# ---- design 1 ----
**Design 1: met1 routing**

Scale bar: 20 um.
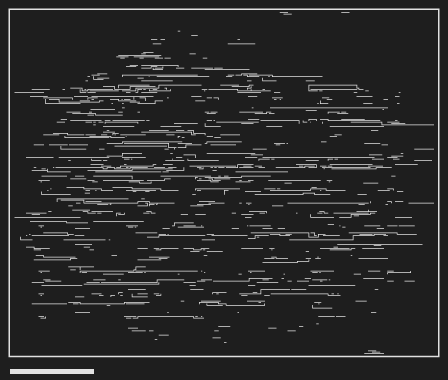

===== src/rtl/writeback_queue_if.sv =====
// Writeback queue bus interface.
// Carries the writeback request handshake, the register-file write port,
// the operand read/bypass signals and the occupancy count.
//   slave  : the queue itself (accepts requests, drives the write port)
//   master : the producer / register-file side that drives the queue
interface writeback_queue_if;
  logic        InValid;
  logic        InReady;
  logic [2:0]  InAddress;
  logic [15:0] InData;
  logic        Hold;
  logic        WriteEn;
  logic [2:0]  WriteAddress;
  logic [15:0] WriteData;
  logic [2:0]  ReadAddress1;
  logic [2:0]  ReadAddress2;
  logic [15:0] ReadData1;
  logic [15:0] ReadData2;
  logic [15:0] FwdData1;
  logic [15:0] FwdData2;
  logic [2:0]  Count;

  modport slave (
    input  InValid, InAddress, InData, Hold,
           ReadAddress1, ReadAddress2, ReadData1, ReadData2,
    output InReady, WriteEn, WriteAddress, WriteData,
           FwdData1, FwdData2, Count
  );

  modport master (
    output InValid, InAddress, InData, Hold,
           ReadAddress1, ReadAddress2, ReadData1, ReadData2,
    input  InReady, WriteEn, WriteAddress, WriteData,
           FwdData1, FwdData2, Count
  );
endinterface


===== src/rtl/writeback_queue.sv =====
// Four-entry writeback queue in front of a register-file write port.
// Requests {address, data} are buffered in a circular buffer and drained
// one per cycle in FIFO order whenever Hold is low. Writes to register 0
// are accepted and dropped.
// Optional macro WBQ_BYPASS_EN: forward the youngest queued value for a
// matching operand address onto FwdData1/FwdData2; otherwise FwdDataN is
// the raw register-file read data.
// Ports:
//   CLK  : clock, rising edge
//   RST  : synchronous active-high reset
//   wbq  : writeback_queue_if.slave (request, write port, bypass, Count)
module writeback_queue (
  input  logic               CLK,
  input  logic               RST,
  writeback_queue_if.slave   wbq
);
  localparam int unsigned DEPTH = 4;
  localparam int unsigned AW    = 3;
  localparam int unsigned DW    = 16;
  localparam int unsigned PW    = 2;
  localparam int unsigned CW    = 3;

  typedef struct packed {
    logic [AW-1:0] addr;
    logic [DW-1:0] data;
  } wb_entry_t;

  wb_entry_t     entry_q [DEPTH];
  wb_entry_t     entry_d [DEPTH];
  logic [PW-1:0] head_q, head_d;
  logic [PW-1:0] tail_q, tail_d;
  logic [CW-1:0] count_q, count_d;

  logic          in_ready_c;
  logic          write_en_c;
  logic          push_c;
  wb_entry_t     head_entry_c;

  // Handshake: full queue never accepts, even if it also pops this edge.
  always_comb begin
    in_ready_c   = (count_q < CW'(DEPTH)) && !RST;
    write_en_c   = (count_q != '0) && !wbq.Hold && !RST;
    push_c       = wbq.InValid && in_ready_c && (wbq.InAddress != '0);
    head_entry_c = entry_q[head_q];
  end

  // Next-state for pointers, occupancy and storage.
  always_comb begin
    entry_d = entry_q;
    head_d  = head_q;
    tail_d  = tail_q;
    count_d = count_q;
    if (push_c) begin
      entry_d[tail_q] = '{addr: wbq.InAddress, data: wbq.InData};
      tail_d          = PW'(tail_q + PW'(1));
    end
    if (write_en_c) begin
      head_d = PW'(head_q + PW'(1));
    end
    unique case ({push_c, write_en_c})
      2'b10:   count_d = CW'(count_q + CW'(1));
      2'b01:   count_d = CW'(count_q - CW'(1));
      default: count_d = count_q;
    endcase
  end

  // Entry contents need no reset: Count = 0 hides them.
  always_ff @(posedge CLK) begin
    if (RST) begin
      head_q  <= '0;
      tail_q  <= '0;
      count_q <= '0;
    end else begin
      head_q  <= head_d;
      tail_q  <= tail_d;
      count_q <= count_d;
    end
  end

  always_ff @(posedge CLK) begin
    entry_q <= entry_d;
  end

  // Write port is driven straight from the head entry, zeroed when empty.
  always_comb begin
    wbq.InReady      = in_ready_c;
    wbq.WriteEn      = write_en_c;
    wbq.Count        = count_q;
    wbq.WriteAddress = (count_q != '0) ? head_entry_c.addr : '0;
    wbq.WriteData    = (count_q != '0) ? head_entry_c.data : '0;
  end

`ifdef WBQ_BYPASS_EN
  // Walk oldest to youngest so the youngest matching entry wins.
  always_comb begin
    wbq.FwdData1 = wbq.ReadData1;
    wbq.FwdData2 = wbq.ReadData2;
    for (int unsigned i = 0; i < DEPTH; i++) begin
      if (CW'(i) < count_q) begin
        if ((wbq.ReadAddress1 != '0) &&
            (entry_q[PW'(head_q + PW'(i))].addr == wbq.ReadAddress1)) begin
          wbq.FwdData1 = entry_q[PW'(head_q + PW'(i))].data;
        end
        if ((wbq.ReadAddress2 != '0) &&
            (entry_q[PW'(head_q + PW'(i))].addr == wbq.ReadAddress2)) begin
          wbq.FwdData2 = entry_q[PW'(head_q + PW'(i))].data;
        end
      end
    end
  end
`else
  always_comb begin
    wbq.FwdData1 = wbq.ReadData1;
    wbq.FwdData2 = wbq.ReadData2;
  end
`endif

endmodule


===== src/flat_wrapper.sv =====
// flat-port wrapper written by rule: the top's interface ports become plain ports
module writeback_queue_flat 
  (CLK, RST, wbq_InValid, wbq_InAddress, wbq_InData, wbq_Hold, wbq_ReadAddress1, wbq_ReadAddress2, wbq_ReadData1, wbq_ReadData2, wbq_InReady, wbq_WriteEn, wbq_WriteAddress, wbq_WriteData, wbq_FwdData1, wbq_FwdData2, wbq_Count);
  writeback_queue_if wbq_i ();
  input  logic CLK;
  input  logic RST;
  input wire logic [$bits(wbq_i.InValid)-1:0] wbq_InValid;
  input wire logic [$bits(wbq_i.InAddress)-1:0] wbq_InAddress;
  input wire logic [$bits(wbq_i.InData)-1:0] wbq_InData;
  input wire logic [$bits(wbq_i.Hold)-1:0] wbq_Hold;
  input wire logic [$bits(wbq_i.ReadAddress1)-1:0] wbq_ReadAddress1;
  input wire logic [$bits(wbq_i.ReadAddress2)-1:0] wbq_ReadAddress2;
  input wire logic [$bits(wbq_i.ReadData1)-1:0] wbq_ReadData1;
  input wire logic [$bits(wbq_i.ReadData2)-1:0] wbq_ReadData2;
  output wire logic [$bits(wbq_i.InReady)-1:0] wbq_InReady;
  output wire logic [$bits(wbq_i.WriteEn)-1:0] wbq_WriteEn;
  output wire logic [$bits(wbq_i.WriteAddress)-1:0] wbq_WriteAddress;
  output wire logic [$bits(wbq_i.WriteData)-1:0] wbq_WriteData;
  output wire logic [$bits(wbq_i.FwdData1)-1:0] wbq_FwdData1;
  output wire logic [$bits(wbq_i.FwdData2)-1:0] wbq_FwdData2;
  output wire logic [$bits(wbq_i.Count)-1:0] wbq_Count;
  assign wbq_i.InValid = wbq_InValid;
  assign wbq_i.InAddress = wbq_InAddress;
  assign wbq_i.InData = wbq_InData;
  assign wbq_i.Hold = wbq_Hold;
  assign wbq_i.ReadAddress1 = wbq_ReadAddress1;
  assign wbq_i.ReadAddress2 = wbq_ReadAddress2;
  assign wbq_i.ReadData1 = wbq_ReadData1;
  assign wbq_i.ReadData2 = wbq_ReadData2;
  assign wbq_InReady = wbq_i.InReady;
  assign wbq_WriteEn = wbq_i.WriteEn;
  assign wbq_WriteAddress = wbq_i.WriteAddress;
  assign wbq_WriteData = wbq_i.WriteData;
  assign wbq_FwdData1 = wbq_i.FwdData1;
  assign wbq_FwdData2 = wbq_i.FwdData2;
  assign wbq_Count = wbq_i.Count;
  writeback_queue u_core (.CLK(CLK), .RST(RST), .wbq(wbq_i));
endmodule

===== config.mk =====
export PLATFORM = sky130hd
export DESIGN_NAME = writeback_queue_flat
export DESIGN_NICKNAME = d
export VERILOG_FILES = /design/src/rtl/writeback_queue_if.sv /design/src/rtl/writeback_queue.sv /design/src/flat_wrapper.sv
export SDC_FILE = /design/constraint.sdc
export NUM_CORES = 1
export LEC_CHECK = 0
export ABC_CLOCK_PERIOD_IN_PS = 2300
export CAP_MARGIN = 40
export CORE_ASPECT_RATIO = 0.8
export CORE_MARGIN = 2
export CORE_UTILIZATION = 46
export DETAILED_ROUTE_END_ITERATION = 8
export HOLD_SLACK_MARGIN = 0.1
export PLACE_DENSITY = 0.86
export SKIP_LAST_GASP = 1
export SYNTH_ARGS = -nofsm -noshare
export SYNTH_HDL_FRONTEND = slang
export SYNTH_SLANG_ARGS = --single-unit

===== constraint.sdc =====
create_clock -name CLK -period 2.3 [get_ports CLK]
set_input_delay 0.23 -clock CLK [delete_from_list [all_inputs] [get_ports CLK]]
set_output_delay 0.23 -clock CLK [all_outputs]
set_load 0.02 [all_outputs]

# ---- design 2 ----
File: src/rtl/cdc_pkg.sv
// Shared types and default sizes for the four-phase REQ/ACK crossing receiver.
package cdc_pkg;

  typedef enum logic [1:0] {
    StIdle    = 2'b00,
    StPresent = 2'b01,
    StAckHi   = 2'b10
  } state_e;

  localparam int unsigned DefDataWidth = 8;
  localparam int unsigned DefNumStages = 2;
  localparam int unsigned DefCntWidth  = 16;

endpackage

File: src/rtl/cdc_hs_rx_if.sv
// Signal bundle between the source-domain sender, the local consumer and cdc_hs_rx.
interface cdc_hs_rx_if
  import cdc_pkg::*;
#(
  parameter int unsigned DATA_WIDTH = DefDataWidth,
  parameter int unsigned CNT_WIDTH  = DefCntWidth
) ();

  logic                  REQ_ASYNC;
  logic [DATA_WIDTH-1:0] DATA_ASYNC;
  logic                  DEST_READY;
  logic                  ERR_CLR;
  logic                  ACK;
  logic [DATA_WIDTH-1:0] SYNC_DATA;
  logic                  DATA_VALID;
  logic                  BUSY;
  logic [CNT_WIDTH-1:0]  XFER_CNT;
  logic                  PROTO_ERR;

  modport master (
    output REQ_ASYNC, DATA_ASYNC, DEST_READY, ERR_CLR,
    input  ACK, SYNC_DATA, DATA_VALID, BUSY, XFER_CNT, PROTO_ERR
  );

  modport slave (
    input  REQ_ASYNC, DATA_ASYNC, DEST_READY, ERR_CLR,
    output ACK, SYNC_DATA, DATA_VALID, BUSY, XFER_CNT, PROTO_ERR
  );

endinterface

File: src/rtl/sync_chain.sv
// Multi-flop synchroniser for a single-bit level crossing into the CLK domain.
module sync_chain
  import cdc_pkg::*;
#(
  parameter int unsigned NUM_STAGES = DefNumStages
) (
  input  logic CLK,
  input  logic RST,
  input  logic d_i,
  output logic q_o
);

  logic [NUM_STAGES-1:0] sync_q, sync_d;

  always_comb begin
    sync_d = {sync_q[NUM_STAGES-2:0], d_i};
  end

  always_ff @(posedge CLK or negedge RST) begin
    if (!RST) begin
      sync_q <= '0;
    end else begin
      sync_q <= sync_d;
    end
  end

  assign q_o = sync_q[NUM_STAGES-1];

endmodule

File: src/rtl/cdc_hs_rx.sv
// Receive side of a four-phase REQ/ACK bus crossing: synchronise REQ, capture the held
// bus, hand it to the local consumer via valid/ready and return ACK to the source.
module cdc_hs_rx
  import cdc_pkg::*;
#(
  parameter int unsigned DATA_WIDTH = DefDataWidth,
  parameter int unsigned NUM_STAGES = DefNumStages,
  parameter int unsigned CNT_WIDTH  = DefCntWidth
) (
  input logic        CLK,
  input logic        RST,
  cdc_hs_rx_if.slave bus
);

  logic                  req_s;
  state_e                state_q, state_d;
  logic                  ack_q, ack_d;
  logic                  valid_q, valid_d;
  logic                  err_q, err_d, err_set;
  logic [DATA_WIDTH-1:0] data_q, data_d;
  logic [CNT_WIDTH-1:0]  cnt_q, cnt_d;

  sync_chain #(
    .NUM_STAGES(NUM_STAGES)
  ) u_req_sync (
    .CLK(CLK),
    .RST(RST),
    .d_i(bus.REQ_ASYNC),
    .q_o(req_s)
  );

  always_comb begin
    state_d = state_q;
    ack_d   = ack_q;
    valid_d = valid_q;
    data_d  = data_q;
    cnt_d   = cnt_q;
    err_set = 1'b0;
    case (state_q)
      StIdle: begin
        if (req_s) begin
          data_d  = bus.DATA_ASYNC;
          valid_d = 1'b1;
          state_d = StPresent;
        end
      end
      StPresent: begin
        // Source withdrew REQ before the consumer took the data: drop it and flag.
        if (!req_s) begin
          valid_d = 1'b0;
          err_set = 1'b1;
          state_d = StIdle;
        end else if (valid_q && bus.DEST_READY) begin
          valid_d = 1'b0;
          ack_d   = 1'b1;
          cnt_d   = cnt_q + CNT_WIDTH'(1);
          state_d = StAckHi;
        end
      end
      StAckHi: begin
        if (!req_s) begin
          ack_d   = 1'b0;
          state_d = StIdle;
        end
      end
      default: state_d = StIdle;
    endcase
    err_d = err_set | (err_q & ~bus.ERR_CLR);
  end

  always_ff @(posedge CLK or negedge RST) begin
    if (!RST) begin
      state_q <= StIdle;
      ack_q   <= 1'b0;
      valid_q <= 1'b0;
      err_q   <= 1'b0;
      data_q  <= '0;
      cnt_q   <= '0;
    end else begin
      state_q <= state_d;
      ack_q   <= ack_d;
      valid_q <= valid_d;
      err_q   <= err_d;
      data_q  <= data_d;
      cnt_q   <= cnt_d;
    end
  end

  assign bus.ACK        = ack_q;
  assign bus.SYNC_DATA  = data_q;
  assign bus.DATA_VALID = valid_q;
  assign bus.BUSY       = (state_q != StIdle);
  assign bus.XFER_CNT   = cnt_q;
  assign bus.PROTO_ERR  = err_q;

endmodule

File: src/flat_wrapper.sv
// flat-port wrapper written by rule: the top's interface ports become plain ports
module cdc_hs_rx_flat import cdc_pkg::*;
#(
  parameter int unsigned DATA_WIDTH = DefDataWidth,
  parameter int unsigned NUM_STAGES = DefNumStages,
  parameter int unsigned CNT_WIDTH  = DefCntWidth
)
  (CLK, RST, bus_REQ_ASYNC, bus_DATA_ASYNC, bus_DEST_READY, bus_ERR_CLR, bus_ACK, bus_SYNC_DATA, bus_DATA_VALID, bus_BUSY, bus_XFER_CNT, bus_PROTO_ERR);
  cdc_hs_rx_if #(.DATA_WIDTH(DATA_WIDTH), .CNT_WIDTH(CNT_WIDTH)) bus_i ();
  input logic CLK;
  input logic RST;
  input wire logic [$bits(bus_i.REQ_ASYNC)-1:0] bus_REQ_ASYNC;
  input wire logic [$bits(bus_i.DATA_ASYNC)-1:0] bus_DATA_ASYNC;
  input wire logic [$bits(bus_i.DEST_READY)-1:0] bus_DEST_READY;
  input wire logic [$bits(bus_i.ERR_CLR)-1:0] bus_ERR_CLR;
  output wire logic [$bits(bus_i.ACK)-1:0] bus_ACK;
  output wire logic [$bits(bus_i.SYNC_DATA)-1:0] bus_SYNC_DATA;
  output wire logic [$bits(bus_i.DATA_VALID)-1:0] bus_DATA_VALID;
  output wire logic [$bits(bus_i.BUSY)-1:0] bus_BUSY;
  output wire logic [$bits(bus_i.XFER_CNT)-1:0] bus_XFER_CNT;
  output wire logic [$bits(bus_i.PROTO_ERR)-1:0] bus_PROTO_ERR;
  assign bus_i.REQ_ASYNC = bus_REQ_ASYNC;
  assign bus_i.DATA_ASYNC = bus_DATA_ASYNC;
  assign bus_i.DEST_READY = bus_DEST_READY;
  assign bus_i.ERR_CLR = bus_ERR_CLR;
  assign bus_ACK = bus_i.ACK;
  assign bus_SYNC_DATA = bus_i.SYNC_DATA;
  assign bus_DATA_VALID = bus_i.DATA_VALID;
  assign bus_BUSY = bus_i.BUSY;
  assign bus_XFER_CNT = bus_i.XFER_CNT;
  assign bus_PROTO_ERR = bus_i.PROTO_ERR;
  cdc_hs_rx #(.DATA_WIDTH(DATA_WIDTH), .NUM_STAGES(NUM_STAGES), .CNT_WIDTH(CNT_WIDTH)) u_core (.CLK(CLK), .RST(RST), .bus(bus_i));
endmodule
File: config.mk
export PLATFORM = sky130hd
export DESIGN_NAME = cdc_hs_rx_flat
export DESIGN_NICKNAME = d
export VERILOG_FILES = /design/src/rtl/cdc_pkg.sv /design/src/rtl/cdc_hs_rx_if.sv /design/src/rtl/sync_chain.sv /design/src/rtl/cdc_hs_rx.sv /design/src/flat_wrapper.sv
export SDC_FILE = /design/constraint.sdc
export NUM_CORES = 1
export LEC_CHECK = 0
export CORE_MARGIN = 3
export CORE_UTILIZATION = 45
export DETAILED_ROUTE_END_ITERATION = 12
export GPL_TIMING_DRIVEN = 0
export PLACE_DENSITY_LB_ADDON = 0.12
export SETUP_SLACK_MARGIN = 0.05
export SLEW_MARGIN = 15
export SYNTH_ARGS = -nofsm -noshare
export SYNTH_HDL_FRONTEND = slang
export SYNTH_SLANG_ARGS = --single-unit
File: constraint.sdc
create_clock -name CLK -period 1.7 [get_ports CLK]
set_input_delay 0.34 -clock CLK [delete_from_list [all_inputs] [get_ports CLK]]
set_output_delay 0.34 -clock CLK [all_outputs]
set_load 0.02 [all_outputs]
# ---- design 3 ----
==> src/rtl/button_conditioner.sv <==
// Multi-channel push-button conditioner: 2-flop synchroniser, debounce, press/release pulses
// and hold-to-repeat per channel. All outputs are registered.
module button_conditioner #(
  parameter int N_BTN           = 3,
  parameter int DEBOUNCE_CYCLES = 250000,
  parameter int REPEAT_DELAY    = 25000000,
  parameter int REPEAT_RATE     = 5000000,
  parameter bit ACTIVE_LOW      = 1'b1
) (
  input  logic             inclk0,
  input  logic             i_Reset,
  input  logic [N_BTN-1:0] i_Btn,
  input  logic [N_BTN-1:0] i_RepeatEn,
  output logic [N_BTN-1:0] o_State,
  output logic [N_BTN-1:0] o_Down,
  output logic [N_BTN-1:0] o_Up,
  output logic [N_BTN-1:0] o_Repeat
);

  localparam int DBW  = $clog2(DEBOUNCE_CYCLES + 1);
  localparam int RMAX = (REPEAT_DELAY > REPEAT_RATE) ? REPEAT_DELAY : REPEAT_RATE;
  localparam int RW   = $clog2(RMAX + 1);

  localparam logic [DBW-1:0]   DB_LAST   = DBW'(DEBOUNCE_CYCLES - 1);
  localparam logic [DBW-1:0]   DB_ONE    = DBW'(1);
  localparam logic [RW-1:0]    DLY_LAST  = RW'(REPEAT_DELAY - 1);
  localparam logic [RW-1:0]    RATE_LAST = RW'(REPEAT_RATE - 1);
  localparam logic [RW-1:0]    HOLD_ONE  = RW'(1);
  localparam logic [N_BTN-1:0] RELEASED  = ACTIVE_LOW ? {N_BTN{1'b1}} : {N_BTN{1'b0}};

  logic [N_BTN-1:0] r_sync1;
  logic [N_BTN-1:0] r_sync2;
  logic [DBW-1:0]   r_db_cnt [N_BTN];
  logic [RW-1:0]    r_hold   [N_BTN];
  logic [N_BTN-1:0] r_first;
  logic [N_BTN-1:0] r_state;
  logic [N_BTN-1:0] r_down;
  logic [N_BTN-1:0] r_up;
  logic [N_BTN-1:0] r_rep;

  logic [N_BTN-1:0] w_lvl;
  logic [N_BTN-1:0] w_diff;
  logic [N_BTN-1:0] w_toggle;
  logic [N_BTN-1:0] w_fire;

  // The hold counter restarts from 0 after every pulse and is compared against the
  // delay before the first pulse and the rate afterwards, so it can never overflow.
  always_comb begin
    w_lvl    = ACTIVE_LOW ? ~r_sync2 : r_sync2;
    w_diff   = w_lvl ^ r_state;
    w_toggle = '0;
    w_fire   = '0;
    for (int i = 0; i < N_BTN; i++) begin
      w_toggle[i] = w_diff[i] && (r_db_cnt[i] == DB_LAST);
      w_fire[i]   = r_state[i] && i_RepeatEn[i] && !w_toggle[i] &&
                    (r_hold[i] == (r_first[i] ? DLY_LAST : RATE_LAST));
    end
  end

  always_ff @(posedge inclk0 or negedge i_Reset) begin
    if (!i_Reset) begin
      r_sync1 <= RELEASED;
      r_sync2 <= RELEASED;
      r_first <= '1;
      r_state <= '0;
      r_down  <= '0;
      r_up    <= '0;
      r_rep   <= '0;
      for (int i = 0; i < N_BTN; i++) begin
        r_db_cnt[i] <= '0;
        r_hold[i]   <= '0;
      end
    end else begin
      r_sync1 <= i_Btn;
      r_sync2 <= r_sync1;
      r_state <= r_state ^ w_toggle;
      r_down  <= w_toggle & ~r_state;
      r_up    <= w_toggle & r_state;
      r_rep   <= w_fire;
      for (int i = 0; i < N_BTN; i++) begin
        if (!w_diff[i] || w_toggle[i]) r_db_cnt[i] <= '0;
        else                           r_db_cnt[i] <= r_db_cnt[i] + DB_ONE;

        if (!r_state[i] || !i_RepeatEn[i] || w_toggle[i]) begin
          r_hold[i]  <= '0;
          r_first[i] <= 1'b1;
        end else if (w_fire[i]) begin
          r_hold[i]  <= '0;
          r_first[i] <= 1'b0;
        end else begin
          r_hold[i]  <= r_hold[i] + HOLD_ONE;
        end
      end
    end
  end

  assign o_State  = r_state;
  assign o_Down   = r_down;
  assign o_Up     = r_up;
  assign o_Repeat = r_rep;

endmodule

==> config.mk <==
export PLATFORM = sky130hd
export DESIGN_NAME = button_conditioner
export DESIGN_NICKNAME = d
export VERILOG_FILES = /design/src/rtl/button_conditioner.sv
export SDC_FILE = /design/constraint.sdc
export NUM_CORES = 1
export LEC_CHECK = 0
export CORE_ASPECT_RATIO = 0.7
export CORE_MARGIN = 1
export CORE_UTILIZATION = 29
export DETAILED_ROUTE_END_ITERATION = 10
export PLACE_DENSITY = 0.46
export SETUP_SLACK_MARGIN = 0.15
export SYNTH_ARGS = -nofsm -noshare
export SYNTH_HDL_FRONTEND = slang
export SYNTH_SLANG_ARGS = --single-unit
==> constraint.sdc <==
create_clock -name inclk0 -period 1.7 [get_ports inclk0]
set_input_delay 0.34 -clock inclk0 [delete_from_list [all_inputs] [get_ports inclk0]]
set_output_delay 0.34 -clock inclk0 [all_outputs]
set_load 0.1 [all_outputs]
**Design 3: wire density map**

Scale bar: 50 um. The die is cut into 38 by 27 equal tiles; black is low, pale yellow is high, scaled to the fullest tile. Values are wire area over tile area, all layers added.
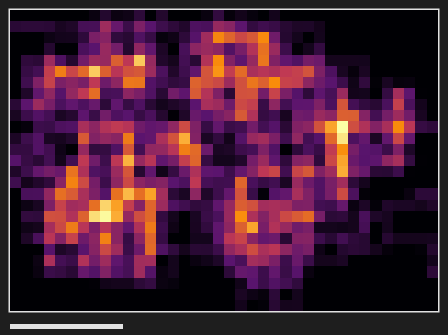
fullest tile: 0.50
tiles over half the peak: 12%
mean over tiles: 0.11
Total Wirelength: 18000 um
total global routing track utilization: 14.3%
overall via count from detail_route: 5687
routed length per placed instance: 14.8 um

==> results.txt, design 3 <==
State of the implementation.

- The final reports fail on setup timing.
- For the finished layout, the period the worst path requires is 1860 ps.
- The number of buffers on the longest clock path is 2, for reference.
- The critical path's largest stage delay is 510 ps, for reference.
- The non-clock buffer share of cell area is 15.2%, for reference.
- The placed cell count is 1138, for reference.
- After floorplanning, the core was divided into 47 placement rows.
- Per the synth log, the flip-flop and latch total comes to 150.
- The worst setup path is captured at a register.
- Summing the areas of all xor and xnor instances in the mapped netlist gives 14.5% of the synthesized area.
- The number of flip-flops under the largest register name is 75, for reference.
- The report shows a maximum critical-path fanout of 7.
- The number of port buffers is 19, for reference.
- For this run, the leading register cell type out of synthesis is dfrtp_1.
- The post-layout worst setup margin is -159 ps, for reference.
- The final hold slack is 320 ps, for reference.
- Per the gpl log, the routability congestion estimate is 0.814.
- The clock network power is 3.79 mW, for reference.
- Per the detail_route report, vias per standard cell equal 4.70.
- The combinational power share is 3.7%, for reference.
- The critical path goes through nand4b_1, or4_4, a211o_4, o2111ai_4, nor2_1.
- The final timing report counts setup violations totalling 78.
- The flow ran to the end, but the final reports show violations.
- The tapcell count is 318, for reference.
- The cell chosen for the clock root is clkbuf_16, for reference.
- The skew report gives the latency at the later pin of the worst-skew pair as 420 ps.
- The final timing report lists a max-slew violation count of 0.
- The fill cell total of the finished layout is 2225, for reference.
- The worst hold path endpoint is r_sync1[1], for reference.
- The die outline height is 133 um, for reference.
==> design 3: routing by layer <==
layer	vias to the layer above	wire, um	global-route usage (%)
li1	2781	-	-
met3	10	575	3.16
met4	0	132	4.93
met2	75	8400	21.3
met1	2821	8850	20.4
met5	-	0	0
==> design 3: worst register-to-register path: stages (launching register included) <==
cell	delay [ps]
dfrtp_1	370
nand4b_1	190
or4_4	510
a211o_4	410
o2111ai_4	170
nor2_1	90
==> design 3: stage by stage <==
stage	TNS (ps)	worst slack, ps
floorplan	-1080	-54.9
global placement	-8050	-161
detailed placement	-10190	-218
CTS	-4160	-106
global route	-12550	-220
finish	-7260	-159
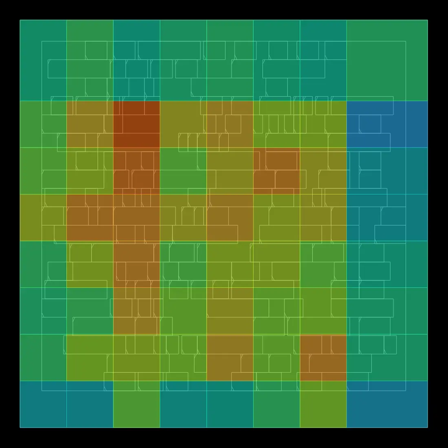
**Above:** design 2 (routing congestion map).
global routing met2 resource utilization: 24.2%
routed length per placed instance: 13.6 um
most utilized layer in the global route result: met2
met3 track utilization from global routing: 7.56%
met1 track utilization from global routing: 18.4%

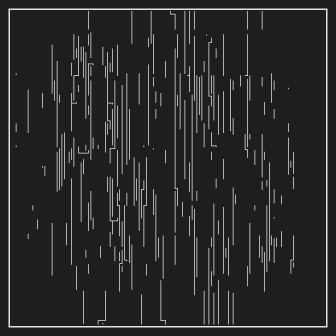
**Above:** design 2 (M2 wires).
main direction: vertical
share of all routed wire: 47%
wire length on this layer: 1190 um
longest straight run: 26.7 um
nets with wire on the layer: 149
Total Wirelength: 2500 um
overall via count from detail_route: 954

==> results.txt, design 2 <==
State of the implementation.

- The flow ran to the end, and the final reports show no timing, DRC or antenna violations.
- The distinct cell type count of the synthesized netlist is 26, for reference.
- Once placement finished, the instance area stood at 1760 um2.
- The share of layout cells above drive strength 1 is 17.6%, for reference.
- Multi-input gates account for 29.3% of the area.
- The part of the total power dissipated in sequential elements is 52.1%, for reference.
- The area used by sequential logic in the layout is 778 um2, for reference.
- STA classifies the critical path endpoint as an output pin.
- The CTS tree is built, for reference.
- In this run the core area contains 19 standard-cell rows.
- The cell type taking the most area is flip-flops and latches, for reference.
- The combinational power share is 24.8%, for reference.
- The area fraction in and, or, nand and nor cells is 17.9%, for reference.
- The non-clock buffer share of cell area is 21.3%, for reference.
- The critical path's slowest stage uses the library cell dfrtp_2.
- The max-slew headroom at the worst pin is 55.4%, for reference.
- The initial antenna violation count is 0, for reference.
- The pre-CTS setup check shows a worst slack of -124 ps.
- The pin count of the biggest net entering global routing is 32, for reference.
- Setup repair after global routing left no endpoint under its margin.
- The number of antenna diodes in the final layout is 0.
- The tapcell count is 31, for reference.
- The total routing usage reported by global routing is 15.8%, for reference.
- The adder-cell share of the synthesized area is 0.944%, for reference.
- By instance count after routing, the leading logic cell types are dfrtp_1 (29), dlygate4sd2_1 (20), clkdlybuf4s50_1 (11).
- The max-slew violation count is 0, for reference.
- The clock network power is 0.404 mW, for reference.
- The sequential power is 0.913 mW, for reference.
- Counting every instance in the synthesized netlist gives 105.
- Endpoints failing hold in the final report were tallied at 0.
## design 2: repair_timing
action | in CTS | in global routing
gates resized | 26 | 7
setup endpoints to repair | 21 | 7
buffers inserted | 0 | 0
endpoints found under the hold margin | 0 | 0
hold buffers | 0 | 0
## design 2: metal layers
layer,track usage (%),wire length [um],up-vias
met5,0,0,-
met4,7.59,53,0
met3,7.56,206,5
met2,24.2,1190,28
met1,18.4,1050,463
li1,-,-,458
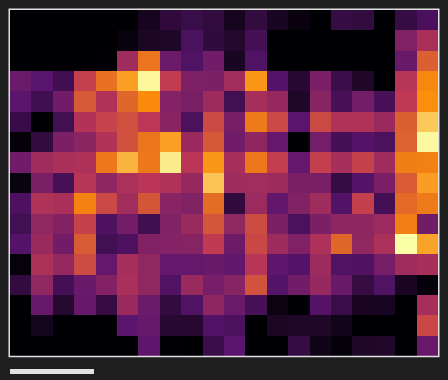
**Above:** design 1 (wire density map).
Scale bar: 20 um. The die is cut into 20 by 17 equal tiles; black is low, pale yellow is high, scaled to the fullest tile. Values are wire area over tile area, all layers added.
nearly empty tiles: 17%
tiles over half the peak: 18%
fullest tile: 0.41
mean over tiles: 0.12
total global routing track utilization: 16.4%
overall via count from detail_route: 1792
routed length per placed instance: 17.9 um
Total Wirelength: 6290 um

## Picture notes: 'met1 routing' of design 1
main direction: horizontal
wire length on this layer: 2400 um
longest straight run: 28.1 um
met1 track utilization from global routing: 17.8%

==> results.txt, design 1 <==
State of the implementation.

- The flow ran to the end, and the final reports show no timing, DRC or antenna violations.
- The number of logged tool warnings is 36, for reference.
- The cell type contributing the most total cell area after synthesis is edfxtp_1, for reference.
- The non-clock buffer instance count of the final layout is 67, for reference.
- The maximum operating frequency is 0.459 GHz, for reference.
- The combinational power share is 15.7%, for reference.
- The fraction of area in registers is 57.0%, for reference.
- The share of total power in the clock network is 32.3%, for reference.
- Counting tap cells, the placed design contains a total of 336 instances.
- The count of cells along the worst register-to-register path is 8, for reference.
- The total number of placement rows is 28, for reference.
- In this run the worst setup path terminates at wbq_WriteData[15].
- The stat command in Yosys gives a chip area of 3570 um2.
- After clock tree synthesis, the setup repair step added 0 buffers.
- The routed length on met1 is 2400 um, for reference.
- The area used by sequential logic in the layout is 2430 um2, for reference.
- The net count of the finished layout is 309.
- By count the netlist is led by edfxtp_1 (76), buf_4 (32), mux4_2 (18).
- The total number of multi-input combinational cells is 75, for reference.
design 1: cells by family after synthesis:
group           share of synthesized area [%]
xor+xnor                                0.491
buf+inv                                  8.70
simple gates                             7.16
compound gates                           1.33
fa+ha+maj                                2.31
flops                                    67.9
mux                                      12.1
design 1: state kept, by name, indices dropped and copies added, names as in the netlist:
signal / count
u_core.wbq.Count: 3
u_core.entry_q: 76
u_core.tail_q: 2
u_core.head_q: 2
design 1: worst max-delay path: stages (launching register included):
cell and delay (ps):
dfxtp_1 410, buf_12 170, mux4_1 560, nor2b_1 140, dlygate4sd2_1 320

# ---- design 4 ----
**Design 4: wire density map**

Scale bar: 50 um. The die is cut into 26 by 24 equal tiles; black is low, pale yellow is high, scaled to the fullest tile. Values are wire area over tile area, all layers added.
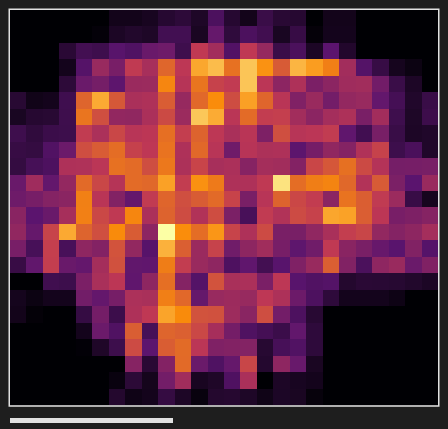

--- config.mk ---
export PLATFORM = sky130hd
export DESIGN_NAME = branch_unit
export DESIGN_NICKNAME = d
export VERILOG_FILES = /design/src/rtl/branch_unit.sv
export SDC_FILE = /design/constraint.sdc
export NUM_CORES = 1
export LEC_CHECK = 0
export ABC_AREA = 1
export CAP_MARGIN = 20
export CELL_PAD_IN_SITES_DETAIL_PLACEMENT = 1
export CELL_PAD_IN_SITES_GLOBAL_PLACEMENT = 2
export CORE_AREA = 2 2 129 119
export DETAILED_ROUTE_END_ITERATION = 12
export DIE_AREA = 0 0 131 121
export GPL_TIMING_DRIVEN = 0
export PLACE_DENSITY = 0.85
export REMOVE_ABC_BUFFERS = 1
export SETUP_SLACK_MARGIN = 0.4
export SYNTH_ARGS = -nofsm -noshare
export SYNTH_HDL_FRONTEND = slang
export SYNTH_SLANG_ARGS = --single-unit
--- constraint.sdc ---
create_clock -name clk_i -period 2.3 [get_ports clk_i]
set_input_delay 0.345 -clock clk_i [delete_from_list [all_inputs] [get_ports clk_i]]
set_output_delay 0.345 -clock clk_i [all_outputs]
set_load 0.02 [all_outputs]
--- src/rtl/branch_unit.sv ---
// Control-flow resolver for relative branches, JMP abs and JMP (ind).
// Emits a one-cycle registered redirect pulse toward the PC register.
module branch_unit #(
   parameter int ADDR_W = 16
) (
   input  logic              clk_i,
   input  logic              rstn_i,
   input  logic              req_valid_i,
   output logic              req_ready_o,
   input  logic [1:0]        op_i,
   input  logic              cond_i,
   input  logic [ADDR_W-1:0] pc_i,
   input  logic [15:0]       operand_i,
   input  logic              flush_i,
   output logic              mem_req_o,
   output logic [ADDR_W-1:0] mem_addr_o,
   input  logic              mem_rvalid_i,
   input  logic [7:0]        mem_rdata_i,
   output logic              taken_branch_o,
   output logic [ADDR_W-1:0] new_pc_o,
   output logic              page_cross_o
);

   // state  | meaning
   // IDLE   | ready for a request; BRANCH/JMP_ABS resolve here
   // RD_LO  | JMP (ind): address-setup cycle, then read target low byte at ptr
   // RD_HI  | JMP (ind): read target high byte at ptr with in-page wrap
   typedef enum logic [1:0] {
      IDLE  = 2'd0,
      RD_LO = 2'd1,
      RD_HI = 2'd2
   } state_t;

   localparam logic [1:0] OP_BRANCH  = 2'b00;
   localparam logic [1:0] OP_JMP_ABS = 2'b01;
   localparam logic [1:0] OP_JMP_IND = 2'b10;

   state_t            r_state;
   logic [ADDR_W-1:0] r_ptr;
   logic [7:0]        r_lo;
   logic              r_mem_req;
   logic [ADDR_W-1:0] r_mem_addr;
   logic              r_taken;
   logic [ADDR_W-1:0] r_new_pc;
   logic              r_page_cross;

   logic              w_accept;
   logic [ADDR_W-1:0] w_branch_tgt;
   logic [ADDR_W-1:0] w_hi_addr;
   logic              w_page_cross;

   assign req_ready_o    = (r_state == IDLE);
   assign w_accept       = req_valid_i && req_ready_o && !flush_i;
   assign w_branch_tgt   = pc_i + {{(ADDR_W-8){operand_i[7]}}, operand_i[7:0]};
   assign w_page_cross   = (w_branch_tgt[ADDR_W-1:8] != pc_i[ADDR_W-1:8]);
   // NMOS 6502 quirk: the pointer's low byte wraps without carrying into the page
   assign w_hi_addr      = {r_ptr[ADDR_W-1:8], r_ptr[7:0] + 8'd1};

   assign mem_req_o      = r_mem_req;
   assign mem_addr_o     = r_mem_addr;
   assign taken_branch_o = r_taken;
   assign new_pc_o       = r_new_pc;
   assign page_cross_o   = r_page_cross;

   always_ff @(posedge clk_i or negedge rstn_i) begin
      if (!rstn_i) begin
         r_state      <= IDLE;
         r_ptr        <= '0;
         r_lo         <= '0;
         r_mem_req    <= 1'b0;
         r_mem_addr   <= '0;
         r_taken      <= 1'b0;
         r_new_pc     <= '0;
         r_page_cross <= 1'b0;
      end else begin
         r_taken      <= 1'b0;
         r_page_cross <= 1'b0;
         if (flush_i) begin
            r_state   <= IDLE;
            r_mem_req <= 1'b0;
         end else begin
            case (r_state)
               IDLE: begin
                  if (w_accept) begin
                     case (op_i)
                        OP_BRANCH: begin
                           if (cond_i) begin
                              r_taken      <= 1'b1;
                              r_new_pc     <= w_branch_tgt;
                              r_page_cross <= w_page_cross;
                           end
                        end
                        OP_JMP_ABS: begin
                           r_taken  <= 1'b1;
                           r_new_pc <= ADDR_W'(operand_i);
                        end
                        OP_JMP_IND: begin
                           r_ptr      <= ADDR_W'(operand_i);
                           r_mem_addr <= ADDR_W'(operand_i);
                           r_state    <= RD_LO;
                        end
                        default: ;
                     endcase
                  end
               end
               RD_LO: begin
                  if (!r_mem_req) begin
                     r_mem_req <= 1'b1;
                  end else if (mem_rvalid_i) begin
                     r_lo       <= mem_rdata_i;
                     r_mem_addr <= w_hi_addr;
                     r_state    <= RD_HI;
                  end
               end
               RD_HI: begin
                  if (mem_rvalid_i) begin
                     r_taken   <= 1'b1;
                     r_new_pc  <= ADDR_W'({mem_rdata_i, r_lo});
                     r_mem_req <= 1'b0;
                     r_state   <= IDLE;
                  end
               end
               default: begin
                  r_state   <= IDLE;
                  r_mem_req <= 1'b0;
               end
            endcase
         end
      end
   end

endmodule

# ---- design 5 ----
`src/rtl/program_loader.sv`:
```
// rtl/program_loader.sv - boot loader: byte stream to instruction memory, holds CPU reset until image verified
module program_loader #(
  parameter int          MAX_WORDS = 1024,
  parameter logic [31:0] BASE_ADDR = 32'h0000_0000
) (
  input  logic        clock,
  input  logic        reset,
  input  logic        in_valid,
  input  logic [7:0]  in_data,
  output logic        in_ready,
  output logic        imem_we,
  output logic [31:0] imem_addr,
  output logic [31:0] imem_wdata,
  output logic        cpu_reset,
  output logic        done,
  output logic        error,
  output logic [15:0] words_loaded
);

  typedef enum logic [2:0] {
    LEN_LO,
    LEN_HI,
    DATA,
    CHECK,
    DONE,
    ERROR
  } state_t;

  state_t      state, next_state;
  logic [15:0] count_q;
  logic [1:0]  byte_idx;
  logic [7:0]  checksum;
  logic [23:0] word_sr;
  logic        accept;
  logic [15:0] full_count;
  logic        last_word;

  assign accept     = in_valid && in_ready;
  assign full_count = {in_data, count_q[7:0]};
  assign last_word  = (words_loaded + 16'd1) == count_q;

  always_comb begin
    next_state = state;
    in_ready   = 1'b0;
    case (state)
      LEN_LO: begin
        in_ready = 1'b1;
        if (accept) next_state = LEN_HI;
      end
      LEN_HI: begin
        in_ready = 1'b1;
        if (accept) begin
          if (full_count == 16'd0)                 next_state = CHECK;
          else if (full_count > 16'(MAX_WORDS))    next_state = ERROR;
          else                                     next_state = DATA;
        end
      end
      DATA: begin
        in_ready = 1'b1;
        if (accept && byte_idx == 2'd3 && last_word) next_state = CHECK;
      end
      CHECK: begin
        in_ready = 1'b1;
        if (accept) next_state = (in_data == checksum) ? DONE : ERROR;
      end
      DONE:    next_state = DONE;
      ERROR:   next_state = ERROR;
      default: next_state = ERROR;
    endcase
  end

  always_ff @(posedge clock) begin
    if (reset) begin
      state <= LEN_LO;
    end else begin
      state <= next_state;
    end
  end

  // Write pulse, address and data are all registered on the edge that accepts byte 3.
  always_ff @(posedge clock) begin
    if (reset) begin
      count_q      <= 16'd0;
      byte_idx     <= 2'd0;
      checksum     <= 8'd0;
      word_sr      <= 24'd0;
      imem_we      <= 1'b0;
      imem_addr    <= BASE_ADDR;
      imem_wdata   <= 32'd0;
      words_loaded <= 16'd0;
      cpu_reset    <= 1'b1;
    end else begin
      imem_we   <= 1'b0;
      cpu_reset <= (state != DONE);
      if (accept) begin
        case (state)
          LEN_LO: begin
            count_q[7:0] <= in_data;
            checksum     <= 8'd0;
            byte_idx     <= 2'd0;
          end
          LEN_HI: count_q[15:8] <= in_data;
          DATA: begin
            checksum <= checksum ^ in_data;
            byte_idx <= byte_idx + 2'd1;
            case (byte_idx)
              2'd0: word_sr[7:0]   <= in_data;
              2'd1: word_sr[15:8]  <= in_data;
              2'd2: word_sr[23:16] <= in_data;
              default: begin
                imem_we      <= 1'b1;
                imem_wdata   <= {in_data, word_sr};
                imem_addr    <= BASE_ADDR + {14'd0, words_loaded, 2'b00};
                words_loaded <= words_loaded + 16'd1;
              end
            endcase
          end
          default: ;
        endcase
      end
    end
  end

  assign done  = (state == DONE);
  assign error = (state == ERROR);

endmodule

```
`config.mk`:
```
export PLATFORM = sky130hd
export DESIGN_NAME = program_loader
export DESIGN_NICKNAME = d
export VERILOG_FILES = /design/src/rtl/program_loader.sv
export SDC_FILE = /design/constraint.sdc
export NUM_CORES = 1
export LEC_CHECK = 0
export ABC_AREA = 1
export CORE_MARGIN = 2
export CORE_UTILIZATION = 55
export CTS_BUF_LIST = sky130_fd_sc_hd__clkbuf_4 sky130_fd_sc_hd__clkbuf_8
export DETAILED_ROUTE_END_ITERATION = 10
export GPL_TIMING_DRIVEN = 1
export PLACE_DENSITY = 0.91
export SLEW_MARGIN = 5
export SYNTH_ARGS = -nofsm -noshare
export SYNTH_HDL_FRONTEND = slang
export SYNTH_SLANG_ARGS = --single-unit
```
`constraint.sdc`:
```
create_clock -name clock -period 4.8 [get_ports clock]
set_clock_uncertainty 0.05 [all_clocks]
set_input_delay 0.96 -clock clock [delete_from_list [all_inputs] [get_ports clock]]
set_output_delay 0.96 -clock clock [all_outputs]
set_load 0.05 [all_outputs]
```
# ---- design 6 ----
## config.mk

```make
export PLATFORM = sky130hd
export DESIGN_NAME = ahb_traffic_gen
export DESIGN_NICKNAME = d
export VERILOG_FILES = /design/src/rtl/ahb_traffic_gen.sv
export SDC_FILE = /design/constraint.sdc
export NUM_CORES = 1
export LEC_CHECK = 0
export CAP_MARGIN = 20
export CORE_MARGIN = 1
export CORE_UTILIZATION = 40
export CTS_BUF_LIST = sky130_fd_sc_hd__clkbuf_4
export DETAILED_ROUTE_END_ITERATION = 16
export PLACE_DENSITY = 0.71
export RECOVER_POWER = 100
export SLEW_MARGIN = 20
export SYNTH_ARGS = -nofsm -noshare
export SYNTH_HDL_FRONTEND = slang
export SYNTH_SLANG_ARGS = --single-unit
export TNS_END_PERCENT = 1
```

## constraint.sdc

```tcl
create_clock -name hclk -period 3.1 [get_ports hclk]
set_input_delay 0.465 -clock hclk [delete_from_list [all_inputs] [get_ports hclk]]
set_output_delay 0.465 -clock hclk [all_outputs]
set_load 0.03 [all_outputs]
```

## src/rtl/ahb_traffic_gen.sv

```systemverilog
// ahb_traffic_gen: AHB-Lite master that issues incrementing-burst write,
// read, or write-then-read-check traffic and reports read mismatches.
//
// Build option: define ATG_CHECK_EN to compile in read-data comparison,
// the mismatch counter and mismatch-driven fail. Without it reads are
// issued but never compared, err_cnt stays 0, and fail/first_err_addr
// report only ERROR responses.
module ahb_traffic_gen #(
    parameter  int ADDR_W    = 32,
    parameter  int DATA_W    = 32,
    parameter  int MAX_BEATS = 16,
    localparam int CW        = $clog2(MAX_BEATS) + 1
) (
    input  logic              hclk,
    input  logic              hresetn,

    // Run control
    input  logic              start,
    input  logic [1:0]        mode,
    input  logic [ADDR_W-1:0] base_addr,
    input  logic [CW-1:0]     num_beats,
    input  logic [DATA_W-1:0] pattern,

    // AHB-Lite master side
    output logic              hsel,
    output logic              hwrite,
    output logic              hready,
    output logic [1:0]        htrans,
    output logic [2:0]        hsize,
    output logic [2:0]        hburst,
    output logic [ADDR_W-1:0] haddr,
    output logic [DATA_W-1:0] hwdata,

    // Slave response
    input  logic              hready_resp,
    input  logic [1:0]        hresp,
    input  logic [DATA_W-1:0] hrdata,

    // Status
    output logic              busy,
    output logic              done,
    output logic              fail,
    output logic [CW-1:0]     err_cnt,
    output logic [ADDR_W-1:0] first_err_addr
);

    localparam logic [1:0]        HTRANS_IDLE   = 2'b00;
    localparam logic [1:0]        HTRANS_NONSEQ = 2'b10;
    localparam logic [1:0]        HTRANS_SEQ    = 2'b11;
    localparam logic [1:0]        HRESP_ERROR   = 2'b01;
    localparam logic [2:0]        HBURST_INCR   = 3'b001;
    localparam logic [2:0]        HSIZE_VAL     = (DATA_W == 8)  ? 3'd0 :
                                                  (DATA_W == 16) ? 3'd1 : 3'd2;
    localparam logic [ADDR_W-1:0] ADDR_STEP     = ADDR_W'(DATA_W / 8);
    // Bits that index within a 1 KB page; a narrow bus only has "wrap to 0".
    localparam int                PAGE_BITS     = (ADDR_W < 10) ? ADDR_W : 10;
    localparam logic [CW-1:0]     MAX_N         = CW'(MAX_BEATS);

    typedef enum logic [2:0] {
        ST_IDLE,
        ST_WR,
        ST_WDRAIN,
        ST_RD,
        ST_RDRAIN,
        ST_DONE,
        ST_ERR
    } state_t;

    state_t            state;
    logic              mode_chk;     // write pass is followed by a read-check pass
    logic [CW-1:0]     n_beats_r;
    logic [ADDR_W-1:0] base_r;
    logic [DATA_W-1:0] pattern_r;
    logic [CW-1:0]     a_idx;        // beat index of the current address phase
    logic [DATA_W-1:0] a_data;       // pattern + a_idx, the beat's data value
    logic              err_seen;     // first_err_addr already captured this run

    // Transfer currently in its data phase
    logic              dp_valid;
    logic [ADDR_W-1:0] dp_addr;

    logic [ADDR_W-1:0] next_addr;
    logic              next_nonseq;
    logic              last_addr;
    logic              bus_err;
    logic              rd_mismatch;

    assign hready      = hready_resp;
    assign next_addr   = haddr + ADDR_STEP;
    // A beat that lands on a page start (or wraps to 0) must restart the burst.
    assign next_nonseq = (next_addr[PAGE_BITS-1:0] == '0);
    assign last_addr   = (a_idx == n_beats_r - CW'(1));
    assign bus_err     = (state == ST_WR || state == ST_WDRAIN ||
                          state == ST_RD || state == ST_RDRAIN) &&
                         hready_resp && (hresp == HRESP_ERROR);

    // Track which transfer owns the data phase, advancing only on accepted cycles
    always_ff @(posedge hclk or negedge hresetn) begin
        if (!hresetn) begin
            dp_valid <= 1'b0;
            dp_addr  <= '0;
        end else if (hready_resp) begin
            // NOTE: non-blocking so every register here and in the FSM sees pre-edge values.
            dp_valid <= (state == ST_WR || state == ST_RD) && !bus_err;
            dp_addr  <= haddr;
        end
    end

`ifdef ATG_CHECK_EN
    logic              dp_rd;
    logic [DATA_W-1:0] dp_exp;

    // Remember the expected word for the read currently in its data phase
    always_ff @(posedge hclk or negedge hresetn) begin
        if (!hresetn) begin
            dp_rd  <= 1'b0;
            dp_exp <= '0;
        end else if (hready_resp) begin
            dp_rd  <= (state == ST_RD) && !bus_err;
            dp_exp <= a_data;
        end
    end

    assign rd_mismatch = dp_rd && hready_resp && (hrdata != dp_exp);
`else
    logic unused_rdata;

    assign unused_rdata = ^hrdata;
    assign rd_mismatch  = 1'b0;
`endif

    // Run sequencer: address phases, write data, status and completion
    always_ff @(posedge hclk or negedge hresetn) begin
        if (!hresetn) begin
            state          <= ST_IDLE;
            mode_chk       <= 1'b0;
            n_beats_r      <= '0;
            base_r         <= '0;
            pattern_r      <= '0;
            a_idx          <= '0;
            a_data         <= '0;
            err_seen       <= 1'b0;
            hsel           <= 1'b0;
            hwrite         <= 1'b0;
            htrans         <= HTRANS_IDLE;
            hsize          <= 3'd0;
            hburst         <= 3'd0;
            haddr          <= '0;
            hwdata         <= '0;
            busy           <= 1'b0;
            done           <= 1'b0;
            fail           <= 1'b0;
            err_cnt        <= '0;
            first_err_addr <= '0;
        end else begin
            done <= 1'b0;

            if (bus_err) begin
                // Abandon the burst: park the bus and report once
                state  <= ST_ERR;
                hsel   <= 1'b0;
                hwrite <= 1'b0;
                htrans <= HTRANS_IDLE;
                fail   <= 1'b1;
                done   <= 1'b1;
                if (!err_seen) begin
                    first_err_addr <= dp_valid ? dp_addr : haddr;
                    err_seen       <= 1'b1;
                end
            end else begin
                if (rd_mismatch) begin
                    err_cnt <= err_cnt + CW'(1);
                    fail    <= 1'b1;
                    if (!err_seen) begin
                        first_err_addr <= dp_addr;
                        err_seen       <= 1'b1;
                    end
                end

                case (state)
                    ST_IDLE: begin
                        if (start) begin
                            busy           <= 1'b1;
                            fail           <= 1'b0;
                            err_cnt        <= '0;
                            first_err_addr <= '0;
                            err_seen       <= 1'b0;
                            mode_chk       <= (mode == 2'b10);
                            n_beats_r      <= (num_beats > MAX_N) ? MAX_N : num_beats;
                            base_r         <= base_addr;
                            pattern_r      <= pattern;
                            hsize          <= HSIZE_VAL;
                            hburst         <= HBURST_INCR;
                            if (num_beats == '0) begin
                                state <= ST_DONE;
                                done  <= 1'b1;
                            end else begin
                                state  <= (mode == 2'b01) ? ST_RD : ST_WR;
                                hsel   <= 1'b1;
                                hwrite <= (mode != 2'b01);
                                htrans <= HTRANS_NONSEQ;
                                haddr  <= base_addr;
                                a_idx  <= '0;
                                a_data <= pattern;
                            end
                        end
                    end

                    ST_WR, ST_RD: begin
                        if (hready_resp) begin
                            // Accepted address becomes next cycle's data phase
                            if (state == ST_WR) begin
                                hwdata <= a_data;
                            end
                            if (last_addr) begin
                                state  <= (state == ST_WR) ? ST_WDRAIN : ST_RDRAIN;
                                hsel   <= 1'b0;
                                hwrite <= 1'b0;
                                htrans <= HTRANS_IDLE;
                            end else begin
                                a_idx  <= a_idx + CW'(1);
                                a_data <= a_data + DATA_W'(1);
                                haddr  <= next_addr;
                                htrans <= next_nonseq ? HTRANS_NONSEQ : HTRANS_SEQ;
                            end
                        end
                    end

                    ST_WDRAIN: begin
                        if (hready_resp) begin
                            if (mode_chk) begin
                                state  <= ST_RD;
                                hsel   <= 1'b1;
                                hwrite <= 1'b0;
                                htrans <= HTRANS_NONSEQ;
                                haddr  <= base_r;
                                a_idx  <= '0;
                                a_data <= pattern_r;
                            end else begin
                                state <= ST_DONE;
                                done  <= 1'b1;
                            end
                        end
                    end

                    ST_RDRAIN: begin
                        if (hready_resp) begin
                            state <= ST_DONE;
                            done  <= 1'b1;
                        end
                    end

                    ST_DONE, ST_ERR: begin
                        state  <= ST_IDLE;
                        busy   <= 1'b0;
                        hsize  <= 3'd0;
                        hburst <= 3'd0;
                    end

                    default: begin
                        state <= ST_IDLE;
                    end
                endcase
            end
        end
    end

endmodule

```

# ---- design 7 ----
==> src/rtl/mouse_position_tracker_pkg.sv <==
// Shared types and constants for the PS/2 mouse tracker.
// Packet FSM encoding, byte0 bit positions, default screen size.
package mouse_pkg;

  typedef enum logic [1:0] {
    S_B0 = 2'd0,
    S_B1 = 2'd1,
    S_B2 = 2'd2
  } state_e;

  localparam int BTN_L = 0;
  localparam int BTN_R = 1;
  localparam int SYNC  = 3;
  localparam int XS    = 4;
  localparam int YS    = 5;
  localparam int XOV   = 6;
  localparam int YOV   = 7;

  localparam int H_DEF       = 640;
  localparam int V_DEF       = 480;
  localparam int TIMEOUT_DEF = 1_000_000;

endpackage

==> src/rtl/mouse_position_tracker_if.sv <==
// Byte-receiver input and cursor outputs of the mouse tracker.
// master drives the PS/2 bytes; slave is the tracker itself.
interface mouse_position_tracker_if;

  logic [7:0] rx_data;
  logic       rx_done;
  logic [9:0] mouse_x;
  logic [9:0] mouse_y;
  logic       btn_l;
  logic       btn_r;
  logic       pkt_tick;

  modport master (
    output rx_data, rx_done,
    input  mouse_x, mouse_y,
    input  btn_l, btn_r, pkt_tick
  );

  modport slave (
    input  rx_data, rx_done,
    output mouse_x, mouse_y,
    output btn_l, btn_r, pkt_tick
  );

endinterface

==> src/rtl/mouse_position_tracker_axis_accum.sv <==
// One cursor axis: adds a signed delta and saturates to 0..MAX_PLUS1-1.
// NEG flips the delta so the Y axis can run top-down.
module mouse_axis_accum #(
  parameter int MAX_PLUS1 = 640,
  parameter bit NEG       = 1'b0
) (
  input  logic              clk,
  input  logic              reset,
  input  logic              upd_i,
  input  logic              hold_i,
  input  logic signed [8:0] delta_i,
  output logic [9:0]        pos_o
);

  localparam logic [9:0] MAX    = 10'(MAX_PLUS1 - 1);
  localparam logic [9:0] CENTRE = 10'(MAX_PLUS1 / 2);

  logic [9:0]         pos_q, pos_d;
  logic signed [10:0] dext, step, sum;

  // Saturating add of the (optionally negated) delta
  always_comb begin
    dext  = {{2{delta_i[8]}}, delta_i};
    step  = NEG ? -dext : dext;
    sum   = $signed({1'b0, pos_q}) + step;
    pos_d = pos_q;
    if (upd_i && !hold_i) begin
      if (sum[10])
        pos_d = '0;
      else if (sum > $signed({1'b0, MAX}))
        pos_d = MAX;
      else
        pos_d = sum[9:0];
    end
  end

  // Position register, centred on reset
  always_ff @(posedge clk) begin
    if (reset) pos_q <= CENTRE;
    else       pos_q <= pos_d;
  end

  assign pos_o = pos_q;

endmodule

==> src/rtl/mouse_position_tracker.sv <==
// Assembles 3-byte PS/2 mouse packets and tracks the cursor.
// Position and buttons change only in the pkt_tick cycle.
module mouse_position_tracker
  import mouse_pkg::*;
#(
  parameter int H_PIXELS       = H_DEF,
  parameter int V_PIXELS       = V_DEF,
  parameter int TIMEOUT_CYCLES = TIMEOUT_DEF
) (
  input logic                     clk,
  input logic                     reset,
  mouse_position_tracker_if.slave bus
);

  localparam int CW = (TIMEOUT_CYCLES > 2) ? $clog2(TIMEOUT_CYCLES) : 1;
  localparam logic [CW-1:0] TMAX = CW'(TIMEOUT_CYCLES - 1);

  state_e          st_q, st_d, cur;
  logic [CW-1:0]   cnt_q, cnt_d;
  logic [7:0]      b0_q, b0_d;
  logic [7:0]      b1_q, b1_d;
  logic [7:0]      b2_q, b2_d;
  logic            upd_q, upd_d;
  logic            btn_l_q, btn_r_q, tick_q;
  logic            timeout;
  logic [9:0]      x_pos, y_pos;

  // Packet FSM: timeout folds back to S_B0 before the byte is decoded
  always_comb begin
    st_d    = st_q;
    cnt_d   = cnt_q;
    b0_d    = b0_q;
    b1_d    = b1_q;
    b2_d    = b2_q;
    upd_d   = 1'b0;
    timeout = (st_q != S_B0) && (cnt_q == TMAX);
    cur     = timeout ? S_B0 : st_q;
    st_d    = cur;
    cnt_d   = (cur != S_B0) ? cnt_q + 1'b1 : '0;
    if (bus.rx_done) begin
      unique case (1'b1)
        cur == S_B0: begin
          if (bus.rx_data[SYNC]) begin
            b0_d  = bus.rx_data;
            st_d  = S_B1;
            cnt_d = '0;
          end
        end
        cur == S_B1: begin
          b1_d  = bus.rx_data;
          st_d  = S_B2;
          cnt_d = '0;
        end
        cur == S_B2: begin
          b2_d  = bus.rx_data;
          st_d  = S_B0;
          cnt_d = '0;
          upd_d = 1'b1;
        end
        default: st_d = S_B0;
      endcase
    end
  end

  // FSM, byte latches and timeout counter
  always_ff @(posedge clk) begin
    if (reset) begin
      st_q  <= S_B0;
      cnt_q <= '0;
      b0_q  <= '0;
      b1_q  <= '0;
      b2_q  <= '0;
      upd_q <= 1'b0;
    end else begin
      st_q  <= st_d;
      cnt_q <= cnt_d;
      b0_q  <= b0_d;
      b1_q  <= b1_d;
      b2_q  <= b2_d;
      upd_q <= upd_d;
    end
  end

  // Buttons and tick follow the pending update by one edge
  always_ff @(posedge clk) begin
    if (reset) begin
      btn_l_q <= 1'b0;
      btn_r_q <= 1'b0;
      tick_q  <= 1'b0;
    end else begin
      tick_q <= upd_q;
      if (upd_q) begin
        btn_l_q <= b0_q[BTN_L];
        btn_r_q <= b0_q[BTN_R];
      end
    end
  end

  mouse_axis_accum #(
    .MAX_PLUS1 (H_PIXELS),
    .NEG       (1'b0)
  ) u_x (
    .clk     (clk),
    .reset   (reset),
    .upd_i   (upd_q),
    .hold_i  (b0_q[XOV]),
    .delta_i ({b0_q[XS], b1_q}),
    .pos_o   (x_pos)
  );

  mouse_axis_accum #(
    .MAX_PLUS1 (V_PIXELS),
    .NEG       (1'b1)
  ) u_y (
    .clk     (clk),
    .reset   (reset),
    .upd_i   (upd_q),
    .hold_i  (b0_q[YOV]),
    .delta_i ({b0_q[YS], b2_q}),
    .pos_o   (y_pos)
  );

  assign bus.mouse_x  = x_pos;
  assign bus.mouse_y  = y_pos;
  assign bus.btn_l    = btn_l_q;
  assign bus.btn_r    = btn_r_q;
  assign bus.pkt_tick = tick_q;

endmodule
==> src/flat_wrapper.sv <==
// flat-port wrapper written by rule: the top's interface ports become plain ports
module mouse_position_tracker_flat import mouse_pkg::*;
#(
  parameter int H_PIXELS       = H_DEF,
  parameter int V_PIXELS       = V_DEF,
  parameter int TIMEOUT_CYCLES = TIMEOUT_DEF
)
  (clk, reset, bus_rx_data, bus_rx_done, bus_mouse_x, bus_mouse_y, bus_btn_l, bus_btn_r, bus_pkt_tick);
  mouse_position_tracker_if bus_i ();
  input logic clk;
  input logic reset;
  input wire logic [$bits(bus_i.rx_data)-1:0] bus_rx_data;
  input wire logic [$bits(bus_i.rx_done)-1:0] bus_rx_done;
  output wire logic [$bits(bus_i.mouse_x)-1:0] bus_mouse_x;
  output wire logic [$bits(bus_i.mouse_y)-1:0] bus_mouse_y;
  output wire logic [$bits(bus_i.btn_l)-1:0] bus_btn_l;
  output wire logic [$bits(bus_i.btn_r)-1:0] bus_btn_r;
  output wire logic [$bits(bus_i.pkt_tick)-1:0] bus_pkt_tick;
  assign bus_i.rx_data = bus_rx_data;
  assign bus_i.rx_done = bus_rx_done;
  assign bus_mouse_x = bus_i.mouse_x;
  assign bus_mouse_y = bus_i.mouse_y;
  assign bus_btn_l = bus_i.btn_l;
  assign bus_btn_r = bus_i.btn_r;
  assign bus_pkt_tick = bus_i.pkt_tick;
  mouse_position_tracker #(.H_PIXELS(H_PIXELS), .V_PIXELS(V_PIXELS), .TIMEOUT_CYCLES(TIMEOUT_CYCLES)) u_core (.clk(clk), .reset(reset), .bus(bus_i));
endmodule
==> config.mk <==
export PLATFORM = sky130hd
export DESIGN_NAME = mouse_position_tracker_flat
export DESIGN_NICKNAME = d
export VERILOG_FILES = /design/src/rtl/mouse_position_tracker_pkg.sv /design/src/rtl/mouse_position_tracker_if.sv /design/src/rtl/mouse_position_tracker_axis_accum.sv /design/src/rtl/mouse_position_tracker.sv /design/src/flat_wrapper.sv
export SDC_FILE = /design/constraint.sdc
export NUM_CORES = 1
export LEC_CHECK = 0
export CAP_MARGIN = 20
export CORE_UTILIZATION = 29
export CTS_CLUSTER_DIAMETER = 100
export CTS_CLUSTER_SIZE = 10
export DETAILED_ROUTE_END_ITERATION = 10
export PLACE_DENSITY = 0.53
export SLEW_MARGIN = 20
export SYNTH_ARGS = -nofsm -noshare
export SYNTH_HDL_FRONTEND = slang
export SYNTH_HIERARCHICAL = 1
export SYNTH_SLANG_ARGS = --single-unit
==> constraint.sdc <==
create_clock -name clk -period 2.8 [get_ports clk]
set_input_delay 0.28 -clock clk [delete_from_list [all_inputs] [get_ports clk]]
set_output_delay 0.28 -clock clk [all_outputs]
set_load 0.02 [all_outputs]
**Design 4: routing congestion map**

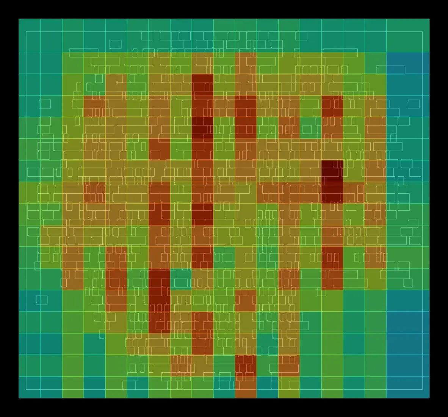
most utilized layer in the global route result: met2
met3 track utilization from global routing: 4.45%
total global routing track utilization: 19.4%
global routing met2 resource utilization: 32.4%

Notes on 'wire density map' of design 4 above:
emptiest ninth of the die: bottom right
nearly empty tiles: 19%
tiles over half the peak: 23%
Total Wirelength: 15400 um
routed length per placed instance: 17.4 um

==> results.txt, design 4 <==
State of the implementation.

- The sum of negative setup slack is 0 ps, for reference.
- The data arrival at the endpoint of the critical path is 2110 ps, for reference.
- In the routed design, unresolved DRC markers number 0.
- The pin slew with the least headroom to its limit is 819 ps, for reference.
- The mapped netlist covers 3970 um2.
- The area share of the largest cell type after synthesis is 38.4%, for reference.
- Global routing finished with a remaining overflow of 0.
- Looking at the worst setup and hold paths, the clock pins of their registers show a slew of 50 ps.
- The total power density per cell area is 783 nW/um2, for reference.
- According to the finish report, the design has a final net count of 746.
- The end point of the critical path is page_cross_o, for reference.
- According to the floorplan log, the row count is 42.
- Per the synth log, the flip-flop and latch total comes to 61.
- The run finished with clean final reports.
- The tree is rooted in a clkbuf_16.
- The required time reported for the critical path endpoint is 2530 ps, for reference.
- Averaged over all synthesized cells, the footprint is 7.05 um2.
design 4: through the flow:
stage	utilization [%]	setup WS, ps	total power [mW]
detailed placement	34.5	-828	3.11
finish	42.1	420	4.76
global placement	34.5	-1290	3.05
global route	42.1	292	5.03
floorplan	-	204	2.34
CTS	40.4	401	4.75
design 4: power breakdown:
part           total [mW]  leakage (nW)  internal (mW)  switching [mW]
combinational        1.74          2.01          0.791           0.950
sequential           1.54         0.745           1.35           0.189
clock                1.48         0.158          0.975           0.508
total                4.76          2.91           3.11            1.65
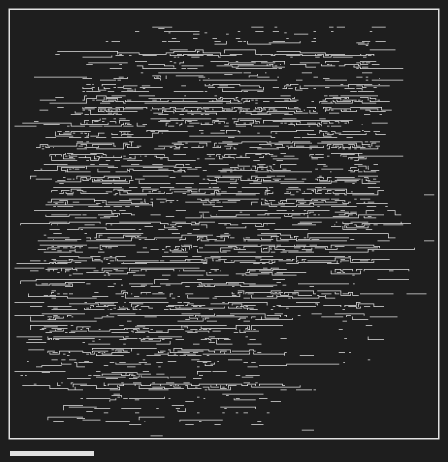
**Above:** design 5 (met1 routing).
Scale bar: 20 um.
nets with wire on the layer: 727
wire length on this layer: 5340 um
main direction: horizontal
share of all routed wire: 39%
overall via count from detail_route: 5054
met1 track utilization from global routing: 32.6%
Total Wirelength: 13600 um

==> results.txt, design 5 <==
State of the implementation.

- The run finished with clean final reports.
- The maximum fanout count along the critical path is 62, for reference.
- The H-tree was split into 4 levels.
- Per the synthesis report, the number of distinct cell types is 34.
- The worst pin sits at a relative slew slack of 56.8%.
- Among the non-sequential cells, simple AND/OR/NAND/NOR gates take the most area.
- The synthesized netlist devotes 1.84% of its cell area to XOR and XNOR gates.
- Before placement the cells fill 56.5% of the core.
- For reference, the final report shows the max-slew violation count at 0.
- The tool warning count for the run is 30.
- Ranking logic cells in the layout by count gives the top entries dfxtp_1 (119), o21ai_0 (98), nor2_1 (96).
- The area used by sequential logic in the layout is 2380 um2, for reference.
- The finished design was reported to have a net count of 793.
- Per the detail_route log, met2 wirelength is 6480 um.
- In this run, the synthesized area fraction spent on AND-OR/OR-AND gates is recorded as 20.2%.
- The timing report shows the most common cell along the critical path to be inv_2.
- Of the post-synthesis cell area, the part taken by muxes is 0%.
- The most common logic cell in the final layout is dfxtp_1.
- The worst setup path is launched from an input pin.
- The number of global-route vias before repair is 4744, for reference.
## design 5: final timing paths
path,start,cells past startpoint,endpoint
hold / removal,word_sr[1],2,word_sr[1]
hold reg to reg,word_sr[1],2,word_sr[1]
setup / recovery,in_valid,11,words_loaded[11]
setup reg to reg,state[2],11,words_loaded[11]
## design 5: sequential cells by signal, summed over array words and instances, names as in the netlist
register	count
imem_wdata	32
word_sr	24
count_q	16
imem_addr	16
words_loaded	16
checksum	8
state	3
byte_idx	2
cpu_reset	1
imem_we	1
## design 5: report_power, final
group,internal [mW],switching (mW)
Sequential,1.03,0.0278
Combinational,0.0811,0.196
Clock,0.428,0.461
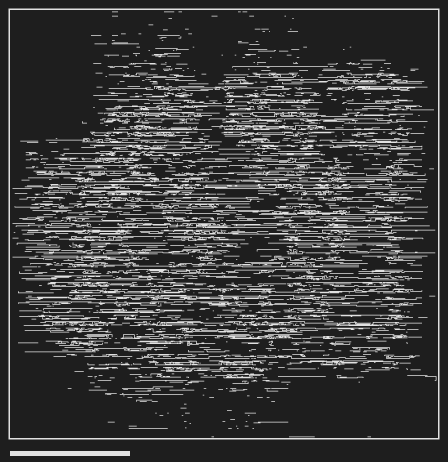
**Above:** design 6 (met1 routing).
Scale bar: 50 um.
nets with wire on the layer: 1400
share of all routed wire: 43%
longest straight run: 39.6 um
wire length on this layer: 15800 um
Total Wirelength: 36400 um
met1 track utilization from global routing: 31.4%

==> results.txt, design 6 <==
State of the implementation.

- In this run the register-to-register setup slack is 220 ps.
- The synthesis report gives the async set-or-reset register share as 100%.
- According to the tapcell log, the count of inserted taps is 396.
- The global routing stage identified its most utilized layer as met2.
- At the worst endpoint, the required time is 3640 ps.
- The top cell family by delay on the critical path is simple AND/OR/NAND/NOR gates, for reference.
- The net count of the finished layout is 1634.
- The initial antenna violation count came to 3.
- The total routing usage reported by global routing is 23.2%, for reference.
- The non-clock buffer share of cell area is 13.9%, for reference.
- The category of the worst setup path capture point is a register, for reference.
- The count of buffer and inverter cells on the critical path is 2, for reference.
- The run finished, with violations left.
- The final critical delay including setup and external delays is 2880 ps, for reference.
- The pin count of the biggest net entering global routing is 95, for reference.
- The met3 track demand over resource is 4.45%, for reference.
- The total of endpoints with negative setup slack in the final report is 0, for reference.
- The worst setup path is launched from a register.
- The highest-count logic cell in the final layout is nand2_1, for reference.
- The cell leakage power is 7.01 nW, for reference.
- The checks that failed: capacitance limit, slew limit.
- The count of synthesis-stage warnings from yosys is 0, for reference.
- The tally of max-capacitance violations is 1, for reference.
- The final max-slew violation count recorded for this run is 38.
- Hold is met by 366 ps.
- The footprint of the multi-input gates is 5720 um2, for reference.
- The horizontal die dimension reported for this design is 178 um.
- After routing, the total negative slack on setup checks comes to 0 ps.
[design 6: power by group]
part | switching (mW) | total [mW] | internal, mW | leakage, nW
logic | 4.21 | 7.09 | 2.88 | 3.40
clock network | 1.36 | 3.00 | 1.64 | 0.512
registers | 1.50 | 6.10 | 4.60 | 3.09
total | 7.06 | 16.2 | 9.12 | 7.01
[design 6: kinds of logic after synthesis]
logic type	Yosys count	synth area share, %
mux	100	8.73
xor+xnor	35	2.47
compound gates	304	15.8
flops	246	49.6
buf+inv	123	4.54
simple gates	510	18.2
fa+ha+maj	6	0.585
other cells	1	0.0302
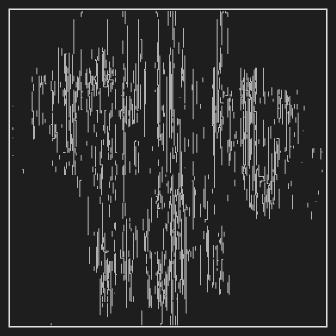
**Above:** design 7 (M2 wires).
longest straight run: 46.6 um
share of all routed wire: 45%
wire length on this layer: 4330 um
main direction: vertical
Total Wirelength: 9640 um
global routing met2 resource utilization: 21.4%

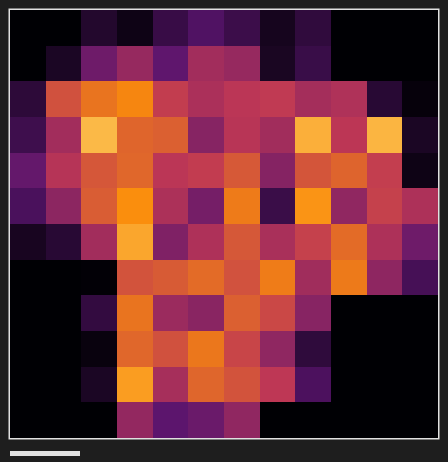
**Above:** design 7 (local utilization).
Scale bar: 20 um. The die is cut into 12 by 12 equal tiles; black is low, pale yellow is high, 0 to 100% covered.
nearly empty tiles: 25%
emptiest ninth of the die: bottom right
tiles over 75% full: 4.9%
mean over tiles: 32%
starting utilization of the core area: 29.9%
Placeable Area: 13900 um2
Final Util: 36.0%

==> results.txt, design 7 <==
State of the implementation.

- Fill cells in the final layout number 1410.
- The timing report notes that buffer and inverter cells on the critical path total 1.
- The analysis attributes to cell leakage a power of 1.76 nW.
- Across all hold checks on the routed design, the worst slack comes to 478 ps.
- The setup fix buffers added after clock tree synthesis is 0, for reference.
- Per the breakdown, switching nets consume 22.5% of all power.
- The first global-routing pass estimated 16000 um of wire.
- The maximum operating frequency is 0.406 GHz, for reference.
- The total power density per cell area is 497 nW/um2, for reference.
- For met1 alone, demand over resource in global routing was 18.3%.
- The internal power summed over all cells is 1.93 mW, for reference.
- The number of global-route vias before repair is 3196.
- The main flop type after synthesis is dfxtp_1, for reference.
- The share of the Yosys chip area taken by registers is 32.7%.
- The flow ran to the end, and the final reports show no timing, DRC or antenna violations.
- The H-tree was split into 3 levels.
- Overall power consumption after layout is estimated at 2.49 mW.
- The data arrival at the endpoint of the critical path is 2710 ps, for reference.
- The number of logged tool warnings is 26, for reference.
- The post-synth tally of flip-flops with integrated enable is 0, for reference.
- In this run, placement finished with an instance count of 659.
- The tally of max-capacitance violations is 0, for reference.
- The post-synthesis sequential element count is 68, for reference.
## design 7: synthesized netlist by cell type, types with 7 or more instances
| master | count |
|---|---|
| nor3_1 | 21 |
| a21o_1 | 8 |
| o21ai_0 | 9 |
| mux2i_1 | 25 |
| xnor2_1 | 16 |
| a21oi_1 | 27 |
| nor2_1 | 17 |
| ha_1 | 21 |
| nand3_1 | 11 |
| clkbuf_1 | 8 |
| xor2_1 | 7 |
| inv_1 | 24 |
| dfxtp_1 | 68 |
| nand2b_1 | 37 |
| nand2_1 | 29 |


==> screenshots <==
Local utilization.
panel A
Scale bar: 50 um. The die is cut into 13 by 12 equal tiles; black is low, pale yellow is high, 0 to 100% covered.
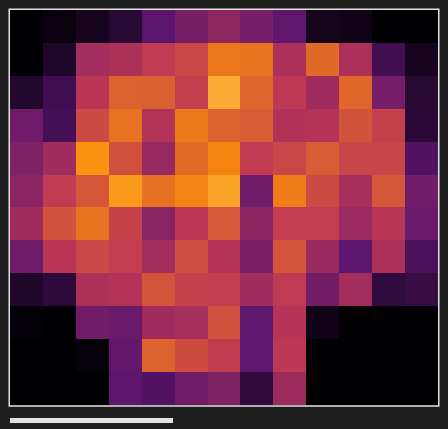
panel B
Scale bar: 20 um. The die is cut into 10 by 8 equal tiles; black is low, pale yellow is high, 0 to 100% covered.
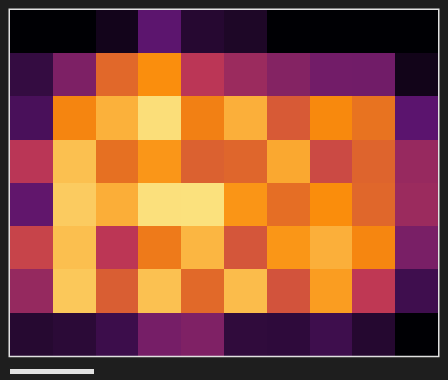
panel C
Scale bar: 20 um. The die is cut into 10 by 10 equal tiles; black is low, pale yellow is high, 0 to 100% covered.
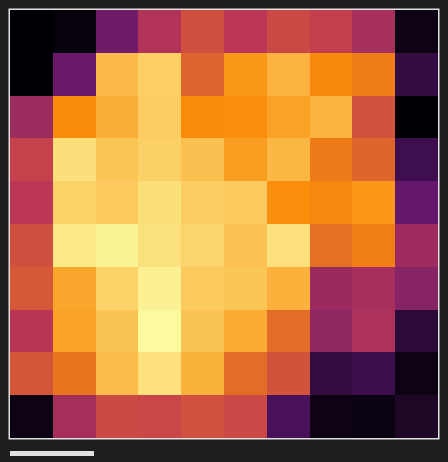
panel D
Scale bar: 50 um. The die is cut into 19 by 13 equal tiles; black is low, pale yellow is high, 0 to 100% covered.
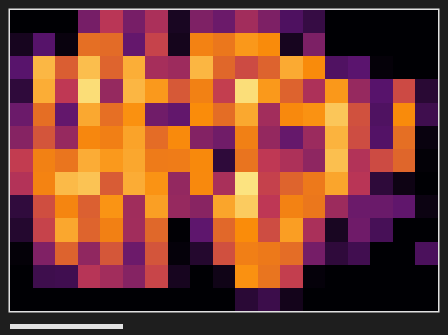
panel E
Scale bar: 50 um. The die is cut into 18 by 18 equal tiles; black is low, pale yellow is high, 0 to 100% covered.
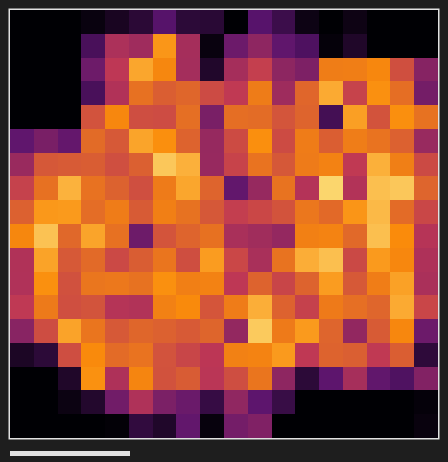
panel F
Scale bar: 20 um. The die is cut into 6 by 6 equal tiles; black is low, pale yellow is high, 0 to 100% covered.
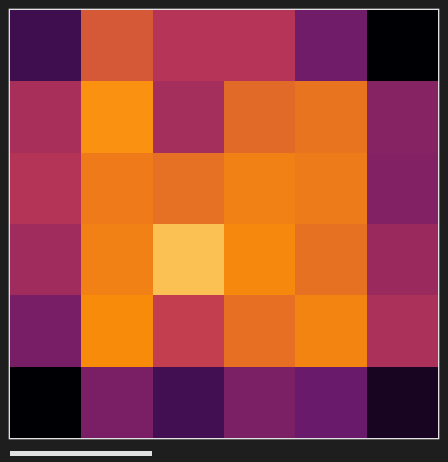
design 4: panel A
design 3: panel D
design 5: panel C
design 2: panel F
design 1: panel B
design 6: panel E
- smallest die: panel F
- largest die: panel E


==> gallery <==
Met1 routing.
shot_01.png
Scale bar: 20 um.
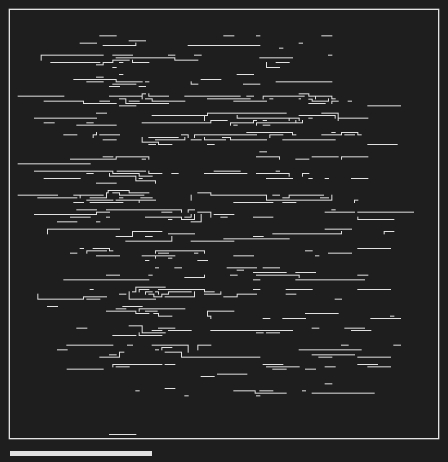
shot_02.png
Scale bar: 20 um.
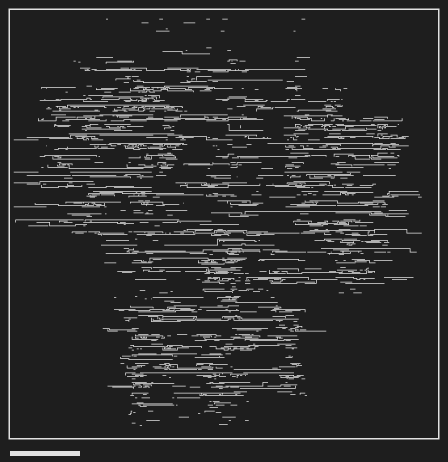
shot_03.png
Scale bar: 50 um.
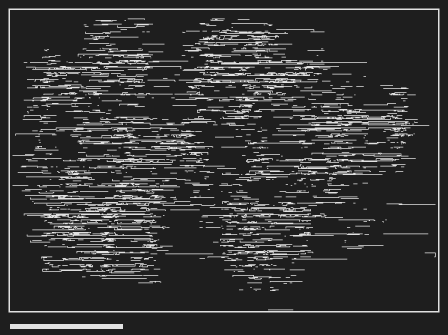
shot_04.png
Scale bar: 50 um.
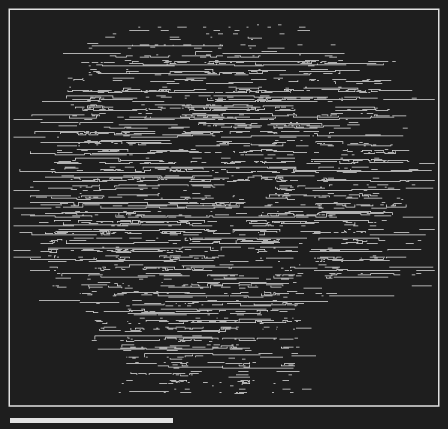
shot_01.png -> design 2
shot_04.png -> design 4
shot_03.png -> design 3
shot_02.png -> design 7
The one with the largest die is shot_03.png.
The one with the smallest die is shot_01.png.

Power figures rest on the tool's default switching activity, not on a simulated workload.
